# ---- gcd_control ----
Figure 1. Cell classes on the final placement (gcd_control).
The bar under the picture is 20 um long.
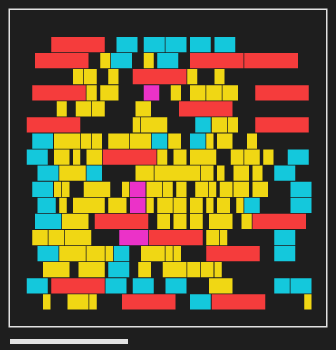

===== config.mk =====
export PLATFORM = sky130hd
export DESIGN_NAME = gcd_control
export DESIGN_NICKNAME = d
export VERILOG_FILES = /design/src/rtl/gcd_ctrl_pkg.sv /design/src/rtl/gcd_iter_counter.sv /design/src/rtl/gcd_control.sv
export SDC_FILE = /design/constraint.sdc
export NUM_CORES = 1
export LEC_CHECK = 0
export CORE_MARGIN = 2
export CORE_UTILIZATION = 48
export CTS_CLUSTER_SIZE = 20
export DETAILED_ROUTE_END_ITERATION = 10
export PLACE_DENSITY = 0.79
export SYNTH_ARGS = -nofsm -noshare
export SYNTH_HDL_FRONTEND = slang
export SYNTH_HIERARCHICAL = 1
export SYNTH_SLANG_ARGS = --single-unit
export TNS_END_PERCENT = 100

===== constraint.sdc =====
create_clock -name clock -period 2.3 [get_ports clock]
set_clock_uncertainty 0.05 [all_clocks]
set_input_delay 0.345 -clock clock [delete_from_list [all_inputs] [get_ports clock]]
set_output_delay 0.345 -clock clock [all_outputs]
set_load 0.02 [all_outputs]

===== src/rtl/gcd_ctrl_pkg.sv =====
// Shared encodings for the subtractive-GCD sequencer: state codes and datapath mux select codes.
// The ERR code is reserved even when the timeout feature (GCD_CTRL_TIMEOUT_EN) is compiled out.
package gcd_ctrl_pkg;

  localparam int STATE_W = 3;

  localparam logic [STATE_W-1:0] ENC_IDLE = 3'd0;
  localparam logic [STATE_W-1:0] ENC_LOAD = 3'd1;
  localparam logic [STATE_W-1:0] ENC_ITER = 3'd2;
  localparam logic [STATE_W-1:0] ENC_DONE = 3'd3;
  localparam logic [STATE_W-1:0] ENC_ERR  = 3'd4;

  typedef enum logic [STATE_W-1:0] {
    IDLE = ENC_IDLE,
    LOAD = ENC_LOAD,
    ITER = ENC_ITER,
    DONE = ENC_DONE,
    ERR  = ENC_ERR
  } state_t;

  // Register input mux: load external operand vs. load the difference.
  localparam logic SEL_LOAD = 1'b0;
  localparam logic SEL_SUB  = 1'b1;

  function automatic logic is_busy(input state_t s);
    return (s != IDLE);
  endfunction

endpackage


===== src/rtl/gcd_iter_counter.sv =====
// Saturating iteration counter: synchronous clear has priority over increment; sticks at all-ones.
module gcd_iter_counter #(
  parameter int CNT_W = 16
) (
  input  logic             clock,
  input  logic             reset,
  input  logic             clear,
  input  logic             inc,
  output logic [CNT_W-1:0] count
);

  logic [CNT_W-1:0] count_reg;
  logic [CNT_W-1:0] count_next;

  always_comb begin
    count_next = count_reg;
    if (clear) begin
      count_next = '0;
    end else if (inc && (count_reg != '1)) begin
      count_next = count_reg + CNT_W'(1);
    end
  end

  always_ff @(posedge clock or negedge reset) begin
    if (!reset) begin
      count_reg <= '0;
    end else begin
      count_reg <= count_next;
    end
  end

  assign count = count_reg;

endmodule


===== src/rtl/gcd_control.sv =====
// Sequencer for the subtractive GCD datapath: load operands, subtract until equal, present result.
// Define GCD_CTRL_TIMEOUT_EN to abort with error after MAX_ITER subtractions.
module gcd_control
  import gcd_ctrl_pkg::*;
#(
  parameter int CNT_W    = 16,
  parameter int MAX_ITER = 1000
) (
  input  logic             clock,
  input  logic             reset,
  input  logic             start,
  input  logic             x_lt_y,
  input  logic             x_ne_y,
  output logic             x_sel,
  output logic             y_sel,
  output logic             x_en,
  output logic             y_en,
  output logic             output_en,
  output logic             busy,
  output logic             done,
  output logic             error,
  output logic [CNT_W-1:0] iter_count
);

  state_t state_reg;
  state_t state_next;

  logic cnt_clear;
  logic cnt_inc;
  logic timeout_hit;

  assign timeout_hit = (iter_count == CNT_W'(MAX_ITER));

`ifndef GCD_CTRL_TIMEOUT_EN
  logic unused_timeout;
  assign unused_timeout = timeout_hit;
`endif

  gcd_iter_counter #(
    .CNT_W (CNT_W)
  ) u_iter_counter (
    .clock (clock),
    .reset (reset),
    .clear (cnt_clear),
    .inc   (cnt_inc),
    .count (iter_count)
  );

  always_ff @(posedge clock or negedge reset) begin
    if (!reset) begin
      state_reg <= IDLE;
    end else begin
      state_reg <= state_next;
    end
  end

  // Outputs are decoded from the current state so an async reset silences them immediately.
  always_comb begin
    state_next = state_reg;
    x_sel      = SEL_LOAD;
    y_sel      = SEL_LOAD;
    x_en       = 1'b0;
    y_en       = 1'b0;
    output_en  = 1'b0;
    done       = 1'b0;
    error      = 1'b0;
    cnt_clear  = 1'b0;
    cnt_inc    = 1'b0;

    case (state_reg)
      IDLE: begin
        if (start) begin
          state_next = LOAD;
        end
      end

      LOAD: begin
        x_en       = 1'b1;
        y_en       = 1'b1;
        cnt_clear  = 1'b1;
        state_next = ITER;
      end

      ITER: begin
        if (!x_ne_y) begin
          state_next = DONE;
`ifdef GCD_CTRL_TIMEOUT_EN
        end else if (timeout_hit) begin
          state_next = ERR;
`endif
        end else if (x_lt_y) begin
          y_en    = 1'b1;
          y_sel   = SEL_SUB;
          cnt_inc = 1'b1;
        end else begin
          x_en    = 1'b1;
          x_sel   = SEL_SUB;
          cnt_inc = 1'b1;
        end
      end

      DONE: begin
        output_en  = 1'b1;
        done       = 1'b1;
        state_next = IDLE;
      end

`ifdef GCD_CTRL_TIMEOUT_EN
      ERR: begin
        error      = 1'b1;
        done       = 1'b1;
        state_next = IDLE;
      end
`endif

      default: begin
        state_next = IDLE;
      end
    endcase
  end

  assign busy = is_busy(state_reg);

endmodule

# ---- mem_access_stage ----
<file path="src/rtl/mem_access_stage.sv">
// MEM-stage data-memory access unit: runs loads/stores over a req/ack bus,
// stalls upstream while busy and presents the MEM bundle to MEM/WB.
module mem_access_stage #(
  parameter int unsigned TIMEOUT = 16
) (
  input  logic        clk,
  input  logic        rst_n,
  input  logic        ex_rf_we,
  input  logic [1:0]  ex_wd_sel,
  input  logic [4:0]  ex_wR,
  input  logic [31:0] ex_sext,
  input  logic [31:0] ex_rD2,
  input  logic [31:0] ex_alu_c,
  input  logic [31:0] ex_pc,
  input  logic        ex_mem_re,
  input  logic        ex_mem_we,
  input  logic [1:0]  ex_mem_size,
  input  logic        ex_mem_uns,
  output logic        stall,
  output logic        dbus_req,
  output logic        dbus_we,
  output logic [31:0] dbus_addr,
  output logic [31:0] dbus_wdata,
  output logic [3:0]  dbus_wstrb,
  input  logic        dbus_ack,
  input  logic [31:0] dbus_rdata,
  output logic        mem_rf_we,
  output logic [1:0]  mem_wd_sel,
  output logic [4:0]  mem_wR,
  output logic [31:0] mem_sext,
  output logic [31:0] mem_rD2,
  output logic [31:0] mem_alu_c,
  output logic [31:0] mem_pc,
  output logic [31:0] mem_dram_rd,
  output logic        mem_misalign,
  output logic        mem_bus_err
);

  localparam int unsigned CW = 8;
  localparam logic [CW-1:0] CNT_LAST = CW'(TIMEOUT - 1);

  typedef enum logic [1:0] {IDLE, BUSY, DONE} state_t;

  state_t          state, state_nx;
  logic [CW-1:0]   cnt;
  logic            timed_out;
  logic [31:0]     rdata_q;
  logic            acc, misalign_c;
  logic [31:0]     wdata_c;
  logic [3:0]      wstrb_c;
  logic [31:0]     load_c;
  logic [31:0]     shifted_c;

  assign acc = ex_mem_re | ex_mem_we;
  assign misalign_c = ((ex_mem_size == 2'b01) && ex_alu_c[0]) ||
                      (ex_mem_size[1] && (ex_alu_c[1:0] != 2'b00));

  // Store lane replication and byte strobes
  always_comb begin
    wdata_c = ex_rD2;
    wstrb_c = 4'b1111;
    case (ex_mem_size)
      2'b00: begin
        wdata_c = {4{ex_rD2[7:0]}};
        wstrb_c = 4'(4'b0001 << ex_alu_c[1:0]);
      end
      2'b01: begin
        wdata_c = {2{ex_rD2[15:0]}};
        wstrb_c = 4'(4'b0011 << {ex_alu_c[1], 1'b0});
      end
      default: ;
    endcase
  end

  // Load lane selection and extension from the captured word
  always_comb begin
    shifted_c = rdata_q;
    load_c    = rdata_q;
    case (ex_mem_size)
      2'b00: begin
        shifted_c = rdata_q >> {ex_alu_c[1:0], 3'b000};
        load_c    = {{24{shifted_c[7] & ~ex_mem_uns}}, shifted_c[7:0]};
      end
      2'b01: begin
        shifted_c = rdata_q >> {ex_alu_c[1], 4'b0000};
        load_c    = {{16{shifted_c[15] & ~ex_mem_uns}}, shifted_c[15:0]};
      end
      default: ;
    endcase
  end

  always_ff @(posedge clk or negedge rst_n) begin
    if (!rst_n) state <= IDLE;
    else        state <= state_nx;
  end

  // Next state, stall and bubble insertion
  always_comb begin
    state_nx     = state;
    stall        = 1'b0;
    mem_rf_we    = ex_rf_we;
    mem_dram_rd  = '0;
    mem_misalign = 1'b0;
    mem_bus_err  = 1'b0;
    case (state)
      IDLE: begin
        if (acc) begin
          mem_rf_we = 1'b0;
          if (misalign_c) begin
            mem_misalign = 1'b1;
          end else begin
            stall    = 1'b1;
            state_nx = BUSY;
          end
        end
      end
      BUSY: begin
        stall     = 1'b1;
        mem_rf_we = 1'b0;
        if (dbus_ack || (cnt == CNT_LAST)) state_nx = DONE;
      end
      DONE: begin
        mem_dram_rd = load_c;
        mem_rf_we   = ex_rf_we & ~timed_out;
        mem_bus_err = timed_out;
        state_nx    = IDLE;
      end
      default: state_nx = IDLE;
    endcase
  end

  // Bus registers, timeout counter and read capture
  always_ff @(posedge clk or negedge rst_n) begin
    if (!rst_n) begin
      dbus_req   <= 1'b0;
      dbus_we    <= 1'b0;
      dbus_addr  <= '0;
      dbus_wdata <= '0;
      dbus_wstrb <= '0;
      rdata_q    <= '0;
      cnt        <= '0;
      timed_out  <= 1'b0;
    end else begin
      case (state)
        IDLE: begin
          if (acc && !misalign_c) begin
            dbus_req   <= 1'b1;
            dbus_we    <= ex_mem_we;
            dbus_addr  <= {ex_alu_c[31:2], 2'b00};
            dbus_wdata <= wdata_c;
            dbus_wstrb <= ex_mem_we ? wstrb_c : 4'b0000;
            cnt        <= '0;
            timed_out  <= 1'b0;
          end
        end
        BUSY: begin
          if (dbus_ack) begin
            dbus_req <= 1'b0;
            rdata_q  <= dbus_rdata;
          end else if (cnt == CNT_LAST) begin
            dbus_req  <= 1'b0;
            timed_out <= 1'b1;
            rdata_q   <= '0;
          end else begin
            cnt <= cnt + CW'(1);
          end
        end
        DONE: begin
          cnt       <= '0;
          timed_out <= 1'b0;
        end
        default: ;
      endcase
    end
  end

  assign mem_wd_sel = ex_wd_sel;
  assign mem_wR     = ex_wR;
  assign mem_sext   = ex_sext;
  assign mem_rD2    = ex_rD2;
  assign mem_alu_c  = ex_alu_c;
  assign mem_pc     = ex_pc;

endmodule

</file>
<file path="config.mk">
export PLATFORM = sky130hd
export DESIGN_NAME = mem_access_stage
export DESIGN_NICKNAME = d
export VERILOG_FILES = /design/src/rtl/mem_access_stage.sv
export SDC_FILE = /design/constraint.sdc
export NUM_CORES = 1
export LEC_CHECK = 0
export CAP_MARGIN = 10
export CORE_AREA = 2 2 161 163
export DETAILED_ROUTE_END_ITERATION = 16
export DIE_AREA = 0 0 163 165
export SYNTH_ARGS = -nofsm -noshare
export SYNTH_HDL_FRONTEND = slang
export SYNTH_SLANG_ARGS = --single-unit
</file>
<file path="constraint.sdc">
create_clock -name clk -period 3.8 [get_ports clk]
set_input_delay 1.14 -clock clk [delete_from_list [all_inputs] [get_ports clk]]
set_output_delay 1.14 -clock clk [all_outputs]
set_load 0.05 [all_outputs]
</file>
# ---- vga_timing_gen ----
## config.mk

```make
export PLATFORM = sky130hd
export DESIGN_NAME = vga_timing_gen
export DESIGN_NICKNAME = d
export VERILOG_FILES = /design/src/rtl/vga_timing_gen_pkg.sv /design/src/rtl/vga_timing_gen_mod_counter.sv /design/src/rtl/vga_timing_gen.sv
export SDC_FILE = /design/constraint.sdc
export NUM_CORES = 1
export LEC_CHECK = 0
export CAP_MARGIN = 20
export CORE_UTILIZATION = 49
export CTS_BUF_LIST = sky130_fd_sc_hd__clkbuf_4 sky130_fd_sc_hd__clkbuf_8 sky130_fd_sc_hd__clkbuf_16
export DETAILED_ROUTE_END_ITERATION = 6
export GPL_TIMING_DRIVEN = 0
export PLACE_DENSITY = 0.81
export SLEW_MARGIN = 20
export SYNTH_ARGS = -nofsm -noshare
export SYNTH_HDL_FRONTEND = slang
export SYNTH_HIERARCHICAL = 1
export SYNTH_SLANG_ARGS = --single-unit
```

## constraint.sdc

```tcl
create_clock -name clk25 -period 2.2 [get_ports clk25]
set_input_delay 0.22 -clock clk25 [delete_from_list [all_inputs] [get_ports clk25]]
set_output_delay 0.22 -clock clk25 [all_outputs]
set_load 0.03 [all_outputs]
```

## src/rtl/vga_timing_gen_pkg.sv

```systemverilog
// Shared VGA constants: 640x480@60 raster timing, counter/coordinate widths,
// and the colour/address widths used by the downstream image RAM and colour mux.
package vga_timing_gen_pkg;

    localparam int WIDTH   = 640;
    localparam int HEIGHT  = 480;
    localparam int H_FRONT = 16;
    localparam int H_SYNC  = 96;
    localparam int H_BACK  = 48;
    localparam int V_FRONT = 10;
    localparam int V_SYNC  = 2;
    localparam int V_BACK  = 33;

    localparam int H_TOTAL = WIDTH + H_FRONT + H_SYNC + H_BACK;
    localparam int V_TOTAL = HEIGHT + V_FRONT + V_SYNC + V_BACK;

    localparam int CNT_W = 10;
    localparam int X_W   = 10;
    localparam int Y_W   = 9;

    localparam int COLOR_W    = 12;
    localparam int PIX_ADDR_W = $clog2(WIDTH * HEIGHT);
    localparam int PAL_ADDR_W = 8;

    typedef logic [COLOR_W-1:0] color_t;

    typedef struct packed {
        logic           active;
        logic           h_sync;
        logic           v_sync;
        logic           screen_end;
        logic [X_W-1:0] x;
        logic [Y_W-1:0] y;
    } vga_timing_t;

    // Half-open window test [lo, hi) on a raster counter.
    function automatic logic in_window(input logic [CNT_W-1:0] cnt,
                                       input logic [CNT_W-1:0] lo,
                                       input logic [CNT_W-1:0] hi);
        return (cnt >= lo) && (cnt < hi);
    endfunction

endpackage

```

## src/rtl/vga_timing_gen_mod_counter.sv

```systemverilog
// Wrap-at-N counter with enable; o_wrap flags the enabled cycle that returns
// the count to zero so it can chain into the next counter.
module mod_counter #(
    parameter int N = 800,
    parameter int W = 10
) (
    input  logic         i_clk,
    input  logic         i_reset,
    input  logic         i_en,
    output logic [W-1:0] o_count,
    output logic         o_wrap
);

    localparam logic [W-1:0] LAST = W'(N - 1);

    logic [W-1:0] r_count;

    always_ff @(posedge i_clk) begin
        if (i_reset)
            r_count <= '0;
        else if (i_en)
            r_count <= o_wrap ? '0 : r_count + W'(1);
    end

    assign o_wrap  = i_en && (r_count == LAST);
    assign o_count = r_count;

endmodule

```

## src/rtl/vga_timing_gen.sv

```systemverilog
// Free-running VGA raster generator: chained h/v counters with purely
// combinational sync/active/coordinate decodes (zero latency to the counters).
module vga_timing_gen
    import vga_timing_gen_pkg::*;
#(
    parameter int P_WIDTH   = WIDTH,
    parameter int P_HEIGHT  = HEIGHT,
    parameter int P_H_FRONT = H_FRONT,
    parameter int P_H_SYNC  = H_SYNC,
    parameter int P_H_BACK  = H_BACK,
    parameter int P_V_FRONT = V_FRONT,
    parameter int P_V_SYNC  = V_SYNC,
    parameter int P_V_BACK  = V_BACK
) (
    input  logic           clk25,
    input  logic           reset,
    output logic           screenEnd,
    output logic           active,
    output logic           hSync,
    output logic           vSync,
    output logic [X_W-1:0] x,
    output logic [Y_W-1:0] y
);

    localparam int P_H_TOTAL = P_WIDTH + P_H_FRONT + P_H_SYNC + P_H_BACK;
    localparam int P_V_TOTAL = P_HEIGHT + P_V_FRONT + P_V_SYNC + P_V_BACK;

    localparam logic [CNT_W-1:0] H_VIS  = CNT_W'(P_WIDTH);
    localparam logic [CNT_W-1:0] H_SS   = CNT_W'(P_WIDTH + P_H_FRONT);
    localparam logic [CNT_W-1:0] H_SE   = CNT_W'(P_WIDTH + P_H_FRONT + P_H_SYNC);
    localparam logic [CNT_W-1:0] H_LAST = CNT_W'(P_H_TOTAL - 1);
    localparam logic [CNT_W-1:0] V_VIS  = CNT_W'(P_HEIGHT);
    localparam logic [CNT_W-1:0] V_SS   = CNT_W'(P_HEIGHT + P_V_FRONT);
    localparam logic [CNT_W-1:0] V_SE   = CNT_W'(P_HEIGHT + P_V_FRONT + P_V_SYNC);
    localparam logic [Y_W-1:0]   Y_MAX  = Y_W'(P_HEIGHT - 1);

    logic [CNT_W-1:0] w_hcount;
    logic [CNT_W-1:0] w_vcount;
    logic             w_hwrap;
    logic             w_vwrap;
    vga_timing_t      w_tim;

    mod_counter #(.N(P_H_TOTAL), .W(CNT_W)) u_hcnt (
        .i_clk   (clk25),
        .i_reset (reset),
        .i_en    (1'b1),
        .o_count (w_hcount),
        .o_wrap  (w_hwrap)
    );

    // Vertical advances only on the last pixel of each line.
    mod_counter #(.N(P_V_TOTAL), .W(CNT_W)) u_vcnt (
        .i_clk   (clk25),
        .i_reset (reset),
        .i_en    (w_hwrap),
        .o_count (w_vcount),
        .o_wrap  (w_vwrap)
    );

    // Frame wrap must coincide with the final pixel of the final line.
    always_ff @(posedge clk25) begin
        if (!reset && w_vwrap)
            assert (w_hcount == H_LAST);
    end

    always_comb begin
        w_tim            = '0;
        w_tim.active     = (w_hcount < H_VIS) && (w_vcount < V_VIS);
        w_tim.h_sync     = !in_window(w_hcount, H_SS, H_SE);
        w_tim.v_sync     = !in_window(w_vcount, V_SS, V_SE);
        w_tim.screen_end = (w_hcount == '0) && (w_vcount == V_VIS);
        w_tim.x          = w_hcount;
        // Saturate in vertical blanking so y never leaves the image.
        w_tim.y          = (w_vcount < V_VIS) ? w_vcount[Y_W-1:0] : Y_MAX;
    end

    assign active    = w_tim.active;
    assign hSync     = w_tim.h_sync;
    assign vSync     = w_tim.v_sync;
    assign screenEnd = w_tim.screen_end;
    assign x         = w_tim.x;
    assign y         = w_tim.y;

endmodule

```

Figure 2. Drive-strength map (vga_timing_gen).
The bar under the picture is 20 um long.
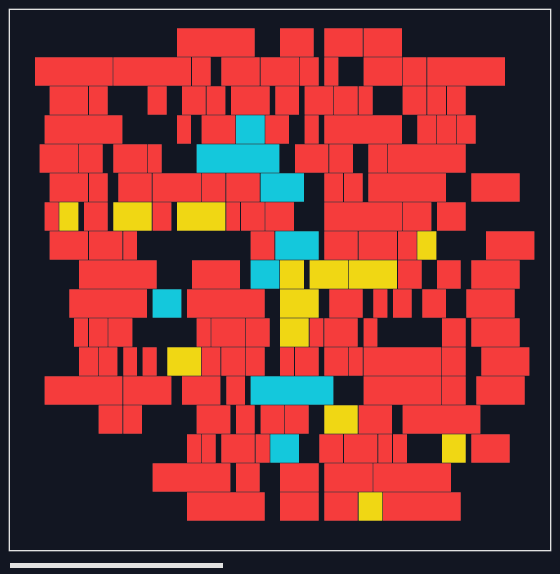
Key: cyan = x3 and x4 [cells 8, most used clkbuf_4]; red = x1 and smaller [cells 141, most used dfxtp_1]; yellow = x2 [cells 13]

==> results.sh, vga_timing_gen <==
# flow metrics
export IMPL_outcome="finished clean"
export IMPL_seq_area_share_pct=27.0
export IMPL_p_leak_nw=0.645
export IMPL_portBuffers=24
export IMPL_cpMaxStageDelayCell="dfxtp_1"
export IMPL_crit_cells=8
export IMPL_vias=1085
export IMPL_viasPerCell=5.71
export IMPL_drt_initial_drc_count=28
export IMPL_postRouteWirelength_um=2450
export IMPL_n_all_buffers=26
export IMPL_wl_met2_um=1140
export IMPL_grt_use_met3_pct=3.94
export IMPL_cts_tree="built"
export IMPL_worstSetupPathType="reg2reg"
export IMPL_routabilityCongestion=0.826
export IMPL_pre_cts_ws_ns=0.0831
-- vga_timing_gen: sequential cells by signal (all words and copies together) (netlist names) --
name	cells
u_hcnt/o_count	10
u_vcnt/o_count	10
-- vga_timing_gen: power by group --
part / internal [W] / leakage, nW / switching [W] / total (W)
logic: 0.0000141 / 0.470 / 0.0000197 / 0.0000338
clock network: 0.0000638 / 0.0138 / 0.000107 / 0.000171
registers: 0.000365 / 0.161 / 0.00000467 / 0.000369
total: 0.000443 / 0.645 / 0.000131 / 0.000574
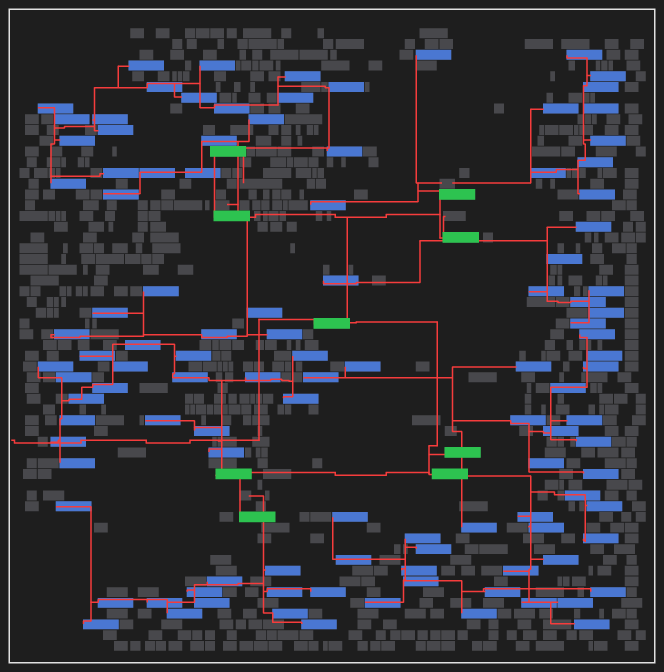
Figure 3: mem_access_stage, clock wires, drivers and flops.
Key: green = clock-net drivers [count 9]; blue = flip-flops [count 111]; red = clock wires [length 1850 um]
Position of the flops: spread over the die.

==> results.sh, mem_access_stage <==
# flow metrics
export IMPL_end_kind="output port"
export IMPL_netSwitchingPower_w=0.00308
export IMPL_flop_cell="dfrtp_1"
export IMPL_die_h_um=165
export IMPL_comb_area_um2=2450
export IMPL_drive_above_1_share_pct=29.2
export IMPL_path_max_fanout=4
export IMPL_dpl_cell_count=1072
export IMPL_ys_seq_share_pct=43.3
export IMPL_antennaDiodeCount=0
export IMPL_path_buffers=3
export IMPL_cpPeakStageDelay_ns=0.29
export IMPL_cp_startpoint="ex_alu_c[1]"
export IMPL_ff2ff_path_depth=5
export IMPL_cts_buffer_depth=2
export IMPL_register_area_um2=2780
export IMPL_grt_start_max_net_pins=59
export IMPL_nWellTaps=330
export IMPL_n_all_buffers=304
export IMPL_hold_path_class="reg2reg"
export IMPL_routabilityCongestion=0.791
export IMPL_fp_util_pct=25.6
export IMPL_cts_max_level=3
export IMPL_period_needed_ns=3.72
export IMPL_clock_sinks=111
export IMPL_seq_area_share_pct=30.4
export IMPL_final_setup_viol_count=0
export IMPL_outcome="finished clean"
export IMPL_fin_cells=1088
export IMPL_wire_per_inst_um=18.2
export IMPL_power_sequential_w=0.00209
export IMPL_hold_end="dbus_wdata[25]$_DFFE_PN0P_"
export IMPL_yosysWarningCount=0
export IMPL_num_clock_buffers=10
export IMPL_vias=4842
export IMPL_die_area_um2=26900
export IMPL_powerClk_w=0.00106
export IMPL_finalSetupTns_ns=0
export IMPL_use_met1_pct=18.2
export IMPL_drt_initial_drc_count=316
export IMPL_edf_count=0
export IMPL_syn_instance_count=611
[mem_access_stage: stage by stage]
step | setup WS [ns] | instance area (um^2)
after floorplan | -0.385 | 6480
after global placement | -0.315 | 8800
after detailed placement | -0.341 | 8800
after CTS | -0.00265 | 9150
after global routing | -0.0119 | 9150
final | 0.0833 | 9150
[mem_access_stage: registers in the layout, indices dropped and copies added (netlist names)]
signal / cells
dbus_wdata: 32
dbus_req: 1
rdata_q: 32
dbus_addr: 30
state: 2
dbus_we: 1
timed_out: 1
cnt: 8
dbus_wstrb: 4
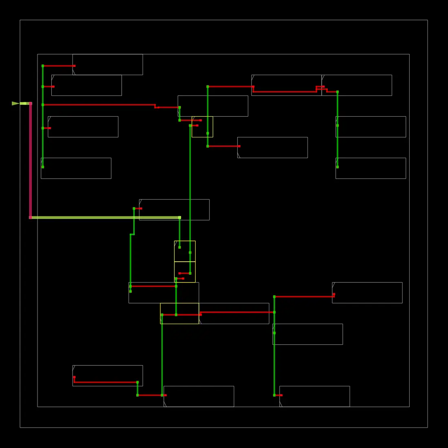
Figure 4: gcd_control, clock nets.
Clk. pwr: 0.000194 W
clk sink count: 18
Clock Buffer Count: 4
num sequential: 18

About Figure 1:
Key: red = sequential cells [cells 18, share of their area 30%]; magenta = clock drivers and dummy loads [cells 4, share of their area 2.4%]; cyan = remaining buffers and delay cells [cells 34, share of their area 22%]; yellow = remaining logic cells [cells 97, share of their area 46%]

==> results.sh, gcd_control <==
# flow metrics
export IMPL_pwr_share_clk_pct=16.1
export IMPL_cts_buffer_depth=2
export IMPL_r2r_slack_ns=0.15
export IMPL_dpl_cell_count=175
export IMPL_syn_instance_count=122
export IMPL_outcome="finished clean"
export IMPL_crit_cells=5
export IMPL_hold_path_class="in2async"
export IMPL_cp_data_arrival_time_ns=1.78
export IMPL_path_clk_slew_ns=0.11
export IMPL_drt_first_pass_iters=4
export IMPL_grt_overflow=0
export IMPL_pre_cts_ws_ns=0.0297
export IMPL_fin_ws_ns=0.120
export IMPL_postLayoutCellArea_um2=1530
export IMPL_synthDistinctLibCells=36
export IMPL_rsz0062_at_grt="no"
export IMPL_cts_max_level=1
export IMPL_cp_startpoint="state_reg[0]$_DFFE_PN0P_"
export IMPL_rows=17
export IMPL_compound_area_share_pct=15.9
export IMPL_drc=0
export IMPL_nNonClkInverters=7
export IMPL_syn_nets=134
export IMPL_wire_per_inst_um=15.3
export IMPL_globalRouteMet2Util_pct=38.7
export IMPL_top_layer="met4"
export IMPL_flop_cell="dfrtp_1"
export IMPL_final_cell_mix="25 x clkdlybuf4s50_1, 18 x dfrtp_1, 11 x a21oi_1"
export IMPL_use_met1_pct=26.4
export IMPL_ant_nets=0
export IMPL_intPower_w=0.000731
export IMPL_ys_cells=122
export IMPL_clockRootBuffer="clkbuf_4"
export IMPL_power_sequential_w=0.000390
export IMPL_path_buffers=2
## gcd_control: worst min-delay path by stage
stage	from	end	slack, ns	cells past startpoint
final	reset	u_iter_counter/count[11]$_DFFE_PN0P_	0.33	2
after global routing	reset	u_iter_counter/count[7]$_DFFE_PN0P_	0.35	2
after CTS	reset	u_iter_counter/count[11]$_DFFE_PN0P_	0.33	2
after detailed placement	state_reg[0]$_DFFE_PN0P_	state_reg[0]$_DFFE_PN0P_	0.54	1
after global placement	state_reg[0]$_DFFE_PN0P_	state_reg[0]$_DFFE_PN0P_	0.52	1
after floorplan	reset	state_reg[0]$_DFFE_PN0P_	-0.0006	0

# ---- sha512_padder ----
Figure 5. I/O pins on the die edge (sha512_padder).
Pins as bars across the die edge, other pins in grey.
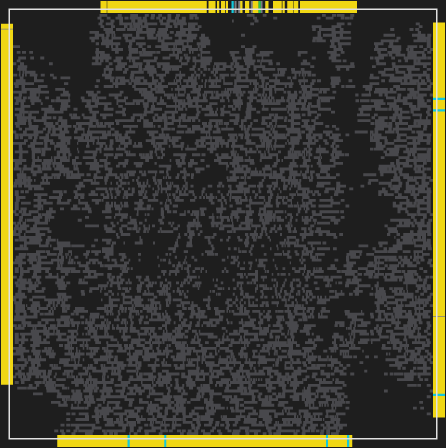

## config.mk

```make
export PLATFORM = sky130hd
export DESIGN_NAME = sha512_padder
export DESIGN_NICKNAME = d
export VERILOG_FILES = /design/src/rtl/sha512_padder.sv
export SDC_FILE = /design/constraint.sdc
export NUM_CORES = 2
export LEC_CHECK = 0
export CAP_MARGIN = 20
export CORE_AREA = 2 2 405 407
export DETAILED_ROUTE_END_ITERATION = 10
export DIE_AREA = 0 0 407 409
export GPL_ROUTABILITY_DRIVEN = 0
export PLACE_DENSITY_LB_ADDON = 0.2
export SLEW_MARGIN = 20
export SYNTH_ARGS = -nofsm -noshare
export SYNTH_HDL_FRONTEND = slang
export SYNTH_SLANG_ARGS = --single-unit
```

## constraint.sdc

```tcl
create_clock -name clk -period 120.5 [get_ports clk]
set_input_delay 36.15 -clock clk [delete_from_list [all_inputs] [get_ports clk]]
set_output_delay 36.15 -clock clk [all_outputs]
set_load 0.02 [all_outputs]
```

## src/rtl/sha512_padder.sv

```systemverilog
// sha512_padder: byte-stream to padded 1024-bit SHA-512 chunk producer.
// Appends 0x80, zero fill and the 128-bit big-endian message bit length.
// Flags the first and the last chunk of each message.
// Optional build macro: SHA512_PADDER_CHUNK_CNT_EN adds the chunk_idx output.
//
// state  | meaning
// FILL   | accepting message bytes into the chunk buffer
// PAD    | one cycle: write 0x80, zero fill, length if it fits
// LENBLK | one cycle: build an extra chunk holding only the length
// EMIT   | chunk offered downstream, held until chunk_ready
module sha512_padder #(
  parameter int LEN_W = 64
) (
  input  logic          clk,
  input  logic          reset,
  input  logic          in_valid,
  output logic          in_ready,
  input  logic [7:0]    in_byte,
  input  logic          in_last,
  input  logic          in_null,
  output logic [1023:0] chunk,
  output logic          chunk_valid,
  input  logic          chunk_ready,
  output logic          chunk_first,
`ifdef SHA512_PADDER_CHUNK_CNT_EN
  output logic          chunk_last,
  output logic [15:0]   chunk_idx
`else
  output logic          chunk_last
`endif
);

  typedef enum logic [1:0] {FILL, PAD, LENBLK, EMIT} state_t;

  state_t             state;
  logic [6:0]         idx;
  logic [LEN_W-1:0]   byte_cnt;
  logic               first_flag;
  logic               pad_pending;
  logic               len_pending;
  logic [127:0]       bit_len;

  assign bit_len = {{(125-LEN_W){1'b0}}, byte_cnt, 3'b000};

  // Main FSM; chunk doubles as the byte buffer, so it is stable while offered.
  always_ff @(posedge clk or posedge reset) begin
    if (reset) begin
      state       <= FILL;
      in_ready    <= 1'b0;
      chunk       <= '0;
      chunk_valid <= 1'b0;
      chunk_first <= 1'b0;
      chunk_last  <= 1'b0;
      idx         <= '0;
      byte_cnt    <= '0;
      first_flag  <= 1'b1;
      pad_pending <= 1'b0;
      len_pending <= 1'b0;
    end else begin
      case (state)
        FILL: begin
          in_ready <= 1'b1;
          if (in_valid && in_ready) begin
            if (!in_null) begin
              chunk[{~idx, 3'b000} +: 8] <= in_byte;
              idx      <= idx + 7'd1;
              byte_cnt <= byte_cnt + 1'b1;
              if (idx == 7'd127) begin
                state       <= EMIT;
                in_ready    <= 1'b0;
                pad_pending <= in_last;
                chunk_valid <= 1'b1;
                chunk_first <= first_flag;
                chunk_last  <= 1'b0;
              end else if (in_last) begin
                state    <= PAD;
                in_ready <= 1'b0;
              end
            end else if (in_last) begin
              state    <= PAD;
              in_ready <= 1'b0;
            end
          end
        end
        PAD: begin
          for (int i = 0; i < 128; i++) begin
            if (7'(i) == idx) chunk[8*(127-i) +: 8] <= 8'h80;
            else if (7'(i) > idx) chunk[8*(127-i) +: 8] <= 8'h00;
          end
          pad_pending <= 1'b0;
          if (idx <= 7'd111) begin
            chunk[127:0] <= bit_len;
            chunk_last   <= 1'b1;
          end else begin
            chunk_last  <= 1'b0;
            len_pending <= 1'b1;
          end
          chunk_valid <= 1'b1;
          chunk_first <= first_flag;
          state       <= EMIT;
        end
        LENBLK: begin
          chunk       <= {896'b0, bit_len};
          len_pending <= 1'b0;
          chunk_last  <= 1'b1;
          chunk_valid <= 1'b1;
          chunk_first <= first_flag;
          state       <= EMIT;
        end
        EMIT: begin
          if (chunk_ready) begin
            chunk_valid <= 1'b0;
            first_flag  <= chunk_last;
            if (chunk_last) begin
              idx      <= '0;
              byte_cnt <= '0;
              in_ready <= 1'b1;
              state    <= FILL;
            end else if (pad_pending) begin
              idx   <= '0;
              state <= PAD;
            end else if (len_pending) begin
              state <= LENBLK;
            end else begin
              idx      <= '0;
              in_ready <= 1'b1;
              state    <= FILL;
            end
          end
        end
        default: state <= FILL;
      endcase
    end
  end

`ifdef SHA512_PADDER_CHUNK_CNT_EN
  // Per-message chunk index, saturating, cleared after the final chunk.
  always_ff @(posedge clk or posedge reset) begin
    if (reset) begin
      chunk_idx <= '0;
    end else if (chunk_valid && chunk_ready) begin
      if (chunk_last) chunk_idx <= '0;
      else if (chunk_idx != 16'hFFFF) chunk_idx <= chunk_idx + 16'd1;
    end
  end
`endif

endmodule

```

# ---- scan_risk_engine ----
--- config.mk ---
export PLATFORM = sky130hd
export DESIGN_NAME = scan_risk_engine
export DESIGN_NICKNAME = d
export VERILOG_FILES = /design/src/rtl/scan_risk_engine.sv
export SDC_FILE = /design/constraint.sdc
export NUM_CORES = 2
export LEC_CHECK = 0
export ABC_AREA = 1
export CORE_AREA = 2 2 275 277
export DETAILED_ROUTE_END_ITERATION = 7
export DIE_AREA = 0 0 277 279
export GPL_TIMING_DRIVEN = 0
export PLACE_DENSITY = 0.46
export SYNTH_ARGS = -nofsm -noshare
export SYNTH_HDL_FRONTEND = slang
export SYNTH_SLANG_ARGS = --single-unit
--- constraint.sdc ---
create_clock -name clk -period 18.85 [get_ports clk]
set_input_delay 3.77 -clock clk [delete_from_list [all_inputs] [get_ports clk]]
set_output_delay 3.77 -clock clk [all_outputs]
set_load 0.1 [all_outputs]
--- src/rtl/scan_risk_engine.sv ---
// Sequential scanning-risk calculator: sweeps nine price scenarios over eight
// positions and reports the worst portfolio loss, floored at 0 and saturated to 16 bits.
module scan_risk_engine (
    input  logic        clk,
    input  logic        reset,
    input  logic        start,
    input  logic [15:0] price_scan_range,
    output logic [2:0]  pos_idx,
    input  logic [15:0] pos_data,
    output logic [15:0] scanning_risk,
    output logic [3:0]  worst_scenario,
    output logic        busy,
    output logic        done
);

    typedef enum logic [2:0] {
        S_IDLE,
        S_MOVE,
        S_ACCUM,
        S_COMPARE,
        S_DONE
    } state_t;

    localparam logic signed [35:0] MAX_INIT  = {1'b1, 35'd0};
    localparam logic [3:0]         LAST_SCEN = 4'd8;

    state_t state_q, state_d;

    logic [15:0]        range_q;
    logic [3:0]         scen_q;
    logic [2:0]         idx_q;
    logic signed [18:0] move_q;
    logic signed [35:0] acc_q;
    logic signed [35:0] max_q;
    logic [3:0]         arg_q;

    // Q8 scenario fractions: 0, +-1/3, +-2/3, +-1, +-1.05 (extreme move).
    function automatic logic signed [9:0] scen_frac(input logic [3:0] s);
        case (s)
            4'd1:    scen_frac =  10'sd85;
            4'd2:    scen_frac = -10'sd85;
            4'd3:    scen_frac =  10'sd171;
            4'd4:    scen_frac = -10'sd171;
            4'd5:    scen_frac =  10'sd256;
            4'd6:    scen_frac = -10'sd256;
            4'd7:    scen_frac =  10'sd269;
            4'd8:    scen_frac = -10'sd269;
            default: scen_frac =  10'sd0;
        endcase
    endfunction

    function automatic logic [15:0] saturate(input logic signed [35:0] v);
        if (v <= 36'sd0)
            saturate = 16'd0;
        else if (v > 36'sd65535)
            saturate = 16'hFFFF;
        else
            saturate = v[15:0];
    endfunction

    // Widths are chosen so the full-scale corner (R=0xFFFF, extreme scenario,
    // |pos|=0x8000) never wraps in the product, the loss or the sum.
    logic signed [26:0] range_ext;
    logic signed [26:0] frac_ext;
    logic signed [26:0] move_prod;
    logic signed [35:0] pos_ext;
    logic signed [35:0] move_ext;
    logic signed [35:0] loss;

    assign range_ext = 27'({1'b0, range_q});
    assign frac_ext  = 27'(scen_frac(scen_q));
    assign move_prod = range_ext * frac_ext;
    assign pos_ext   = 36'($signed(pos_data));
    assign move_ext  = 36'(move_q);
    assign loss      = -(pos_ext * move_ext);

    logic               take_new;
    logic signed [35:0] best_val;
    logic [3:0]         best_idx;

    // Strict compare keeps the lowest scenario index on ties.
    assign take_new = (acc_q > max_q);
    assign best_val = take_new ? acc_q  : max_q;
    assign best_idx = take_new ? scen_q : arg_q;

    // NOTE: state registers use non-blocking assignments so every flop samples
    // pre-edge values regardless of block evaluation order.
    always_ff @(posedge clk) begin
        if (!reset)
            state_q <= S_IDLE;
        else
            state_q <= state_d;
    end

    // NOTE: every output of this block gets a default first, so no path
    // through the case leaves a signal unassigned and no latch is inferred.
    always_comb begin
        state_d = state_q;
        busy    = 1'b0;
        done    = 1'b0;
        pos_idx = 3'd0;
        case (state_q)
            S_IDLE: begin
                if (start)
                    state_d = S_MOVE;
            end
            S_MOVE: begin
                busy    = 1'b1;
                state_d = S_ACCUM;
            end
            S_ACCUM: begin
                busy    = 1'b1;
                pos_idx = idx_q;
                if (idx_q == 3'd7)
                    state_d = S_COMPARE;
            end
            S_COMPARE: begin
                busy    = 1'b1;
                state_d = (scen_q == LAST_SCEN) ? S_DONE : S_MOVE;
            end
            S_DONE: begin
                done    = 1'b1;
                state_d = S_IDLE;
            end
            default: state_d = S_IDLE;
        endcase
    end

    always_ff @(posedge clk) begin
        if (!reset) begin
            range_q        <= 16'd0;
            scen_q         <= 4'd0;
            idx_q          <= 3'd0;
            move_q         <= 19'sd0;
            acc_q          <= 36'sd0;
            max_q          <= MAX_INIT;
            arg_q          <= 4'd0;
            scanning_risk  <= 16'd0;
            worst_scenario <= 4'd0;
        end else begin
            case (state_q)
                S_IDLE: begin
                    if (start) begin
                        range_q <= price_scan_range;
                        scen_q  <= 4'd0;
                        max_q   <= MAX_INIT;
                        arg_q   <= 4'd0;
                    end
                end
                S_MOVE: begin
                    // Dropping the low 8 bits of a signed product is an
                    // arithmetic shift, so the move floors toward -inf.
                    move_q <= move_prod[26:8];
                    acc_q  <= 36'sd0;
                    idx_q  <= 3'd0;
                end
                S_ACCUM: begin
                    acc_q <= acc_q + loss;
                    idx_q <= idx_q + 3'd1;
                end
                S_COMPARE: begin
                    max_q <= best_val;
                    arg_q <= best_idx;
                    if (scen_q == LAST_SCEN) begin
                        scanning_risk  <= saturate(best_val);
                        worst_scenario <= best_idx;
                    end else begin
                        scen_q <= scen_q + 4'd1;
                    end
                end
                default: ;
            endcase
        end
    end

endmodule


## Gallery

Drive-strength map.
The bar under the picture is 100 um long.
Plate I
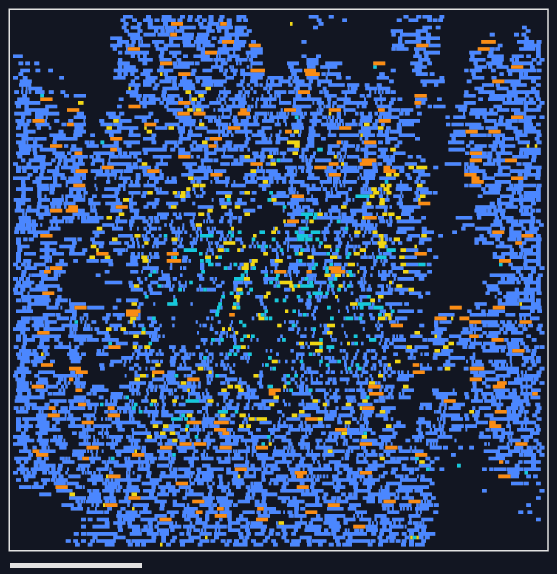
Plate II
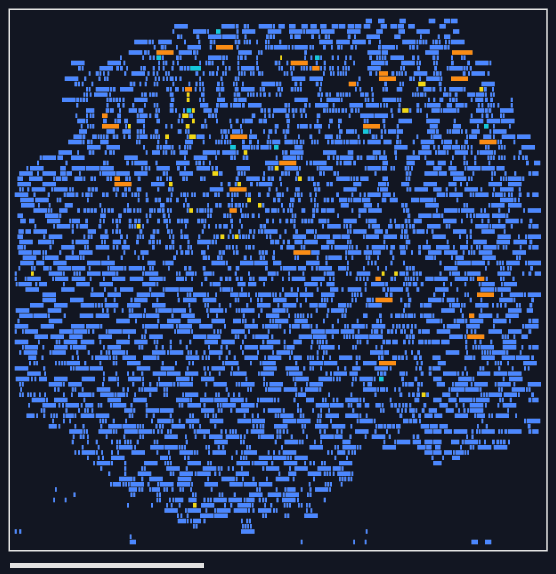
Plate I comes from sha512_padder.
Plate II comes from scan_risk_engine.

Figure 6. Clock wires, drivers and flops (sha512_padder).
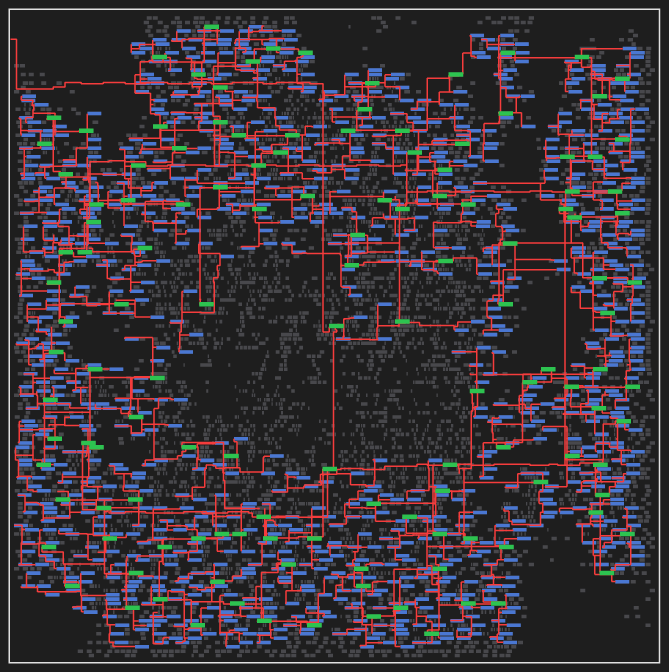
Key: red = clock wires [length 16400 um]; green = clock-net drivers [count 133]; blue = flip-flops [count 1104]
There are 134 routed clock nets. Position of the flops: spread over the die.

Notes on Figure 5 above:
Key: cyan = `in_byte` [pins 8, direction input, edge 4 bottom, 3 right, 1 top]; yellow = `chunk` [pins 1024, direction output, edge 301 bottom, 273 right, 252 left, 198 top]; green = `in_last` [pins 1, direction input, edge top]

==> results.sh, sha512_padder <==
# flow metrics
export IMPL_outcome="finished clean"
export IMPL_die_h_um=409
export IMPL_synth_seq_cells=1104
export IMPL_yosysWarningCount=0
export IMPL_dpl_cell_area_um2=63600
export IMPL_syn_cell_area_um2=50300
export IMPL_wl_met2_um=136000
export IMPL_clock_sinks=1104
export IMPL_nonClkBufAreaFrac_pct=17.2
export IMPL_antennaDiodeCount=8
export IMPL_crit_cells=7
export IMPL_end_kind="flip-flop"
export IMPL_cap_violations=0
export IMPL_fin_hold_ws_ns=0.480
export IMPL_critPathCapture="chunk[816]$_DFFE_PP0P_"
export IMPL_ff2ff_path_depth=9
export IMPL_cp_data_arrival_time_ns=40.38
sha512_padder: worst reg2reg max path, stage by stage (launching register included):
cell and delay [ns]:
dfrtp_1 0.33, buf_4 0.50, ha_1 0.69, nand3_1 0.19
o21ai_1 0.72, o211a_1 0.83, buf_4 0.40, nand2_1 0.69
nor4_2 1.14, a32o_1 0.28
sha512_padder: cell families after synthesis:
logic type	after synthesis
AND-OR/OR-AND	1680
AND/OR/NAND/NOR	1423
flip-flops	1104
buffers and inverters	357
multiplexers	124
XOR/XNOR	58
adder cells (fa/ha/maj)	10
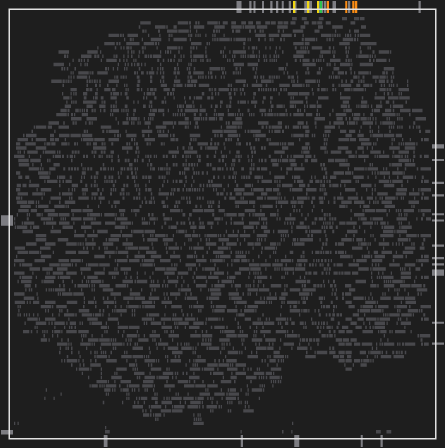
Figure 7: scan_risk_engine, I/O pins on the die edge.
Pins as bars across the die edge, other pins in grey.
Key: orange = `worst_scenario` [pins 4, direction output, edge top]; green = `start` [pins 1, direction input, edge top]; yellow = `pos_idx` [pins 3, direction output, edge top]
All pins by edge: 30 top, 15 right, 8 bottom, 7 left.

==> results.sh, scan_risk_engine <==
# flow metrics
export IMPL_yosys_area_um2=25800
export IMPL_hold_path_class="reg2reg"
export IMPL_worstSetupPathType="in2reg"
export IMPL_final_cell_mix="926 x inv_1, 806 x nand2_1, 460 x fa_1"
export IMPL_mux_share_pct=0.0437
export IMPL_lay_top_count="inv_1"
export IMPL_cts_setup_buffers=0
export IMPL_seq_area_share_pct=10.6
export IMPL_nWellTaps=969
export IMPL_final_clk_cell_share_pct=2.08
export IMPL_fp_util_pct=34.8
export IMPL_postLayoutCellArea_um2=28000
export IMPL_worstPathRequired_ns=19.18
export IMPL_cp_data_arrival_time_ns=10.44
export IMPL_viasPerCell=4.59
export IMPL_finish_utilization_pct=37.8
export IMPL_path_max_fanout=10
export IMPL_m1WireLength_um=34100
export IMPL_num_clock_buffers=18
export IMPL_drive_above_1_share_pct=1.94
export IMPL_max_clock_freq_ghz=0.0989
export IMPL_cts_buffers_inserted=17
export IMPL_dpl_cell_area_um2=27400
export IMPL_slew_headroom_pct=29.4
export IMPL_outcome="finished clean"
export IMPL_drt_initial_drc_count=967
export IMPL_fin_crit_sh_pct=53.6
export IMPL_hold_buffers=0
export IMPL_drt_first_pass_iters=7
export IMPL_nets=4200
export IMPL_fill_cells=7999
export IMPL_flops=148
export IMPL_grt_overflow=0
==> scan_risk_engine: worst max-delay path, cell delays in order <==
cell	delay (ns)
clkbuf_1	0.61
buf_1	0.65
nand2_1	0.11
inv_1	0.10
fa_1	0.42
fa_1	0.54
fa_1	0.51
inv_1	0.05
fa_1	0.52
fa_1	0.50
inv_1	0.05
fa_1	0.47
inv_1	0.05
ha_1	0.36
nand2_1	0.15
nor2_1	0.13
inv_1	0.06
o221ai_1	0.17
a21oi_1	0.12
o21ai_0	0.49
nand4_1	0.14
nand2_1	0.15
a21oi_1	0.07
o21ai_0	0.12
a21oi_1	0.08

# ---- serial_tx_port ----
Figure 8. Clock wires, drivers and flops (serial_tx_port).
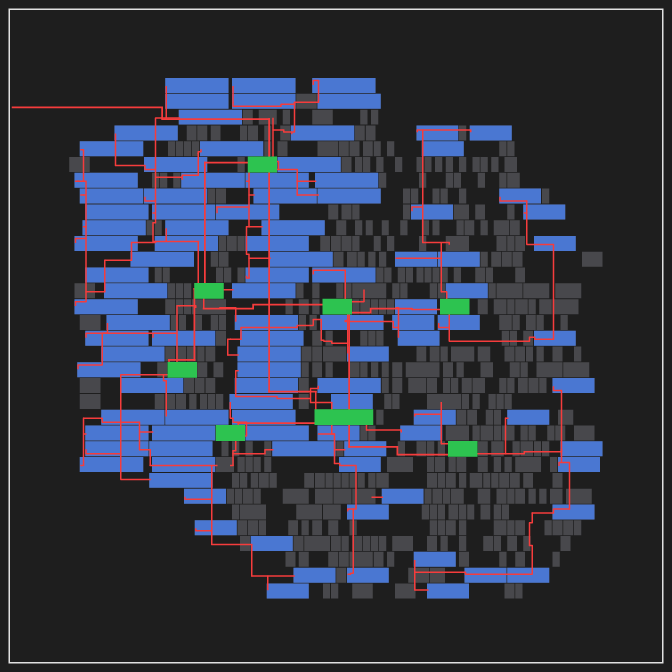

===== config.mk =====
export PLATFORM = sky130hd
export DESIGN_NAME = serial_tx_port
export DESIGN_NICKNAME = d
export VERILOG_FILES = /design/src/rtl/serial_tx_port.sv
export SDC_FILE = /design/constraint.sdc
export NUM_CORES = 1
export LEC_CHECK = 0
export ABC_AREA = 1
export CAP_MARGIN = 40
export CORE_MARGIN = 10
export CORE_UTILIZATION = 55
export DETAILED_ROUTE_END_ITERATION = 6
export PLACE_DENSITY = 0.76
export SETUP_SLACK_MARGIN = 0.5
export SLEW_MARGIN = 0
export SYNTH_ARGS = -nofsm -noshare
export SYNTH_HDL_FRONTEND = slang
export SYNTH_SLANG_ARGS = --single-unit
export TNS_END_PERCENT = 10

===== constraint.sdc =====
create_clock -name Clock -period 4.5 [get_ports Clock]
set_input_delay 1.35 -clock Clock [delete_from_list [all_inputs] [get_ports Clock]]
set_output_delay 1.35 -clock Clock [all_outputs]
set_load 0.01 [all_outputs]

===== src/rtl/serial_tx_port.sv =====
// Byte FIFO feeding a UART-style serialiser: 8N1 frames, or 8E1 when SERIAL_TX_PARITY_EN is defined.
// Dout is registered, so it trails the FSM state by one clock; a push into an idle port reaches the line two edges later.
module serial_tx_port #(
  parameter int CLKS_PER_BIT = 1042,
  parameter int FIFO_DEPTH   = 8
) (
  input  logic       Clock,
  input  logic       Reset,
  input  logic       WrEn,
  input  logic [7:0] WrData,
  output logic       Full,
  output logic       Busy,
  output logic       Overflow,
  output logic       Dout
);

  localparam int PTR_W  = $clog2(FIFO_DEPTH);
  localparam int CNT_W  = PTR_W + 1;
  localparam int BAUD_W = $clog2(CLKS_PER_BIT);

  localparam logic [BAUD_W-1:0] BAUD_LAST = BAUD_W'(CLKS_PER_BIT - 1);
  localparam logic [CNT_W-1:0]  CNT_FULL  = CNT_W'(FIFO_DEPTH);

  typedef enum logic [2:0] {
    ST_IDLE,
    ST_START,
    ST_DATA,
`ifdef SERIAL_TX_PARITY_EN
    ST_PARITY,
`endif
    ST_STOP
  } state_t;

  // FIFO storage and bookkeeping
  logic [7:0]       mem_q [FIFO_DEPTH];
  logic [PTR_W-1:0] wr_ptr_q, wr_ptr_d;
  logic [PTR_W-1:0] rd_ptr_q, rd_ptr_d;
  logic [CNT_W-1:0] count_q, count_d;
  logic             overflow_q, overflow_d;
  logic             fifo_push;
  logic             fifo_pop;
  logic             fifo_nempty;

  // Transmitter
  state_t           state_q, state_d;
  logic [BAUD_W-1:0] baud_q, baud_d;
  logic [2:0]       bit_q, bit_d;
  logic [7:0]       data_q, data_d;
  logic             dout_q, dout_d;
  logic             baud_end;

  assign Full        = (count_q == CNT_FULL);
  assign fifo_nempty = (count_q != '0);
  assign fifo_push   = WrEn && !Full;
  assign baud_end    = (baud_q == BAUD_LAST);

  assign Busy     = (state_q != ST_IDLE) || fifo_nempty;
  assign Overflow = overflow_q;
  assign Dout     = dout_q;

  always_comb begin
    wr_ptr_d   = wr_ptr_q;
    rd_ptr_d   = rd_ptr_q;
    count_d    = count_q;
    overflow_d = overflow_q;

    if (fifo_push) begin
      wr_ptr_d = wr_ptr_q + PTR_W'(1);
    end
    if (fifo_pop) begin
      rd_ptr_d = rd_ptr_q + PTR_W'(1);
    end
    // A rejected push flags overflow even when a pop frees a slot this cycle.
    if (WrEn && Full) begin
      overflow_d = 1'b1;
    end

    case ({fifo_push, fifo_pop})
      2'b10:   count_d = count_q + CNT_W'(1);
      2'b01:   count_d = count_q - CNT_W'(1);
      default: count_d = count_q;
    endcase
  end

  always_comb begin
    state_d  = state_q;
    baud_d   = baud_q;
    bit_d    = bit_q;
    data_d   = data_q;
    dout_d   = 1'b1;
    fifo_pop = 1'b0;

    case (state_q)
      ST_IDLE: begin
        dout_d = 1'b1;
        if (fifo_nempty) begin
          fifo_pop = 1'b1;
          data_d   = mem_q[rd_ptr_q];
          baud_d   = '0;
          state_d  = ST_START;
        end
      end

      ST_START: begin
        dout_d = 1'b0;
        baud_d = baud_q + BAUD_W'(1);
        if (baud_end) begin
          baud_d  = '0;
          bit_d   = '0;
          state_d = ST_DATA;
        end
      end

      ST_DATA: begin
        dout_d = data_q[bit_q];
        baud_d = baud_q + BAUD_W'(1);
        if (baud_end) begin
          baud_d = '0;
          if (bit_q == 3'd7) begin
`ifdef SERIAL_TX_PARITY_EN
            state_d = ST_PARITY;
`else
            state_d = ST_STOP;
`endif
          end else begin
            bit_d = bit_q + 3'd1;
          end
        end
      end

`ifdef SERIAL_TX_PARITY_EN
      ST_PARITY: begin
        dout_d = ^data_q;
        baud_d = baud_q + BAUD_W'(1);
        if (baud_end) begin
          baud_d  = '0;
          state_d = ST_STOP;
        end
      end
`endif

      ST_STOP: begin
        dout_d = 1'b1;
        baud_d = baud_q + BAUD_W'(1);
        if (baud_end) begin
          baud_d = '0;
          // Chain straight into the next start bit so frames abut with no idle gap.
          if (fifo_nempty) begin
            fifo_pop = 1'b1;
            data_d   = mem_q[rd_ptr_q];
            state_d  = ST_START;
          end else begin
            state_d = ST_IDLE;
          end
        end
      end

      default: begin
        state_d = ST_IDLE;
        baud_d  = '0;
        bit_d   = '0;
      end
    endcase
  end

  always_ff @(posedge Clock) begin
    if (fifo_push) begin
      mem_q[wr_ptr_q] <= WrData;
    end
  end

  always_ff @(posedge Clock) begin
    if (!Reset) begin
      wr_ptr_q   <= '0;
      rd_ptr_q   <= '0;
      count_q    <= '0;
      overflow_q <= 1'b0;
      state_q    <= ST_IDLE;
      baud_q     <= '0;
      bit_q      <= '0;
      data_q     <= '0;
      dout_q     <= 1'b1;
    end else begin
      wr_ptr_q   <= wr_ptr_d;
      rd_ptr_q   <= rd_ptr_d;
      count_q    <= count_d;
      overflow_q <= overflow_d;
      state_q    <= state_d;
      baud_q     <= baud_d;
      bit_q      <= bit_d;
      data_q     <= data_d;
      dout_q     <= dout_d;
    end
  end

endmodule


# ---- dm_port_arbiter ----
[src/rtl/dm_port_arbiter.sv]
// Shares one single-port memory bus between fetch and LSU, one transaction at a time; grant is same-cycle in IDLE,
// response is routed back combinationally; requesters stall on gnt and memory stalls via gnt/rvalid, with a WAIT timeout.
module dm_port_arbiter #(
  parameter int XLEN          = 32,
  parameter int MAX_LS_STREAK = 4,
  parameter int TIMEOUT       = 64
) (
  input  logic              i_clk,
  input  logic              i_rst_n,
  input  logic              i_if_req,
  input  logic [XLEN-1:0]   i_if_addr,
  output logic              o_if_gnt,
  output logic              o_if_rvalid,
  output logic [XLEN-1:0]   o_if_rdata,
  output logic              o_if_err,
  input  logic              i_ls_req,
  input  logic              i_ls_we,
  input  logic [XLEN-1:0]   i_ls_addr,
  input  logic [XLEN-1:0]   i_ls_wdata,
  input  logic [XLEN/8-1:0] i_ls_wstrb,
  output logic              o_ls_gnt,
  output logic              o_ls_rvalid,
  output logic [XLEN-1:0]   o_ls_rdata,
  output logic              o_ls_err,
  output logic              o_mem_req,
  output logic              o_mem_we,
  output logic [XLEN-1:0]   o_mem_addr,
  output logic [XLEN-1:0]   o_mem_wdata,
  output logic [XLEN/8-1:0] o_mem_wstrb,
  input  logic              i_mem_gnt,
  input  logic              i_mem_rvalid,
  input  logic [XLEN-1:0]   i_mem_rdata
);

  localparam logic [1:0] IDLE  = 2'd0;
  localparam logic [1:0] ISSUE = 2'd1;
  localparam logic [1:0] WAIT  = 2'd2;

  localparam logic [3:0] STREAK_MAX = 4'(MAX_LS_STREAK);
  localparam logic [7:0] TO_LAST    = 8'(TIMEOUT - 1);

  logic [1:0]        state;
  logic              owner_ls;
  logic              we_q;
  logic [XLEN-1:0]   addr_q;
  logic [XLEN-1:0]   wdata_q;
  logic [XLEN/8-1:0] wstrb_q;
  logic [3:0]        streak;
  logic [7:0]        tcnt;

  logic ls_win;
  logic if_win;
  logic resp;
  logic timed_out;
  logic [XLEN-1:0] resp_data;

  // Gating with reset keeps grants low while reset is held, even with requests pending.
  always_comb begin
    ls_win    = i_rst_n && (state == IDLE) && i_ls_req &&
                !(i_if_req && (streak == STREAK_MAX));
    if_win    = i_rst_n && (state == IDLE) && i_if_req && !ls_win;
    timed_out = (state == WAIT) && !i_mem_rvalid && (tcnt == TO_LAST);
    resp      = (state == WAIT) && (i_mem_rvalid || (tcnt == TO_LAST));
    resp_data = i_mem_rvalid ? i_mem_rdata : '0;
  end

  always_comb begin
    o_if_gnt    = if_win;
    o_ls_gnt    = ls_win;
    o_if_rvalid = resp && !owner_ls;
    o_ls_rvalid = resp && owner_ls;
    o_if_rdata  = (resp && !owner_ls) ? resp_data : '0;
    o_ls_rdata  = (resp && owner_ls) ? resp_data : '0;
    o_if_err    = timed_out && !owner_ls;
    o_ls_err    = timed_out && owner_ls;
    o_mem_req   = (state == ISSUE);
    o_mem_we    = (state == ISSUE) && we_q;
    o_mem_addr  = (state == ISSUE) ? addr_q : '0;
    o_mem_wdata = (state == ISSUE) ? wdata_q : '0;
    o_mem_wstrb = (state == ISSUE) ? wstrb_q : '0;
  end

  always_ff @(posedge i_clk or negedge i_rst_n) begin
    if (!i_rst_n) begin
      state    <= IDLE;
      owner_ls <= 1'b0;
      we_q     <= 1'b0;
      addr_q   <= '0;
      wdata_q  <= '0;
      wstrb_q  <= '0;
      streak   <= '0;
      tcnt     <= '0;
    end else begin
      case (state)
        IDLE: begin
          if (ls_win || if_win) begin
            owner_ls <= ls_win;
            addr_q   <= ls_win ? i_ls_addr : i_if_addr;
            we_q     <= ls_win && i_ls_we;
            wdata_q  <= ls_win ? i_ls_wdata : '0;
            wstrb_q  <= ls_win ? i_ls_wstrb : '0;
            state    <= ISSUE;
          end
          // Only contested LSU wins count toward forcing a fetch grant.
          if (if_win) begin
            streak <= '0;
          end else if (ls_win && i_if_req) begin
            streak <= streak + 4'd1;
          end
        end
        ISSUE: begin
          if (i_mem_gnt) begin
            state <= WAIT;
            tcnt  <= '0;
          end
        end
        WAIT: begin
          if (resp) begin
            state <= IDLE;
          end else begin
            tcnt <= tcnt + 8'd1;
          end
        end
        default: state <= IDLE;
      endcase
    end
  end

endmodule
[config.mk]
export PLATFORM = sky130hd
export DESIGN_NAME = dm_port_arbiter
export DESIGN_NICKNAME = d
export VERILOG_FILES = /design/src/rtl/dm_port_arbiter.sv
export SDC_FILE = /design/constraint.sdc
export NUM_CORES = 1
export LEC_CHECK = 0
export CAP_MARGIN = 20
export CORE_ASPECT_RATIO = 2
export CORE_UTILIZATION = 35
export CTS_CLUSTER_SIZE = 12
export DETAILED_ROUTE_END_ITERATION = 10
export PLACE_DENSITY = 0.78
export SLEW_MARGIN = 10
export SYNTH_ARGS = -nofsm -noshare
export SYNTH_HDL_FRONTEND = slang
export SYNTH_SLANG_ARGS = --single-unit
[constraint.sdc]
create_clock -name i_clk -period 3.7 [get_ports i_clk]
set_clock_uncertainty 0.2 [all_clocks]
set_input_delay 0.555 -clock i_clk [delete_from_list [all_inputs] [get_ports i_clk]]
set_output_delay 0.555 -clock i_clk [all_outputs]
set_load 0.01 [all_outputs]
# ---- round_robin_grant_scheduler ----
File: src/rtl/common.vh
// Shared helper macros for the arbiter slice.
`ifndef COMMON_VH
`define COMMON_VH

// Ceiling log2, used to size index and pointer fields.
`define CLOG2(x) $clog2(x)

`endif

File: src/rtl/round_robin_priority_encoder.sv
// Combinational round-robin priority encoder.
// Finds the first set request at or after 'pointer', wrapping modulo REQUESTERS.
// It works for any requester count, including non-power-of-2 counts.
// The request vector is doubled and every position below the pointer is masked off.
// The lowest surviving bit is then the winner, and its position folds back into 0..REQUESTERS-1.
module round_robin_priority_encoder #(
  parameter int unsigned REQUESTERS      = 5,
  parameter int unsigned REQUESTERS_LOG2 = 3
) (
  input  logic [REQUESTERS-1:0]      requests,
  input  logic [REQUESTERS_LOG2-1:0] pointer,
  output logic                       found,
  output logic [REQUESTERS_LOG2-1:0] index,
  output logic [REQUESTERS-1:0]      one_hot
);

  // One extra bit so a position in the doubled vector (up to 2*REQUESTERS-1) fits.
  localparam int unsigned POS_W = REQUESTERS_LOG2 + 1;

  logic [2*REQUESTERS-1:0] doubled;
  logic [2*REQUESTERS-1:0] mask;
  logic [2*REQUESTERS-1:0] candidates;
  logic [POS_W-1:0]        first_pos;
  logic [POS_W-1:0]        folded_pos;

  // Keep only doubled positions at or above the pointer, so the search starts there and wraps.
  always_comb begin
    doubled = {requests, requests};
    mask    = '0;
    for (int i = 0; i < 2 * int'(REQUESTERS); i++) begin
      mask[i] = (i >= int'(pointer));
    end
    candidates = doubled & mask;
  end

  // Lowest set candidate bit; scanning downward lets the lowest hit overwrite higher ones.
  always_comb begin
    first_pos = '0;
    for (int i = 2 * int'(REQUESTERS) - 1; i >= 0; i--) begin
      if (candidates[i]) begin
        first_pos = POS_W'(i);
      end
    end
  end

  // Fold the doubled position back into range and build the one-hot form.
  always_comb begin
    found = |candidates;
    if (first_pos >= POS_W'(REQUESTERS)) begin
      folded_pos = first_pos - POS_W'(REQUESTERS);
    end else begin
      folded_pos = first_pos;
    end
    index   = folded_pos[REQUESTERS_LOG2-1:0];
    one_hot = '0;
    for (int i = 0; i < int'(REQUESTERS); i++) begin
      one_hot[i] = found && (int'(folded_pos) == i);
    end
  end

endmodule

File: src/rtl/round_robin_grant_scheduler.sv
// Round-robin grant scheduler: shares one downstream resource between
// REQUESTERS requesters with a registered one-hot grant and a valid/ready handshake.
// The optional multi-beat lock input is enabled by defining ROUND_ROBIN_GRANT_SCHEDULER_LOCK_EN.
// In that build, a locked transfer re-issues the same grant while its request stays set.
`include "common.vh"

module round_robin_grant_scheduler #(
  parameter int unsigned REQUESTERS      = 5,
  parameter int unsigned REQUESTERS_LOG2 = `CLOG2(REQUESTERS),
  parameter int unsigned RESET_POINTER   = 0
) (
  input  logic                       clock,
  input  logic                       resetn,
  input  logic [REQUESTERS-1:0]      requests,
  output logic [REQUESTERS-1:0]      grant,
  output logic [REQUESTERS_LOG2-1:0] grant_index,
  output logic                       grant_valid,
  input  logic                       grant_ready,
`ifdef ROUND_ROBIN_GRANT_SCHEDULER_LOCK_EN
  input  logic                       grant_lock,
`endif
  output logic [REQUESTERS_LOG2-1:0] priority_pointer
);

  // Power-of-2 counts wrap naturally at the index width, so they can use a plain increment.
  localparam bit REQUESTERS_IS_POW2 = ((REQUESTERS & (REQUESTERS - 1)) == 0);
  localparam logic [REQUESTERS_LOG2-1:0] LAST_INDEX = REQUESTERS_LOG2'(REQUESTERS - 1);
  localparam logic [REQUESTERS_LOG2-1:0] ONE        = REQUESTERS_LOG2'(1);

  // Index that follows 'idx' in round-robin order.
  function automatic logic [REQUESTERS_LOG2-1:0] next_index(
    input logic [REQUESTERS_LOG2-1:0] idx
  );
    if (REQUESTERS_IS_POW2) begin
      return idx + ONE;
    end else if (idx == LAST_INDEX) begin
      return '0;
    end else begin
      return idx + ONE;
    end
  endfunction

  logic [REQUESTERS-1:0]      grant_q, grant_d;
  logic [REQUESTERS_LOG2-1:0] grant_index_q, grant_index_d;
  logic                       grant_valid_q, grant_valid_d;
  logic [REQUESTERS_LOG2-1:0] pointer_q, pointer_d;

  logic                       transfer;
  logic                       arbitrate;
  logic                       lock_hold;
  logic [REQUESTERS_LOG2-1:0] served_next;
  logic [REQUESTERS_LOG2-1:0] search_pointer;
  logic                       enc_found;
  logic [REQUESTERS_LOG2-1:0] enc_index;
  logic [REQUESTERS-1:0]      enc_one_hot;

  // Handshake decode. On a transfer the search already uses the advanced pointer, so grants can follow back to back.
  always_comb begin
    transfer       = grant_valid_q & grant_ready;
    arbitrate      = ~grant_valid_q | transfer;
    served_next    = next_index(grant_index_q);
    search_pointer = transfer ? served_next : pointer_q;
`ifdef ROUND_ROBIN_GRANT_SCHEDULER_LOCK_EN
    lock_hold      = transfer & grant_lock & requests[grant_index_q];
`else
    lock_hold      = 1'b0;
`endif
  end

  round_robin_priority_encoder #(
    .REQUESTERS      (REQUESTERS),
    .REQUESTERS_LOG2 (REQUESTERS_LOG2)
  ) u_priority_encoder (
    .requests (requests),
    .pointer  (search_pointer),
    .found    (enc_found),
    .index    (enc_index),
    .one_hot  (enc_one_hot)
  );

  // Next-state logic: hold while granted and stalled, re-issue on a locked beat, otherwise arbitrate.
  always_comb begin
    grant_d       = grant_q;
    grant_index_d = grant_index_q;
    grant_valid_d = grant_valid_q;
    pointer_d     = pointer_q;
    if (lock_hold) begin
      grant_valid_d = 1'b1;
    end else if (arbitrate) begin
      if (transfer) begin
        pointer_d = served_next;
      end
      grant_valid_d = enc_found;
      grant_d       = enc_found ? enc_one_hot : '0;
      if (enc_found) begin
        grant_index_d = enc_index;
      end
    end
  end

  // Grant and pointer registers. Reset drops any grant at once, with no handshake.
  always_ff @(posedge clock or negedge resetn) begin
    if (!resetn) begin
      grant_q       <= '0;
      grant_index_q <= '0;
      grant_valid_q <= 1'b0;
      pointer_q     <= REQUESTERS_LOG2'(RESET_POINTER);
    end else begin
      grant_q       <= grant_d;
      grant_index_q <= grant_index_d;
      grant_valid_q <= grant_valid_d;
      pointer_q     <= pointer_d;
    end
  end

  assign grant            = grant_q;
  assign grant_index      = grant_index_q;
  assign grant_valid      = grant_valid_q;
  assign priority_pointer = pointer_q;

endmodule
File: config.mk
export PLATFORM = sky130hd
export DESIGN_NAME = round_robin_grant_scheduler
export DESIGN_NICKNAME = d
export VERILOG_FILES = /design/src/rtl/round_robin_priority_encoder.sv /design/src/rtl/round_robin_grant_scheduler.sv
export VERILOG_INCLUDE_DIRS = /design/src /design/src/rtl
export SDC_FILE = /design/constraint.sdc
export NUM_CORES = 1
export LEC_CHECK = 0
export CORE_MARGIN = 2
export CORE_UTILIZATION = 29
export CTS_CLUSTER_SIZE = 20
export DETAILED_ROUTE_END_ITERATION = 7
export SYNTH_ARGS = -nofsm -noshare
export SYNTH_HDL_FRONTEND = slang
export SYNTH_HIERARCHICAL = 1
export SYNTH_SLANG_ARGS = --single-unit
File: constraint.sdc
create_clock -name clock -period 4.2 [get_ports clock]
set_clock_uncertainty 0.15 [all_clocks]
set_input_delay 0.84 -clock clock [delete_from_list [all_inputs] [get_ports clock]]
set_output_delay 0.84 -clock clock [all_outputs]
set_load 0.005 [all_outputs]
Figure 9. Drive-strength map (dm_port_arbiter).
The bar under the picture is 20 um long.
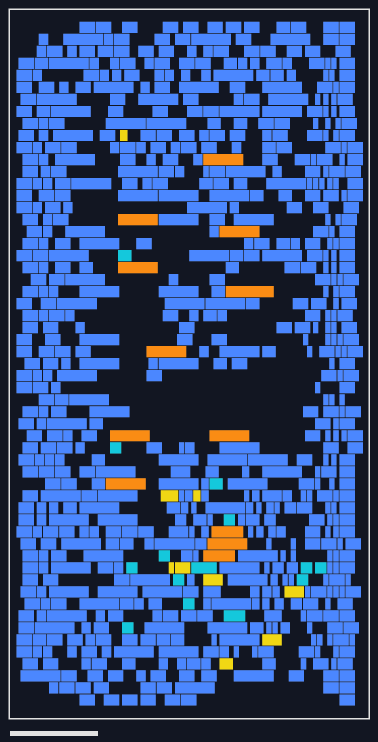
Key: cyan = x3 and x4 [cells 14, most used buf_4]; yellow = x2 [cells 9]; orange = x6 and larger [cells 12, most used clkbuf_16]; blue = x1 and smaller [cells 697, most used clkdlybuf4s50_1]

==> results.sh, dm_port_arbiter <==
# flow metrics
export IMPL_outcome="finished clean"
export IMPL_syn_to_final_growth_pct=73.3
export IMPL_r2r_slack_ns=1.47
export IMPL_p_leak_nw=3.27
export IMPL_num_clock_buffers=10
export IMPL_vdd_ir_drop_max_mv=0.294
export IMPL_comb_area_share_pct=27.7
export IMPL_fin_crit_sh_pct=90.5
export IMPL_io_pins=279
export IMPL_logic_gate_count=336
export IMPL_end_kind="output port"
export IMPL_cts_tree="built"
export IMPL_finish_utilization_pct=62.4
export IMPL_synthArstFlopShare_pct=100
export IMPL_nonClkBufAreaFrac_pct=38.0
export IMPL_rsz0062_at_grt="no"
export IMPL_wire_per_inst_um=17.8
export IMPL_viasPerCell=5.36
export IMPL_path_max_fanout=27
export IMPL_compound_area_share_pct=18.2
export IMPL_ant_nets=0
export IMPL_startpoint_type="input port"
export IMPL_dpl_hpwl_um=11700
export IMPL_cp_data_arrival_time_ns=2.59
export IMPL_flop_cell="dfrtp_1"
export IMPL_yosys_area_um2=4390
export IMPL_cts_setup_buffers=0
export IMPL_die_h_um=160
export IMPL_simple_gate_share_pct=27.9
export IMPL_comb_power_share_pct=42.9
export IMPL_p_sw_share_pct=32.8
export IMPL_die_area_um2=13000
export IMPL_grt_pass1_vias=4895
export IMPL_worstPathRequired_ns=2.94
[dm_port_arbiter: critical path, delay by kind of cell]
kind | cells | cell delay [ns]
buffers and inverters | 3 | 1.61
and+or+nand+nor | 2 | 0.41
[dm_port_arbiter: flip-flops by register name, indices dropped and copies added (netlist names)]
register,cells
addr_q,32
owner_ls,1
state,2
wstrb_q,4
streak,4
wdata_q,32
we_q,1
tcnt,8
[dm_port_arbiter: routing by layer]
metal	share of wire [%]	global-route usage, %
met4	3.0	10.8
met3	9.7	7.39
met2	53	44.1
met1	34	24.3
met5	0	0
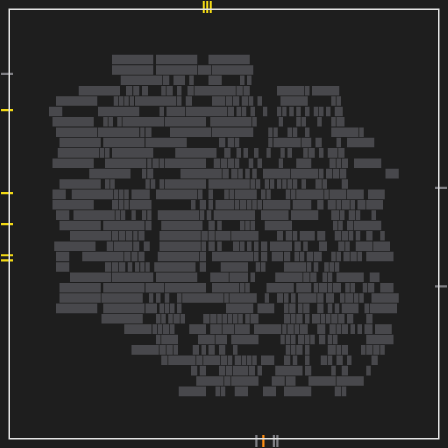
Figure 10: serial_tx_port, I/O pins on the die edge.
Pins as bars across the die edge, other pins in grey.
Key: orange = `Full` [pins 1, direction output, edge bottom]; yellow = `WrData` [pins 8, direction input, edge 5 left, 3 top]
All pins by edge: 6 left, 4 bottom, 3 top, 2 right.

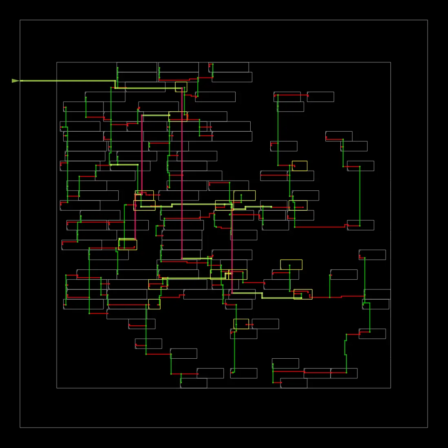
Figure 11: serial_tx_port, clock nets.
Clk. pwr: 0.000598 W
clock skew: 0.0110 ns
clk sink count: 103
total CTS buffers: 9
Clock Buffer Count: 9

About Figure 8:
Key: red = clock wires [length 1120 um]; green = clock-net drivers [count 9]; blue = flip-flops [count 103]
There are 10 routed clock nets.

==> results.sh, serial_tx_port <==
# flow metrics
export IMPL_outcome="finished clean"
export IMPL_clock_latency_ns=0.38
export IMPL_drc=0
export IMPL_grt_pass1_vias=3272
export IMPL_critPathCapture="Busy"
export IMPL_portBuffers=14
export IMPL_flops=103
export IMPL_cts_setup_buffers=0
export IMPL_powerComb_w=0.00100
export IMPL_path_cells="inv_1 > ha_1 > clkinv_1 > nor2_4 > inv_2 > clkdlybuf4s50_1"
export IMPL_flop_cell="edfxtp_1"
export IMPL_wl_met3_um=373
export IMPL_slew_headroom_pct=38.9
export IMPL_synthArstFlopShare_pct=0
export IMPL_regMostFlops="mem_q"
export IMPL_grt_use_met3_pct=3.35
export IMPL_largest_register_ffs=64
export IMPL_die_h_um=112
export IMPL_core_um2=8260
export IMPL_fin_cells=640
export IMPL_nWellTaps=105
export IMPL_netSwitchingPower_w=0.00114
export IMPL_ys_seq_share_pct=57.7
export IMPL_worst_pin_slew_ns=0.915
export IMPL_drt_first_pass_iters=4
export IMPL_m1WireLength_um=4170
export IMPL_rsz0062_at_grt="no"
export IMPL_hold_violations=0
export IMPL_clockRootBuffer="clkbuf_8"
## serial_tx_port: per-stage QoR
stage          total power [W]  area, um^2  util (%)  setup WS (ns)  hold WS, ns
2_1_floorplan          0.00199        4680         -           1.94        0.457
3_3_place_gp           0.00220        4860      58.9           1.33        0.439
3_5_place_dp           0.00223        4880      59.0           1.22        0.446
4_1_cts                0.00283        5090      61.6          0.903        0.461
5_1_grt                0.00303        5090      61.6          0.746        0.476
6_report               0.00282        5090      61.6          0.918        0.459
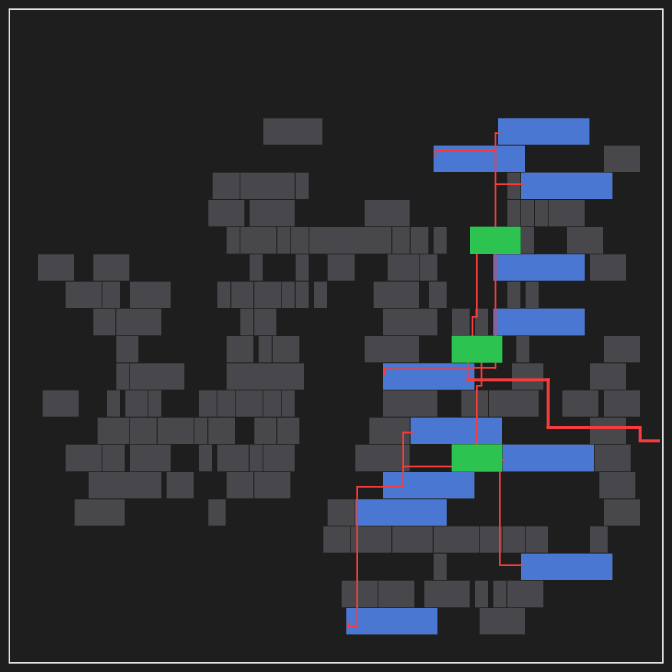
Figure 12: round_robin_grant_scheduler, clock wires, drivers and flops.
Key: red = clock wires [length 153 um]; blue = flip-flops [count 12]; green = clock-net drivers [count 3]
There are 4 routed clock nets.

==> results.sh, round_robin_grant_scheduler <==
# flow metrics
export IMPL_logic_gate_count=92
export IMPL_seqPwrFrac_pct=19.2
export IMPL_xor_share_pct=0
export IMPL_clock_sinks=12
export IMPL_cts_buffer_depth=2
export IMPL_fp_util_pct=29.9
export IMPL_path_buffers=3
export IMPL_n_all_buffers=23
export IMPL_worst_pin_slew_ns=0.546
export IMPL_cp_data_arrival_time_ns=3.95
export IMPL_synthDistinctLibCells=49
export IMPL_syn_instance_count=113
export IMPL_period_needed_ns=3.93
export IMPL_hold_path_class="reg2reg"
export IMPL_power_top_group="combinational cells"
export IMPL_outcome="finished clean"
export IMPL_drt_first_pass_iters=4
export IMPL_worstSetupPathType="in2reg"
export IMPL_p_sw_share_pct=41.5
export IMPL_avgSynthCellArea_um2=9.61
export IMPL_ys_seq_share_pct=27.6
export IMPL_finish_utilization_pct=37.7
export IMPL_die_h_um=65.2
export IMPL_intPower_w=0.000610
export IMPL_slew_headroom_pct=63.5
export IMPL_yosysWarningCount=6
export IMPL_postLayoutCellArea_um2=1370
export IMPL_finalSetupTns_ns=0
export IMPL_rows=22
export IMPL_adder_share_pct=3.46
export IMPL_register_area_um2=300
export IMPL_hold_buffers=0
export IMPL_cpPeakStageDelay_ns=0.58
export IMPL_viasPerCell=5.10
export IMPL_grt_pass1_wl_um=4080
export IMPL_num_clock_buffers=3
export IMPL_slew_violations=0
export IMPL_comb_area_um2=729
export IMPL_synth_logic_top_family="simple AND/OR/NAND/NOR gates"
export IMPL_powerClk_w=0.000100
[round_robin_grant_scheduler: worst reg2reg max path: stages, from the launching register on]
cell and delay, ns:
dfrtp_1 0.45, inv_1 0.07, ha_1 0.22, nor2_1 0.10, mux2i_1 0.09, a31oi_1 0.44
buf_4 0.25, o21bai_1 0.14, o21ai_0 0.14, o221ai_2 0.21, nand2_1 0.10, inv_1 0.07
ha_1 0.20, o211ai_1 0.17, a31oi_4 0.31, nor3b_2 0.20, nand3_1 0.10, nand2_1 0.09

# ---- seq_divider ----
### src/rtl/seq_divider_pkg.sv
// Shared types and helpers for the iterative radix-2 restoring divider.
package seq_divider_pkg;

  typedef enum logic [1:0] {IDLE, CALC, FIX, DONE} div_state_t;

  // Widest operand the magnitude helper supports; callers sign-extend into it.
  localparam int unsigned MaxWidth = 128;

  function automatic logic [MaxWidth-1:0] twos_mag(input logic [MaxWidth-1:0] x);
    return x[MaxWidth-1] ? -x : x;
  endfunction

endpackage

### src/rtl/seq_divider_lzc.sv
// Combinational leading-zero counter; an all-zero input yields WIDTH.
module seq_divider_lzc #(
  parameter int unsigned WIDTH = 32
) (
  input  logic [WIDTH-1:0]              value,
  output logic [$clog2(WIDTH+1)-1:0]    count
);

  localparam int unsigned CNT_W = $clog2(WIDTH + 1);

  // Scan upward so the highest set bit wins.
  always_comb begin
    count = CNT_W'(WIDTH);
    for (int unsigned i = 0; i < WIDTH; i++) begin
      if (value[i]) count = CNT_W'(WIDTH - 1 - i);
    end
  end

endmodule

### src/rtl/seq_divider.sv
// Iterative radix-2 restoring divider, signed/unsigned, valid/ready on both sides.
// Optional leading-zero early termination: define SEQ_DIVIDER_EARLY_TERM_EN.
module seq_divider
  import seq_divider_pkg::*;
#(
  parameter int unsigned WIDTH = 32
) (
  input  logic             clk,
  input  logic             rst_n,
  input  logic             in_valid,
  output logic             in_ready,
  input  logic             usigned_n,
  input  logic [WIDTH-1:0] dividend,
  input  logic [WIDTH-1:0] divisor,
  output logic             out_valid,
  input  logic             out_ready,
  output logic [WIDTH-1:0] quotient,
  output logic [WIDTH-1:0] remainder,
  output logic             div_by_zero,
  output logic             overflow,
  output logic             busy
);

  localparam int unsigned CNT_W = $clog2(WIDTH + 1);

  div_state_t       state_q, state_d;
  logic [CNT_W-1:0] cnt_q, cnt_d, init_cnt;
  logic [WIDTH-1:0] rem_q, rem_d, q_q, q_d, dr_mag_q, dr_mag_d;
  logic [WIDTH-1:0] quot_q, quot_d, rmd_q, rmd_d;
  logic             neg_quo_q, neg_quo_d, neg_rem_q, neg_rem_d;
  logic             ovf_pend_q, ovf_pend_d, ovf_q, ovf_d, dbz_q, dbz_d;

  logic                accept, is_signed, dd_neg, dr_neg, is_ovf;
  logic [WIDTH-1:0]    dd_mag, dr_mag, q_init;
  logic [MaxWidth-1:0] dd_ext, dr_ext;
  logic [WIDTH:0]      trial;

  // Reset already holds every flop, so accept needs only the state.
  assign accept    = in_valid && (state_q == IDLE);
  assign is_signed = ~usigned_n;
  assign dd_neg    = is_signed & dividend[WIDTH-1];
  assign dr_neg    = is_signed & divisor[WIDTH-1];
  assign dd_ext    = {{(MaxWidth - WIDTH){dd_neg}}, dividend};
  assign dr_ext    = {{(MaxWidth - WIDTH){dr_neg}}, divisor};
  assign dd_mag    = WIDTH'(twos_mag(dd_ext));
  assign dr_mag    = WIDTH'(twos_mag(dr_ext));
  assign is_ovf    = is_signed && (dividend == {1'b1, {(WIDTH - 1){1'b0}}}) && (&divisor);
  assign trial     = {rem_q, q_q[WIDTH-1]} - {1'b0, dr_mag_q};

`ifdef SEQ_DIVIDER_EARLY_TERM_EN
  logic [CNT_W-1:0] lz;

  seq_divider_lzc #(
    .WIDTH(WIDTH)
  ) u_lzc (
    .value(dd_mag),
    .count(lz)
  );

  // Skip the leading zeros: they would only shift zero quotient bits in.
  assign q_init   = dd_mag << lz;
  assign init_cnt = CNT_W'(WIDTH) - lz;
`else
  assign q_init   = dd_mag;
  assign init_cnt = CNT_W'(WIDTH);
`endif

  always_ff @(posedge clk or negedge rst_n) begin
    if (!rst_n) state_q <= IDLE;
    else        state_q <= state_d;
  end

  always_comb begin
    state_d = state_q;
    unique case (state_q)
      IDLE: begin
        if (accept) begin
          if (divisor == '0)        state_d = DONE;
          else if (init_cnt == '0)  state_d = FIX;
          else                      state_d = CALC;
        end
      end
      CALC:    if (cnt_q == CNT_W'(1)) state_d = FIX;
      FIX:     state_d = DONE;
      DONE:    if (out_ready) state_d = IDLE;
      default: state_d = IDLE;
    endcase
  end

  always_comb begin
    in_ready    = rst_n && (state_q == IDLE);
    out_valid   = (state_q == DONE);
    busy        = (state_q != IDLE);
    quotient    = quot_q;
    remainder   = rmd_q;
    div_by_zero = dbz_q;
    overflow    = ovf_q;
  end

  always_comb begin
    cnt_d      = cnt_q;
    rem_d      = rem_q;
    q_d        = q_q;
    dr_mag_d   = dr_mag_q;
    neg_quo_d  = neg_quo_q;
    neg_rem_d  = neg_rem_q;
    ovf_pend_d = ovf_pend_q;
    quot_d     = quot_q;
    rmd_d      = rmd_q;
    ovf_d      = ovf_q;
    dbz_d      = dbz_q;
    unique case (state_q)
      IDLE: begin
        if (accept) begin
          quot_d = '0;
          rmd_d  = '0;
          ovf_d  = 1'b0;
          dbz_d  = 1'b0;
          if (divisor == '0) begin
            quot_d = '1;
            rmd_d  = dividend;
            dbz_d  = 1'b1;
          end else begin
            rem_d      = '0;
            q_d        = q_init;
            cnt_d      = init_cnt;
            dr_mag_d   = dr_mag;
            neg_quo_d  = dd_neg ^ dr_neg;
            neg_rem_d  = dd_neg;
            ovf_pend_d = is_ovf;
          end
        end
      end
      CALC: begin
        if (!trial[WIDTH]) begin
          rem_d = trial[WIDTH-1:0];
          q_d   = {q_q[WIDTH-2:0], 1'b1};
        end else begin
          rem_d = {rem_q[WIDTH-2:0], q_q[WIDTH-1]};
          q_d   = {q_q[WIDTH-2:0], 1'b0};
        end
        cnt_d = cnt_q - CNT_W'(1);
      end
      FIX: begin
        quot_d = neg_quo_q ? -q_q : q_q;
        rmd_d  = neg_rem_q ? -rem_q : rem_q;
        ovf_d  = ovf_pend_q;
      end
      DONE:    ;
      default: ;
    endcase
  end

  always_ff @(posedge clk or negedge rst_n) begin
    if (!rst_n) begin
      cnt_q      <= '0;
      rem_q      <= '0;
      q_q        <= '0;
      dr_mag_q   <= '0;
      neg_quo_q  <= 1'b0;
      neg_rem_q  <= 1'b0;
      ovf_pend_q <= 1'b0;
      quot_q     <= '0;
      rmd_q      <= '0;
      ovf_q      <= 1'b0;
      dbz_q      <= 1'b0;
    end else begin
      cnt_q      <= cnt_d;
      rem_q      <= rem_d;
      q_q        <= q_d;
      dr_mag_q   <= dr_mag_d;
      neg_quo_q  <= neg_quo_d;
      neg_rem_q  <= neg_rem_d;
      ovf_pend_q <= ovf_pend_d;
      quot_q     <= quot_d;
      rmd_q      <= rmd_d;
      ovf_q      <= ovf_d;
      dbz_q      <= dbz_d;
    end
  end

endmodule

### config.mk
export PLATFORM = sky130hd
export DESIGN_NAME = seq_divider
export DESIGN_NICKNAME = d
export VERILOG_FILES = /design/src/rtl/seq_divider_pkg.sv /design/src/rtl/seq_divider_lzc.sv /design/src/rtl/seq_divider.sv
export SDC_FILE = /design/constraint.sdc
export NUM_CORES = 1
export LEC_CHECK = 0
export CORE_UTILIZATION = 58
export CTS_CLUSTER_DIAMETER = 200
export DETAILED_ROUTE_END_ITERATION = 6
export MAX_ROUTING_LAYER = met4
export PLACE_DENSITY = 0.82
export SLEW_MARGIN = 20
export SYNTH_ARGS = -nofsm -noshare
export SYNTH_HDL_FRONTEND = slang
export SYNTH_SLANG_ARGS = --single-unit
### constraint.sdc
create_clock -name clk -period 3.61 [get_ports clk]
set_input_delay 0.5415 -clock clk [delete_from_list [all_inputs] [get_ports clk]]
set_output_delay 0.5415 -clock clk [all_outputs]
set_load 0.02 [all_outputs]
# ---- lock_ctrl_param_flat ----
File: config.mk
export PLATFORM = sky130hd
export DESIGN_NAME = lock_ctrl_param_flat
export DESIGN_NICKNAME = d
export VERILOG_FILES = /design/src/rtl/lock_pkg.sv /design/src/rtl/lock_ctrl_param_if.sv /design/src/rtl/lock_pw_reg.sv /design/src/rtl/lock_ctrl_param.sv /design/src/flat_wrapper.sv
export SDC_FILE = /design/constraint.sdc
export NUM_CORES = 1
export LEC_CHECK = 0
export CAP_MARGIN = 25
export CELL_PAD_IN_SITES_DETAIL_PLACEMENT = 0
export CELL_PAD_IN_SITES_GLOBAL_PLACEMENT = 1
export CORE_MARGIN = 2
export CORE_UTILIZATION = 44
export CTS_BUF_LIST = sky130_fd_sc_hd__clkbuf_8
export DETAILED_ROUTE_END_ITERATION = 8
export PLACE_DENSITY_LB_ADDON = 0.1
export SYNTH_ARGS = -nofsm -noshare
export SYNTH_HDL_FRONTEND = slang
export SYNTH_HIERARCHICAL = 1
export SYNTH_SLANG_ARGS = --single-unit
File: constraint.sdc
create_clock -name clk -period 2.6 [get_ports clk]
set_input_delay 0.26 -clock clk [delete_from_list [all_inputs] [get_ports clk]]
set_output_delay 0.26 -clock clk [all_outputs]
set_load 0.03 [all_outputs]
File: src/rtl/lock_pkg.sv
// lock_pkg: shared state encoding and constants for the lock controller
package lock_pkg;
  typedef enum logic [1:0] {LOCKED, CHECK, UNLOCK, LOCKOUT} state_t;
  localparam logic MODE_VERIFY = 1'b0;
  localparam logic MODE_SET = 1'b1;
  localparam logic PW_DEFAULT_BIT = 1'b0;
endpackage

File: src/rtl/lock_ctrl_param_if.sv
// lock_ctrl_param_if: keypad strobes in, display/actuator status out
interface lock_ctrl_param_if #(
  parameter int DIGITS = 6,
  parameter int DIGIT_W = 4
);
  logic mode;
  logic key_valid;
  logic [DIGIT_W-1:0] key_digit;
  logic key_enter;
  logic key_clear;
  logic relock;
  logic [DIGITS*DIGIT_W-1:0] disp;
  logic [$clog2(DIGITS+1)-1:0] digit_cnt;
  logic unlock;
  logic fail;
  logic set_ok;
  logic lockout;
  modport master (
    output mode, key_valid, key_digit, key_enter, key_clear, relock,
    input disp, digit_cnt, unlock, fail, set_ok, lockout
  );
  modport slave (
    input mode, key_valid, key_digit, key_enter, key_clear, relock,
    output disp, digit_cnt, unlock, fail, set_ok, lockout
  );
endinterface

File: src/rtl/lock_pw_reg.sv
// lock_pw_reg: stored password, cleared to the default on clr
module lock_pw_reg
  import lock_pkg::*;
#(
  parameter int DIGITS = 6,
  parameter int DIGIT_W = 4
) (
  input  logic clk,
  input  logic clr,
  input  logic we,
  input  logic [DIGITS*DIGIT_W-1:0] d,
  output logic [DIGITS*DIGIT_W-1:0] q
);
  always_ff @(posedge clk)
    if (clr) q <= {(DIGITS*DIGIT_W){PW_DEFAULT_BIT}};
    else if (we) q <= d;
endmodule

File: src/rtl/lock_ctrl_param.sv
// lock_ctrl_param: serial-entry lock FSM with entry buffer, fail counter and lockout timer
module lock_ctrl_param
  import lock_pkg::*;
#(
  parameter int DIGITS = 6,
  parameter int DIGIT_W = 4,
  parameter int MAX_FAIL = 3,
  parameter int LOCK_CYCLES = 16
) (
  input logic clk,
  input logic clr,
  lock_ctrl_param_if.slave bus
);
  localparam int W = DIGITS * DIGIT_W;
  localparam int CW = $clog2(DIGITS + 1);
  localparam int FW = $clog2(MAX_FAIL + 1);
  localparam int TW = $clog2(LOCK_CYCLES + 1);
  state_t state;
  logic [DIGITS-1:0][DIGIT_W-1:0] entry;
  logic [CW-1:0] cnt;
  logic [FW-1:0] fail_cnt;
  logic [FW-1:0] fail_nxt;
  logic [TW-1:0] timer;
  logic [W-1:0] pw;
  logic full, match, pw_we, fail_q, set_ok_q;
  assign full = cnt == CW'(DIGITS);
  assign match = full && (entry == pw);
  assign fail_nxt = (fail_cnt == FW'(MAX_FAIL)) ? fail_cnt : fail_cnt + FW'(1);
  assign pw_we = (state == UNLOCK) && !bus.key_clear && bus.key_enter && (bus.mode == MODE_SET) && full;
  lock_pw_reg #(.DIGITS(DIGITS), .DIGIT_W(DIGIT_W)) u_pw (
    .clk(clk), .clr(clr), .we(pw_we), .d(entry), .q(pw)
  );
  always_ff @(posedge clk) begin
    if (clr) begin
      state <= LOCKED;
      entry <= '0;
      cnt <= '0;
      fail_cnt <= '0;
      timer <= '0;
      fail_q <= 1'b0;
      set_ok_q <= 1'b0;
    end else begin
      fail_q <= 1'b0;
      set_ok_q <= pw_we;
      case (state)
        LOCKED, UNLOCK: begin
          // in LOCKED the entry survives key_enter so CHECK can compare it
          if (bus.key_clear || (state == UNLOCK && (bus.key_enter || bus.relock))) begin
            entry <= '0;
            cnt <= '0;
          end else if (bus.key_enter) state <= CHECK;
          else if (bus.key_valid && !full) begin
            for (int i = 0; i < DIGITS; i++)
              if (cnt == CW'(i)) entry[i] <= bus.key_digit;
            cnt <= cnt + CW'(1);
          end
          if (state == UNLOCK && bus.relock && !bus.key_enter) state <= LOCKED;
        end
        CHECK: begin
          entry <= '0;
          cnt <= '0;
          if (match) begin
            state <= UNLOCK;
            fail_cnt <= '0;
          end else begin
            fail_q <= 1'b1;
            fail_cnt <= fail_nxt;
            state <= (fail_nxt == FW'(MAX_FAIL)) ? LOCKOUT : LOCKED;
            timer <= TW'(LOCK_CYCLES - 1);
          end
        end
        LOCKOUT:
          if (timer == '0) begin
            state <= LOCKED;
            fail_cnt <= '0;
          end else timer <= timer - TW'(1);
        default: state <= LOCKED;
      endcase
    end
  end
  assign bus.disp = entry;
  assign bus.digit_cnt = cnt;
  assign bus.unlock = state == UNLOCK;
  assign bus.lockout = state == LOCKOUT;
  assign bus.fail = fail_q;
  assign bus.set_ok = set_ok_q;
endmodule

File: src/flat_wrapper.sv
// flat-port wrapper written by rule: the top's interface ports become plain ports
module lock_ctrl_param_flat import lock_pkg::*;
#(
  parameter int DIGITS = 6,
  parameter int DIGIT_W = 4,
  parameter int MAX_FAIL = 3,
  parameter int LOCK_CYCLES = 16
)
  (clk, clr, bus_mode, bus_key_valid, bus_key_digit, bus_key_enter, bus_key_clear, bus_relock, bus_disp, bus_digit_cnt, bus_unlock, bus_fail, bus_set_ok, bus_lockout);
  lock_ctrl_param_if #(.DIGITS(DIGITS), .DIGIT_W(DIGIT_W)) bus_i ();
  input logic clk;
  input logic clr;
  input wire logic [$bits(bus_i.mode)-1:0] bus_mode;
  input wire logic [$bits(bus_i.key_valid)-1:0] bus_key_valid;
  input wire logic [$bits(bus_i.key_digit)-1:0] bus_key_digit;
  input wire logic [$bits(bus_i.key_enter)-1:0] bus_key_enter;
  input wire logic [$bits(bus_i.key_clear)-1:0] bus_key_clear;
  input wire logic [$bits(bus_i.relock)-1:0] bus_relock;
  output wire logic [$bits(bus_i.disp)-1:0] bus_disp;
  output wire logic [$bits(bus_i.digit_cnt)-1:0] bus_digit_cnt;
  output wire logic [$bits(bus_i.unlock)-1:0] bus_unlock;
  output wire logic [$bits(bus_i.fail)-1:0] bus_fail;
  output wire logic [$bits(bus_i.set_ok)-1:0] bus_set_ok;
  output wire logic [$bits(bus_i.lockout)-1:0] bus_lockout;
  assign bus_i.mode = bus_mode;
  assign bus_i.key_valid = bus_key_valid;
  assign bus_i.key_digit = bus_key_digit;
  assign bus_i.key_enter = bus_key_enter;
  assign bus_i.key_clear = bus_key_clear;
  assign bus_i.relock = bus_relock;
  assign bus_disp = bus_i.disp;
  assign bus_digit_cnt = bus_i.digit_cnt;
  assign bus_unlock = bus_i.unlock;
  assign bus_fail = bus_i.fail;
  assign bus_set_ok = bus_i.set_ok;
  assign bus_lockout = bus_i.lockout;
  lock_ctrl_param #(.DIGITS(DIGITS), .DIGIT_W(DIGIT_W), .MAX_FAIL(MAX_FAIL), .LOCK_CYCLES(LOCK_CYCLES)) u_core (.clk(clk), .clr(clr), .bus(bus_i));
endmodule
Figure 13. Signal wires on met4 (seq_divider).
The bar under the picture is 50 um long.
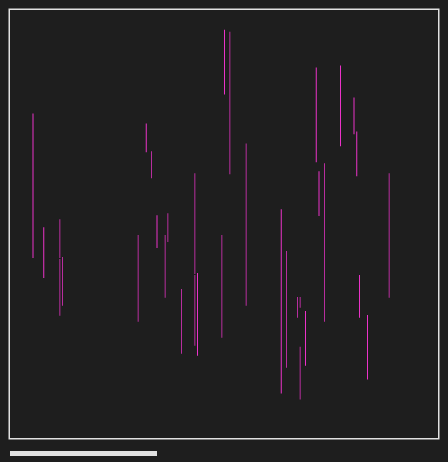
The wires run mostly vertical. The layer holds 2.7% of the routed length.

==> results.sh, seq_divider <==
# flow metrics
export IMPL_max_clock_freq_ghz=0.281
export IMPL_seq_area_share_pct=29.3
export IMPL_skew_ns=0.00741
export IMPL_m1WireLength_um=13500
export IMPL_ys_seq_share_pct=36.0
export IMPL_grt_start_max_net_pins=79
export IMPL_grt_pass1_wl_um=51800
export IMPL_outcome="finished clean"
export IMPL_yosysTopAreaCellShare_pct=36.0
export IMPL_top_layer="met4"
export IMPL_fin_cells=1892
export IMPL_avgSynthCellArea_um2=8.23
export IMPL_path_clk_slew_ns=0.06
export IMPL_flop_cell="dfrtp_1"
export IMPL_cpMaxStageDelayCell="dfrtp_1"
export IMPL_finish_utilization_pct=72.8
export IMPL_holdCritStartpoint="quotient[11]$_DFFE_PN0P_"
export IMPL_worstPathRequired_ns=3.89
export IMPL_yosys_area_um2=12000
export IMPL_viasPerCell=5.99
export IMPL_wl_met3_um=1780
export IMPL_end_kind="flip-flop"
export IMPL_slew_headroom_pct=31.0
export IMPL_nonClkBufAreaFrac_pct=14.2
export IMPL_num_clock_buffers=18
export IMPL_cts_repair_resized=0
export IMPL_globalRouteMet2Util_pct=52.7
export IMPL_fin_hold_ws_ns=0.477
export IMPL_fin_ws_ns=0.0454
export IMPL_critPathCapture="rem_q[12]$_DFFE_PN0P_"
export IMPL_wl_met2_um=16000
export IMPL_dpl_cell_area_um2=14000
export IMPL_cts_max_level=4
export IMPL_register_area_um2=4330
export IMPL_ant_nets=0
export IMPL_fill_cells=1518
export IMPL_synthTopCellsByArea="dfrtp_1 36%, o21ai_0 6.9%, xnor2_1 6.6%, nand2_1 6.4%, a21oi_1 5.0%"
export IMPL_nNonClkInverters=60
export IMPL_worstSetupPathType="reg2reg"
export IMPL_grt_pass1_vias=10523
export IMPL_cts_setup_buffers=0
## seq_divider: power breakdown
group,leakage (nW),switching (W),internal (W)
combinational,3.89,0.00463,0.00358
sequential,2.27,0.000809,0.00268
clock,0.287,0.000810,0.00109
total,6.45,0.00625,0.00735
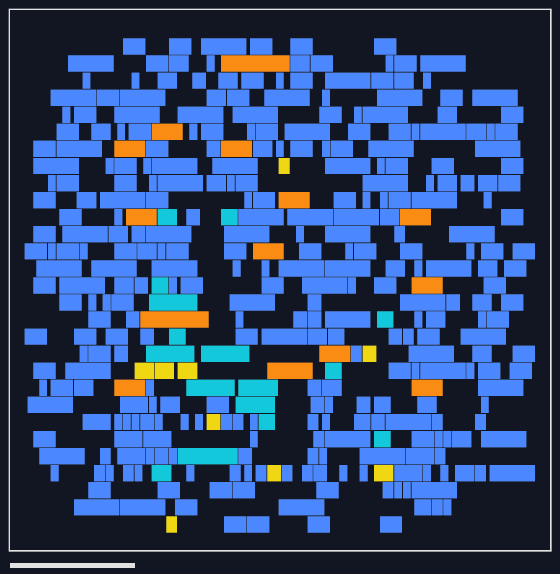
Figure 14: lock_ctrl_param_flat, drive-strength map.
The bar under the picture is 20 um long.
Key: orange = x6 and larger [cells 14, most used clkbuf_8]; blue = x1 and smaller [cells 314, most used dfxtp_1]; yellow = x2 [cells 9, most used and2b_2]; cyan = x3 and x4 [cells 16, most used buf_4]

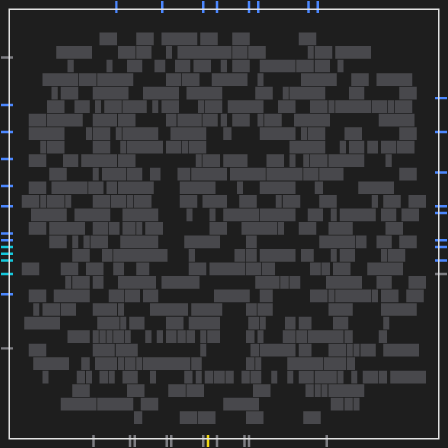
Figure 15: lock_ctrl_param_flat, I/O pins on the die edge.
Pins as bars across the die edge, other pins in grey.
Key: cyan = `bus_key_digit` [pins 4, direction input, edge left]; yellow = `bus_relock` [pins 1, direction input, edge bottom]; blue = `bus_disp` [pins 24, direction output, edge 8 left, 8 top, 8 right]
All pins by edge: 14 left, 11 bottom, 9 right, 8 top.

==> results.sh, lock_ctrl_param_flat <==
# flow metrics
export IMPL_outcome="finished clean"
export IMPL_die_h_um=86.1
export IMPL_cpPeakStageDelay_ns=0.67
export IMPL_wire_per_inst_um=14.4
export IMPL_wl_met3_um=161
export IMPL_nets=366
export IMPL_final_setup_viol_count=0
export IMPL_edf_count=0
export IMPL_flop_cell="dfxtp_1"
export IMPL_drt_first_pass_iters=4
export IMPL_clockRootBuffer="clkbuf_8"
export IMPL_cts_setup_buffers=0
export IMPL_worstSetupPathType="reg2reg"
export IMPL_cp_startpoint="u_core/bus.digit_cnt[0]$_SDFFE_PP0P_"
export IMPL_drc=0
export IMPL_pre_cts_ws_ns=0.369
export IMPL_grt_start_max_net_pins=27
export IMPL_postLayoutCellArea_um2=3670
export IMPL_compound_area_share_pct=8.45
export IMPL_path_max_fanout=9
export IMPL_worst_pin_slew_ns=0.813
export IMPL_power_sequential_w=0.00100
export IMPL_synthArstFlopShare_pct=0
export IMPL_slew_violations=0
export IMPL_comb_power_share_pct=11.8
export IMPL_adder_share_pct=2.96
export IMPL_cts_tree="built"
export IMPL_core_um2=6420
export IMPL_cpMaxStageDelayCell="o311ai_4"
export IMPL_grt_pass1_vias=2158
export IMPL_synth_seq_cells=62
export IMPL_cp_data_arrival_time_ns=2.45
export IMPL_grtUsageTotal_pct=18.2
export IMPL_syn_instance_count=302
export IMPL_hold_path_class="in2reg"
export IMPL_syn_to_final_growth_pct=23.7
export IMPL_skew_ns=0.00753
export IMPL_path_clk_slew_ns=0.07
export IMPL_holdCritStartpoint="clr"
export IMPL_postRouteWirelength_um=6190
export IMPL_reg2reg_to="u_core/bus.disp[12]$_SDFFE_PP0P_"
## lock_ctrl_param_flat: final cells by class
cell class / instances / area [um^2]
multi-input cells: 218 / 1590
flip-flops and latches: 62 / 1240
clock buffers: 11 / 151
fillers: 590 / 2760
well taps: 77 / 96.3
repair buffers: 48 / 470
clock inverters: 5 / 81.3
inverters: 9 / 33.8
## lock_ctrl_param_flat: metal layers
metal	global-route usage, %	up-vias
met5	0	-
met1	23.9	1009
li1	-	1117
met4	8.80	0
met2	28.2	36
met3	4.14	12

==> notes/layouts.md <==
Pictures saved along the way, in no particular order.

Clock nets.
(a)
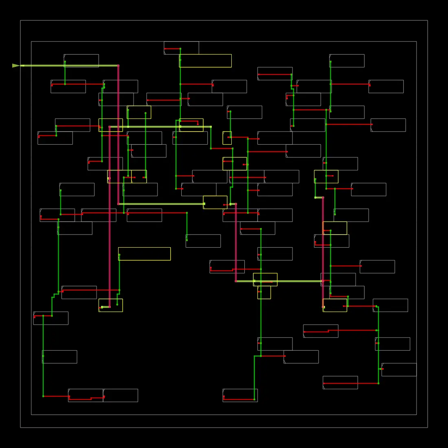
(b)
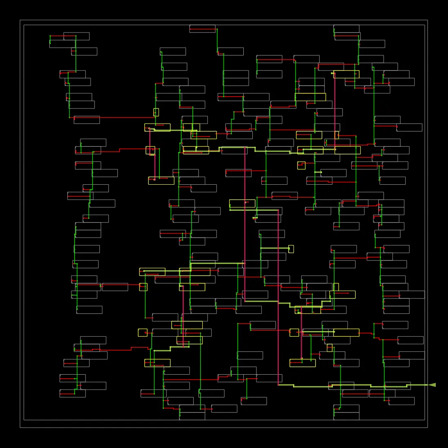
seq_divider -> (b)
lock_ctrl_param_flat -> (a)
Of these, most clock buffers: (b)
Of these, most sequential cells: (b)



==> notes/layouts.md <==
Pictures saved along the way, in no particular order.

I/O pins on the die edge.
Pins as bars across the die edge, other pins in grey.
shot_01.png
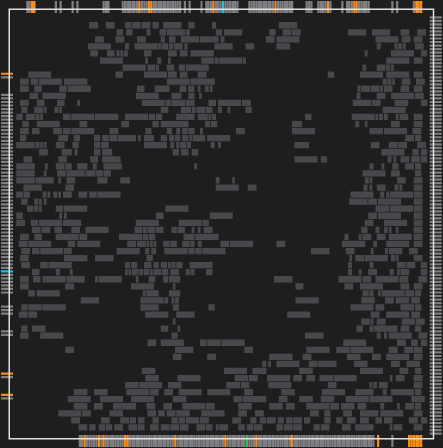
shot_02.png
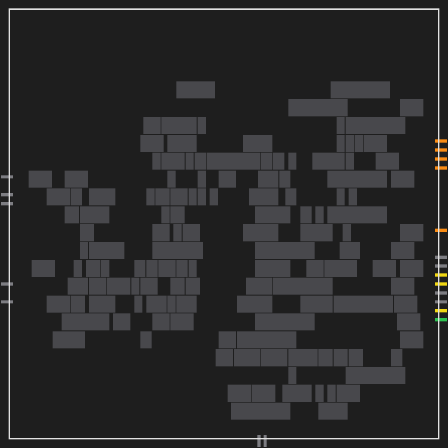
shot_03.png
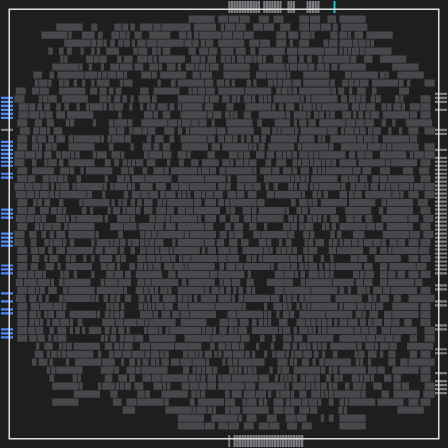
shot_04.png
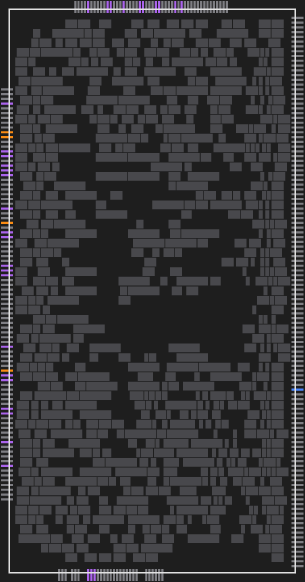
shot_05.png
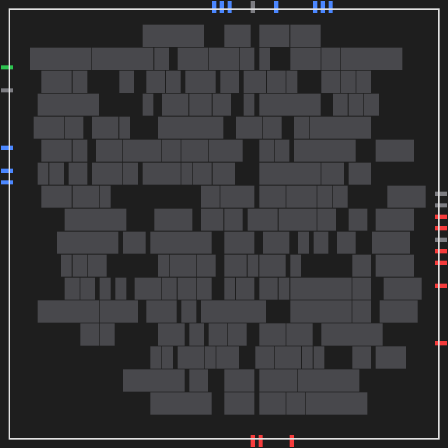
shot_06.png
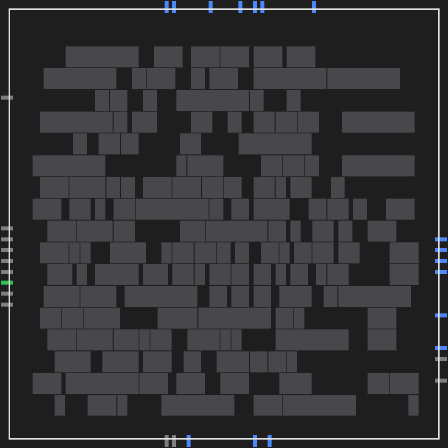
Of these, most pins: shot_01.png
dm_port_arbiter is shot_04.png.
mem_access_stage is shot_01.png.
gcd_control is shot_06.png.
round_robin_grant_scheduler is shot_02.png.
vga_timing_gen is shot_05.png.
seq_divider is shot_03.png.


==> notes/layouts.md <==
Pictures saved along the way, in no particular order.

Drive-strength map.
picture 1
The bar under the picture is 20 um long.
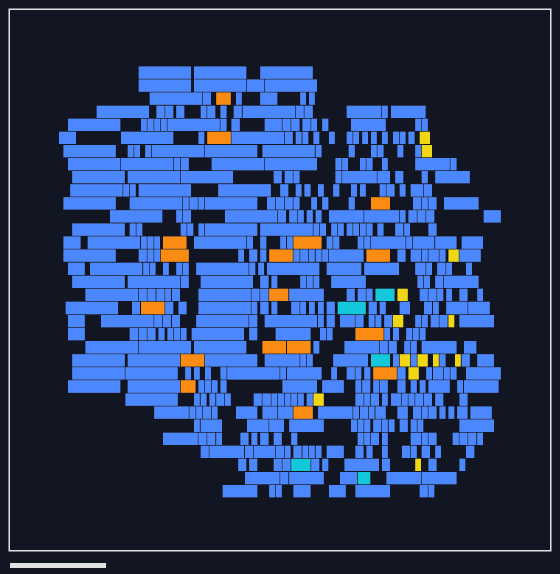
picture 2
The bar under the picture is 50 um long.
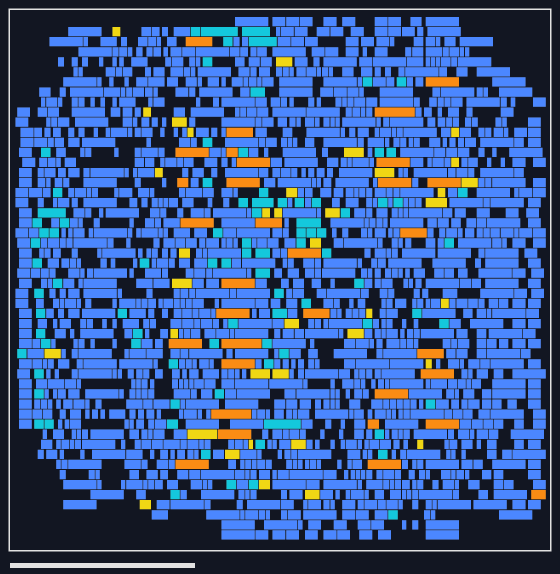
picture 3
The bar under the picture is 50 um long.
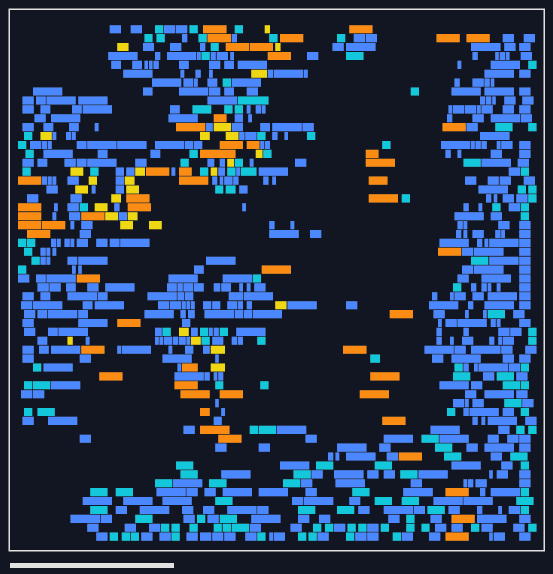
picture 4
The bar under the picture is 20 um long.
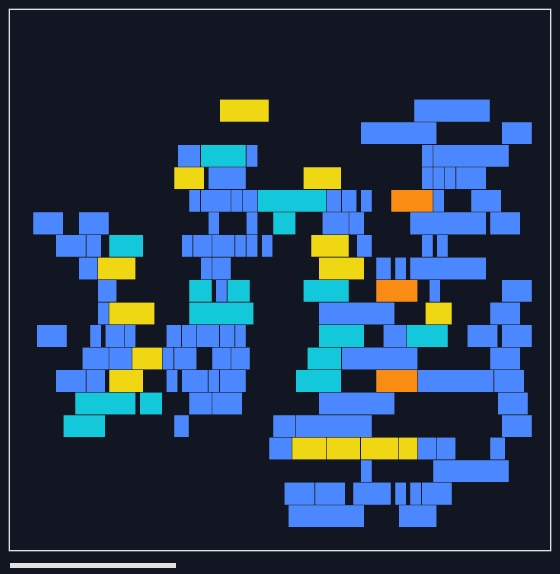
picture 5
The bar under the picture is 20 um long.
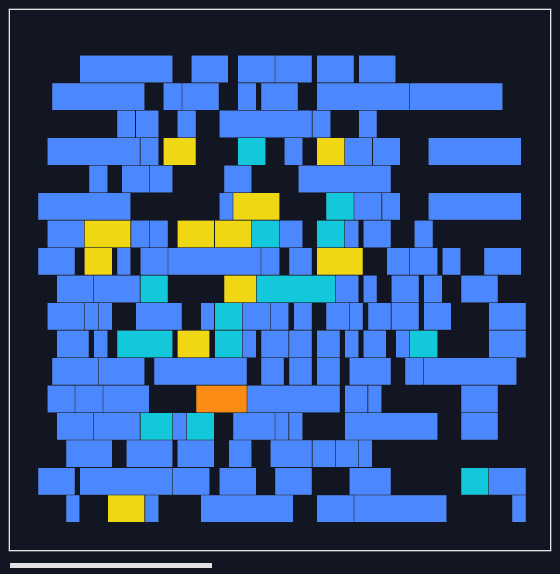
The one with the largest die is picture 3.
The one with the most cells is picture 2.
picture 3: mem_access_stage
picture 1: serial_tx_port
picture 5: gcd_control
picture 2: seq_divider
picture 4: round_robin_grant_scheduler

Power is estimated from default activity; no workload was simulated.
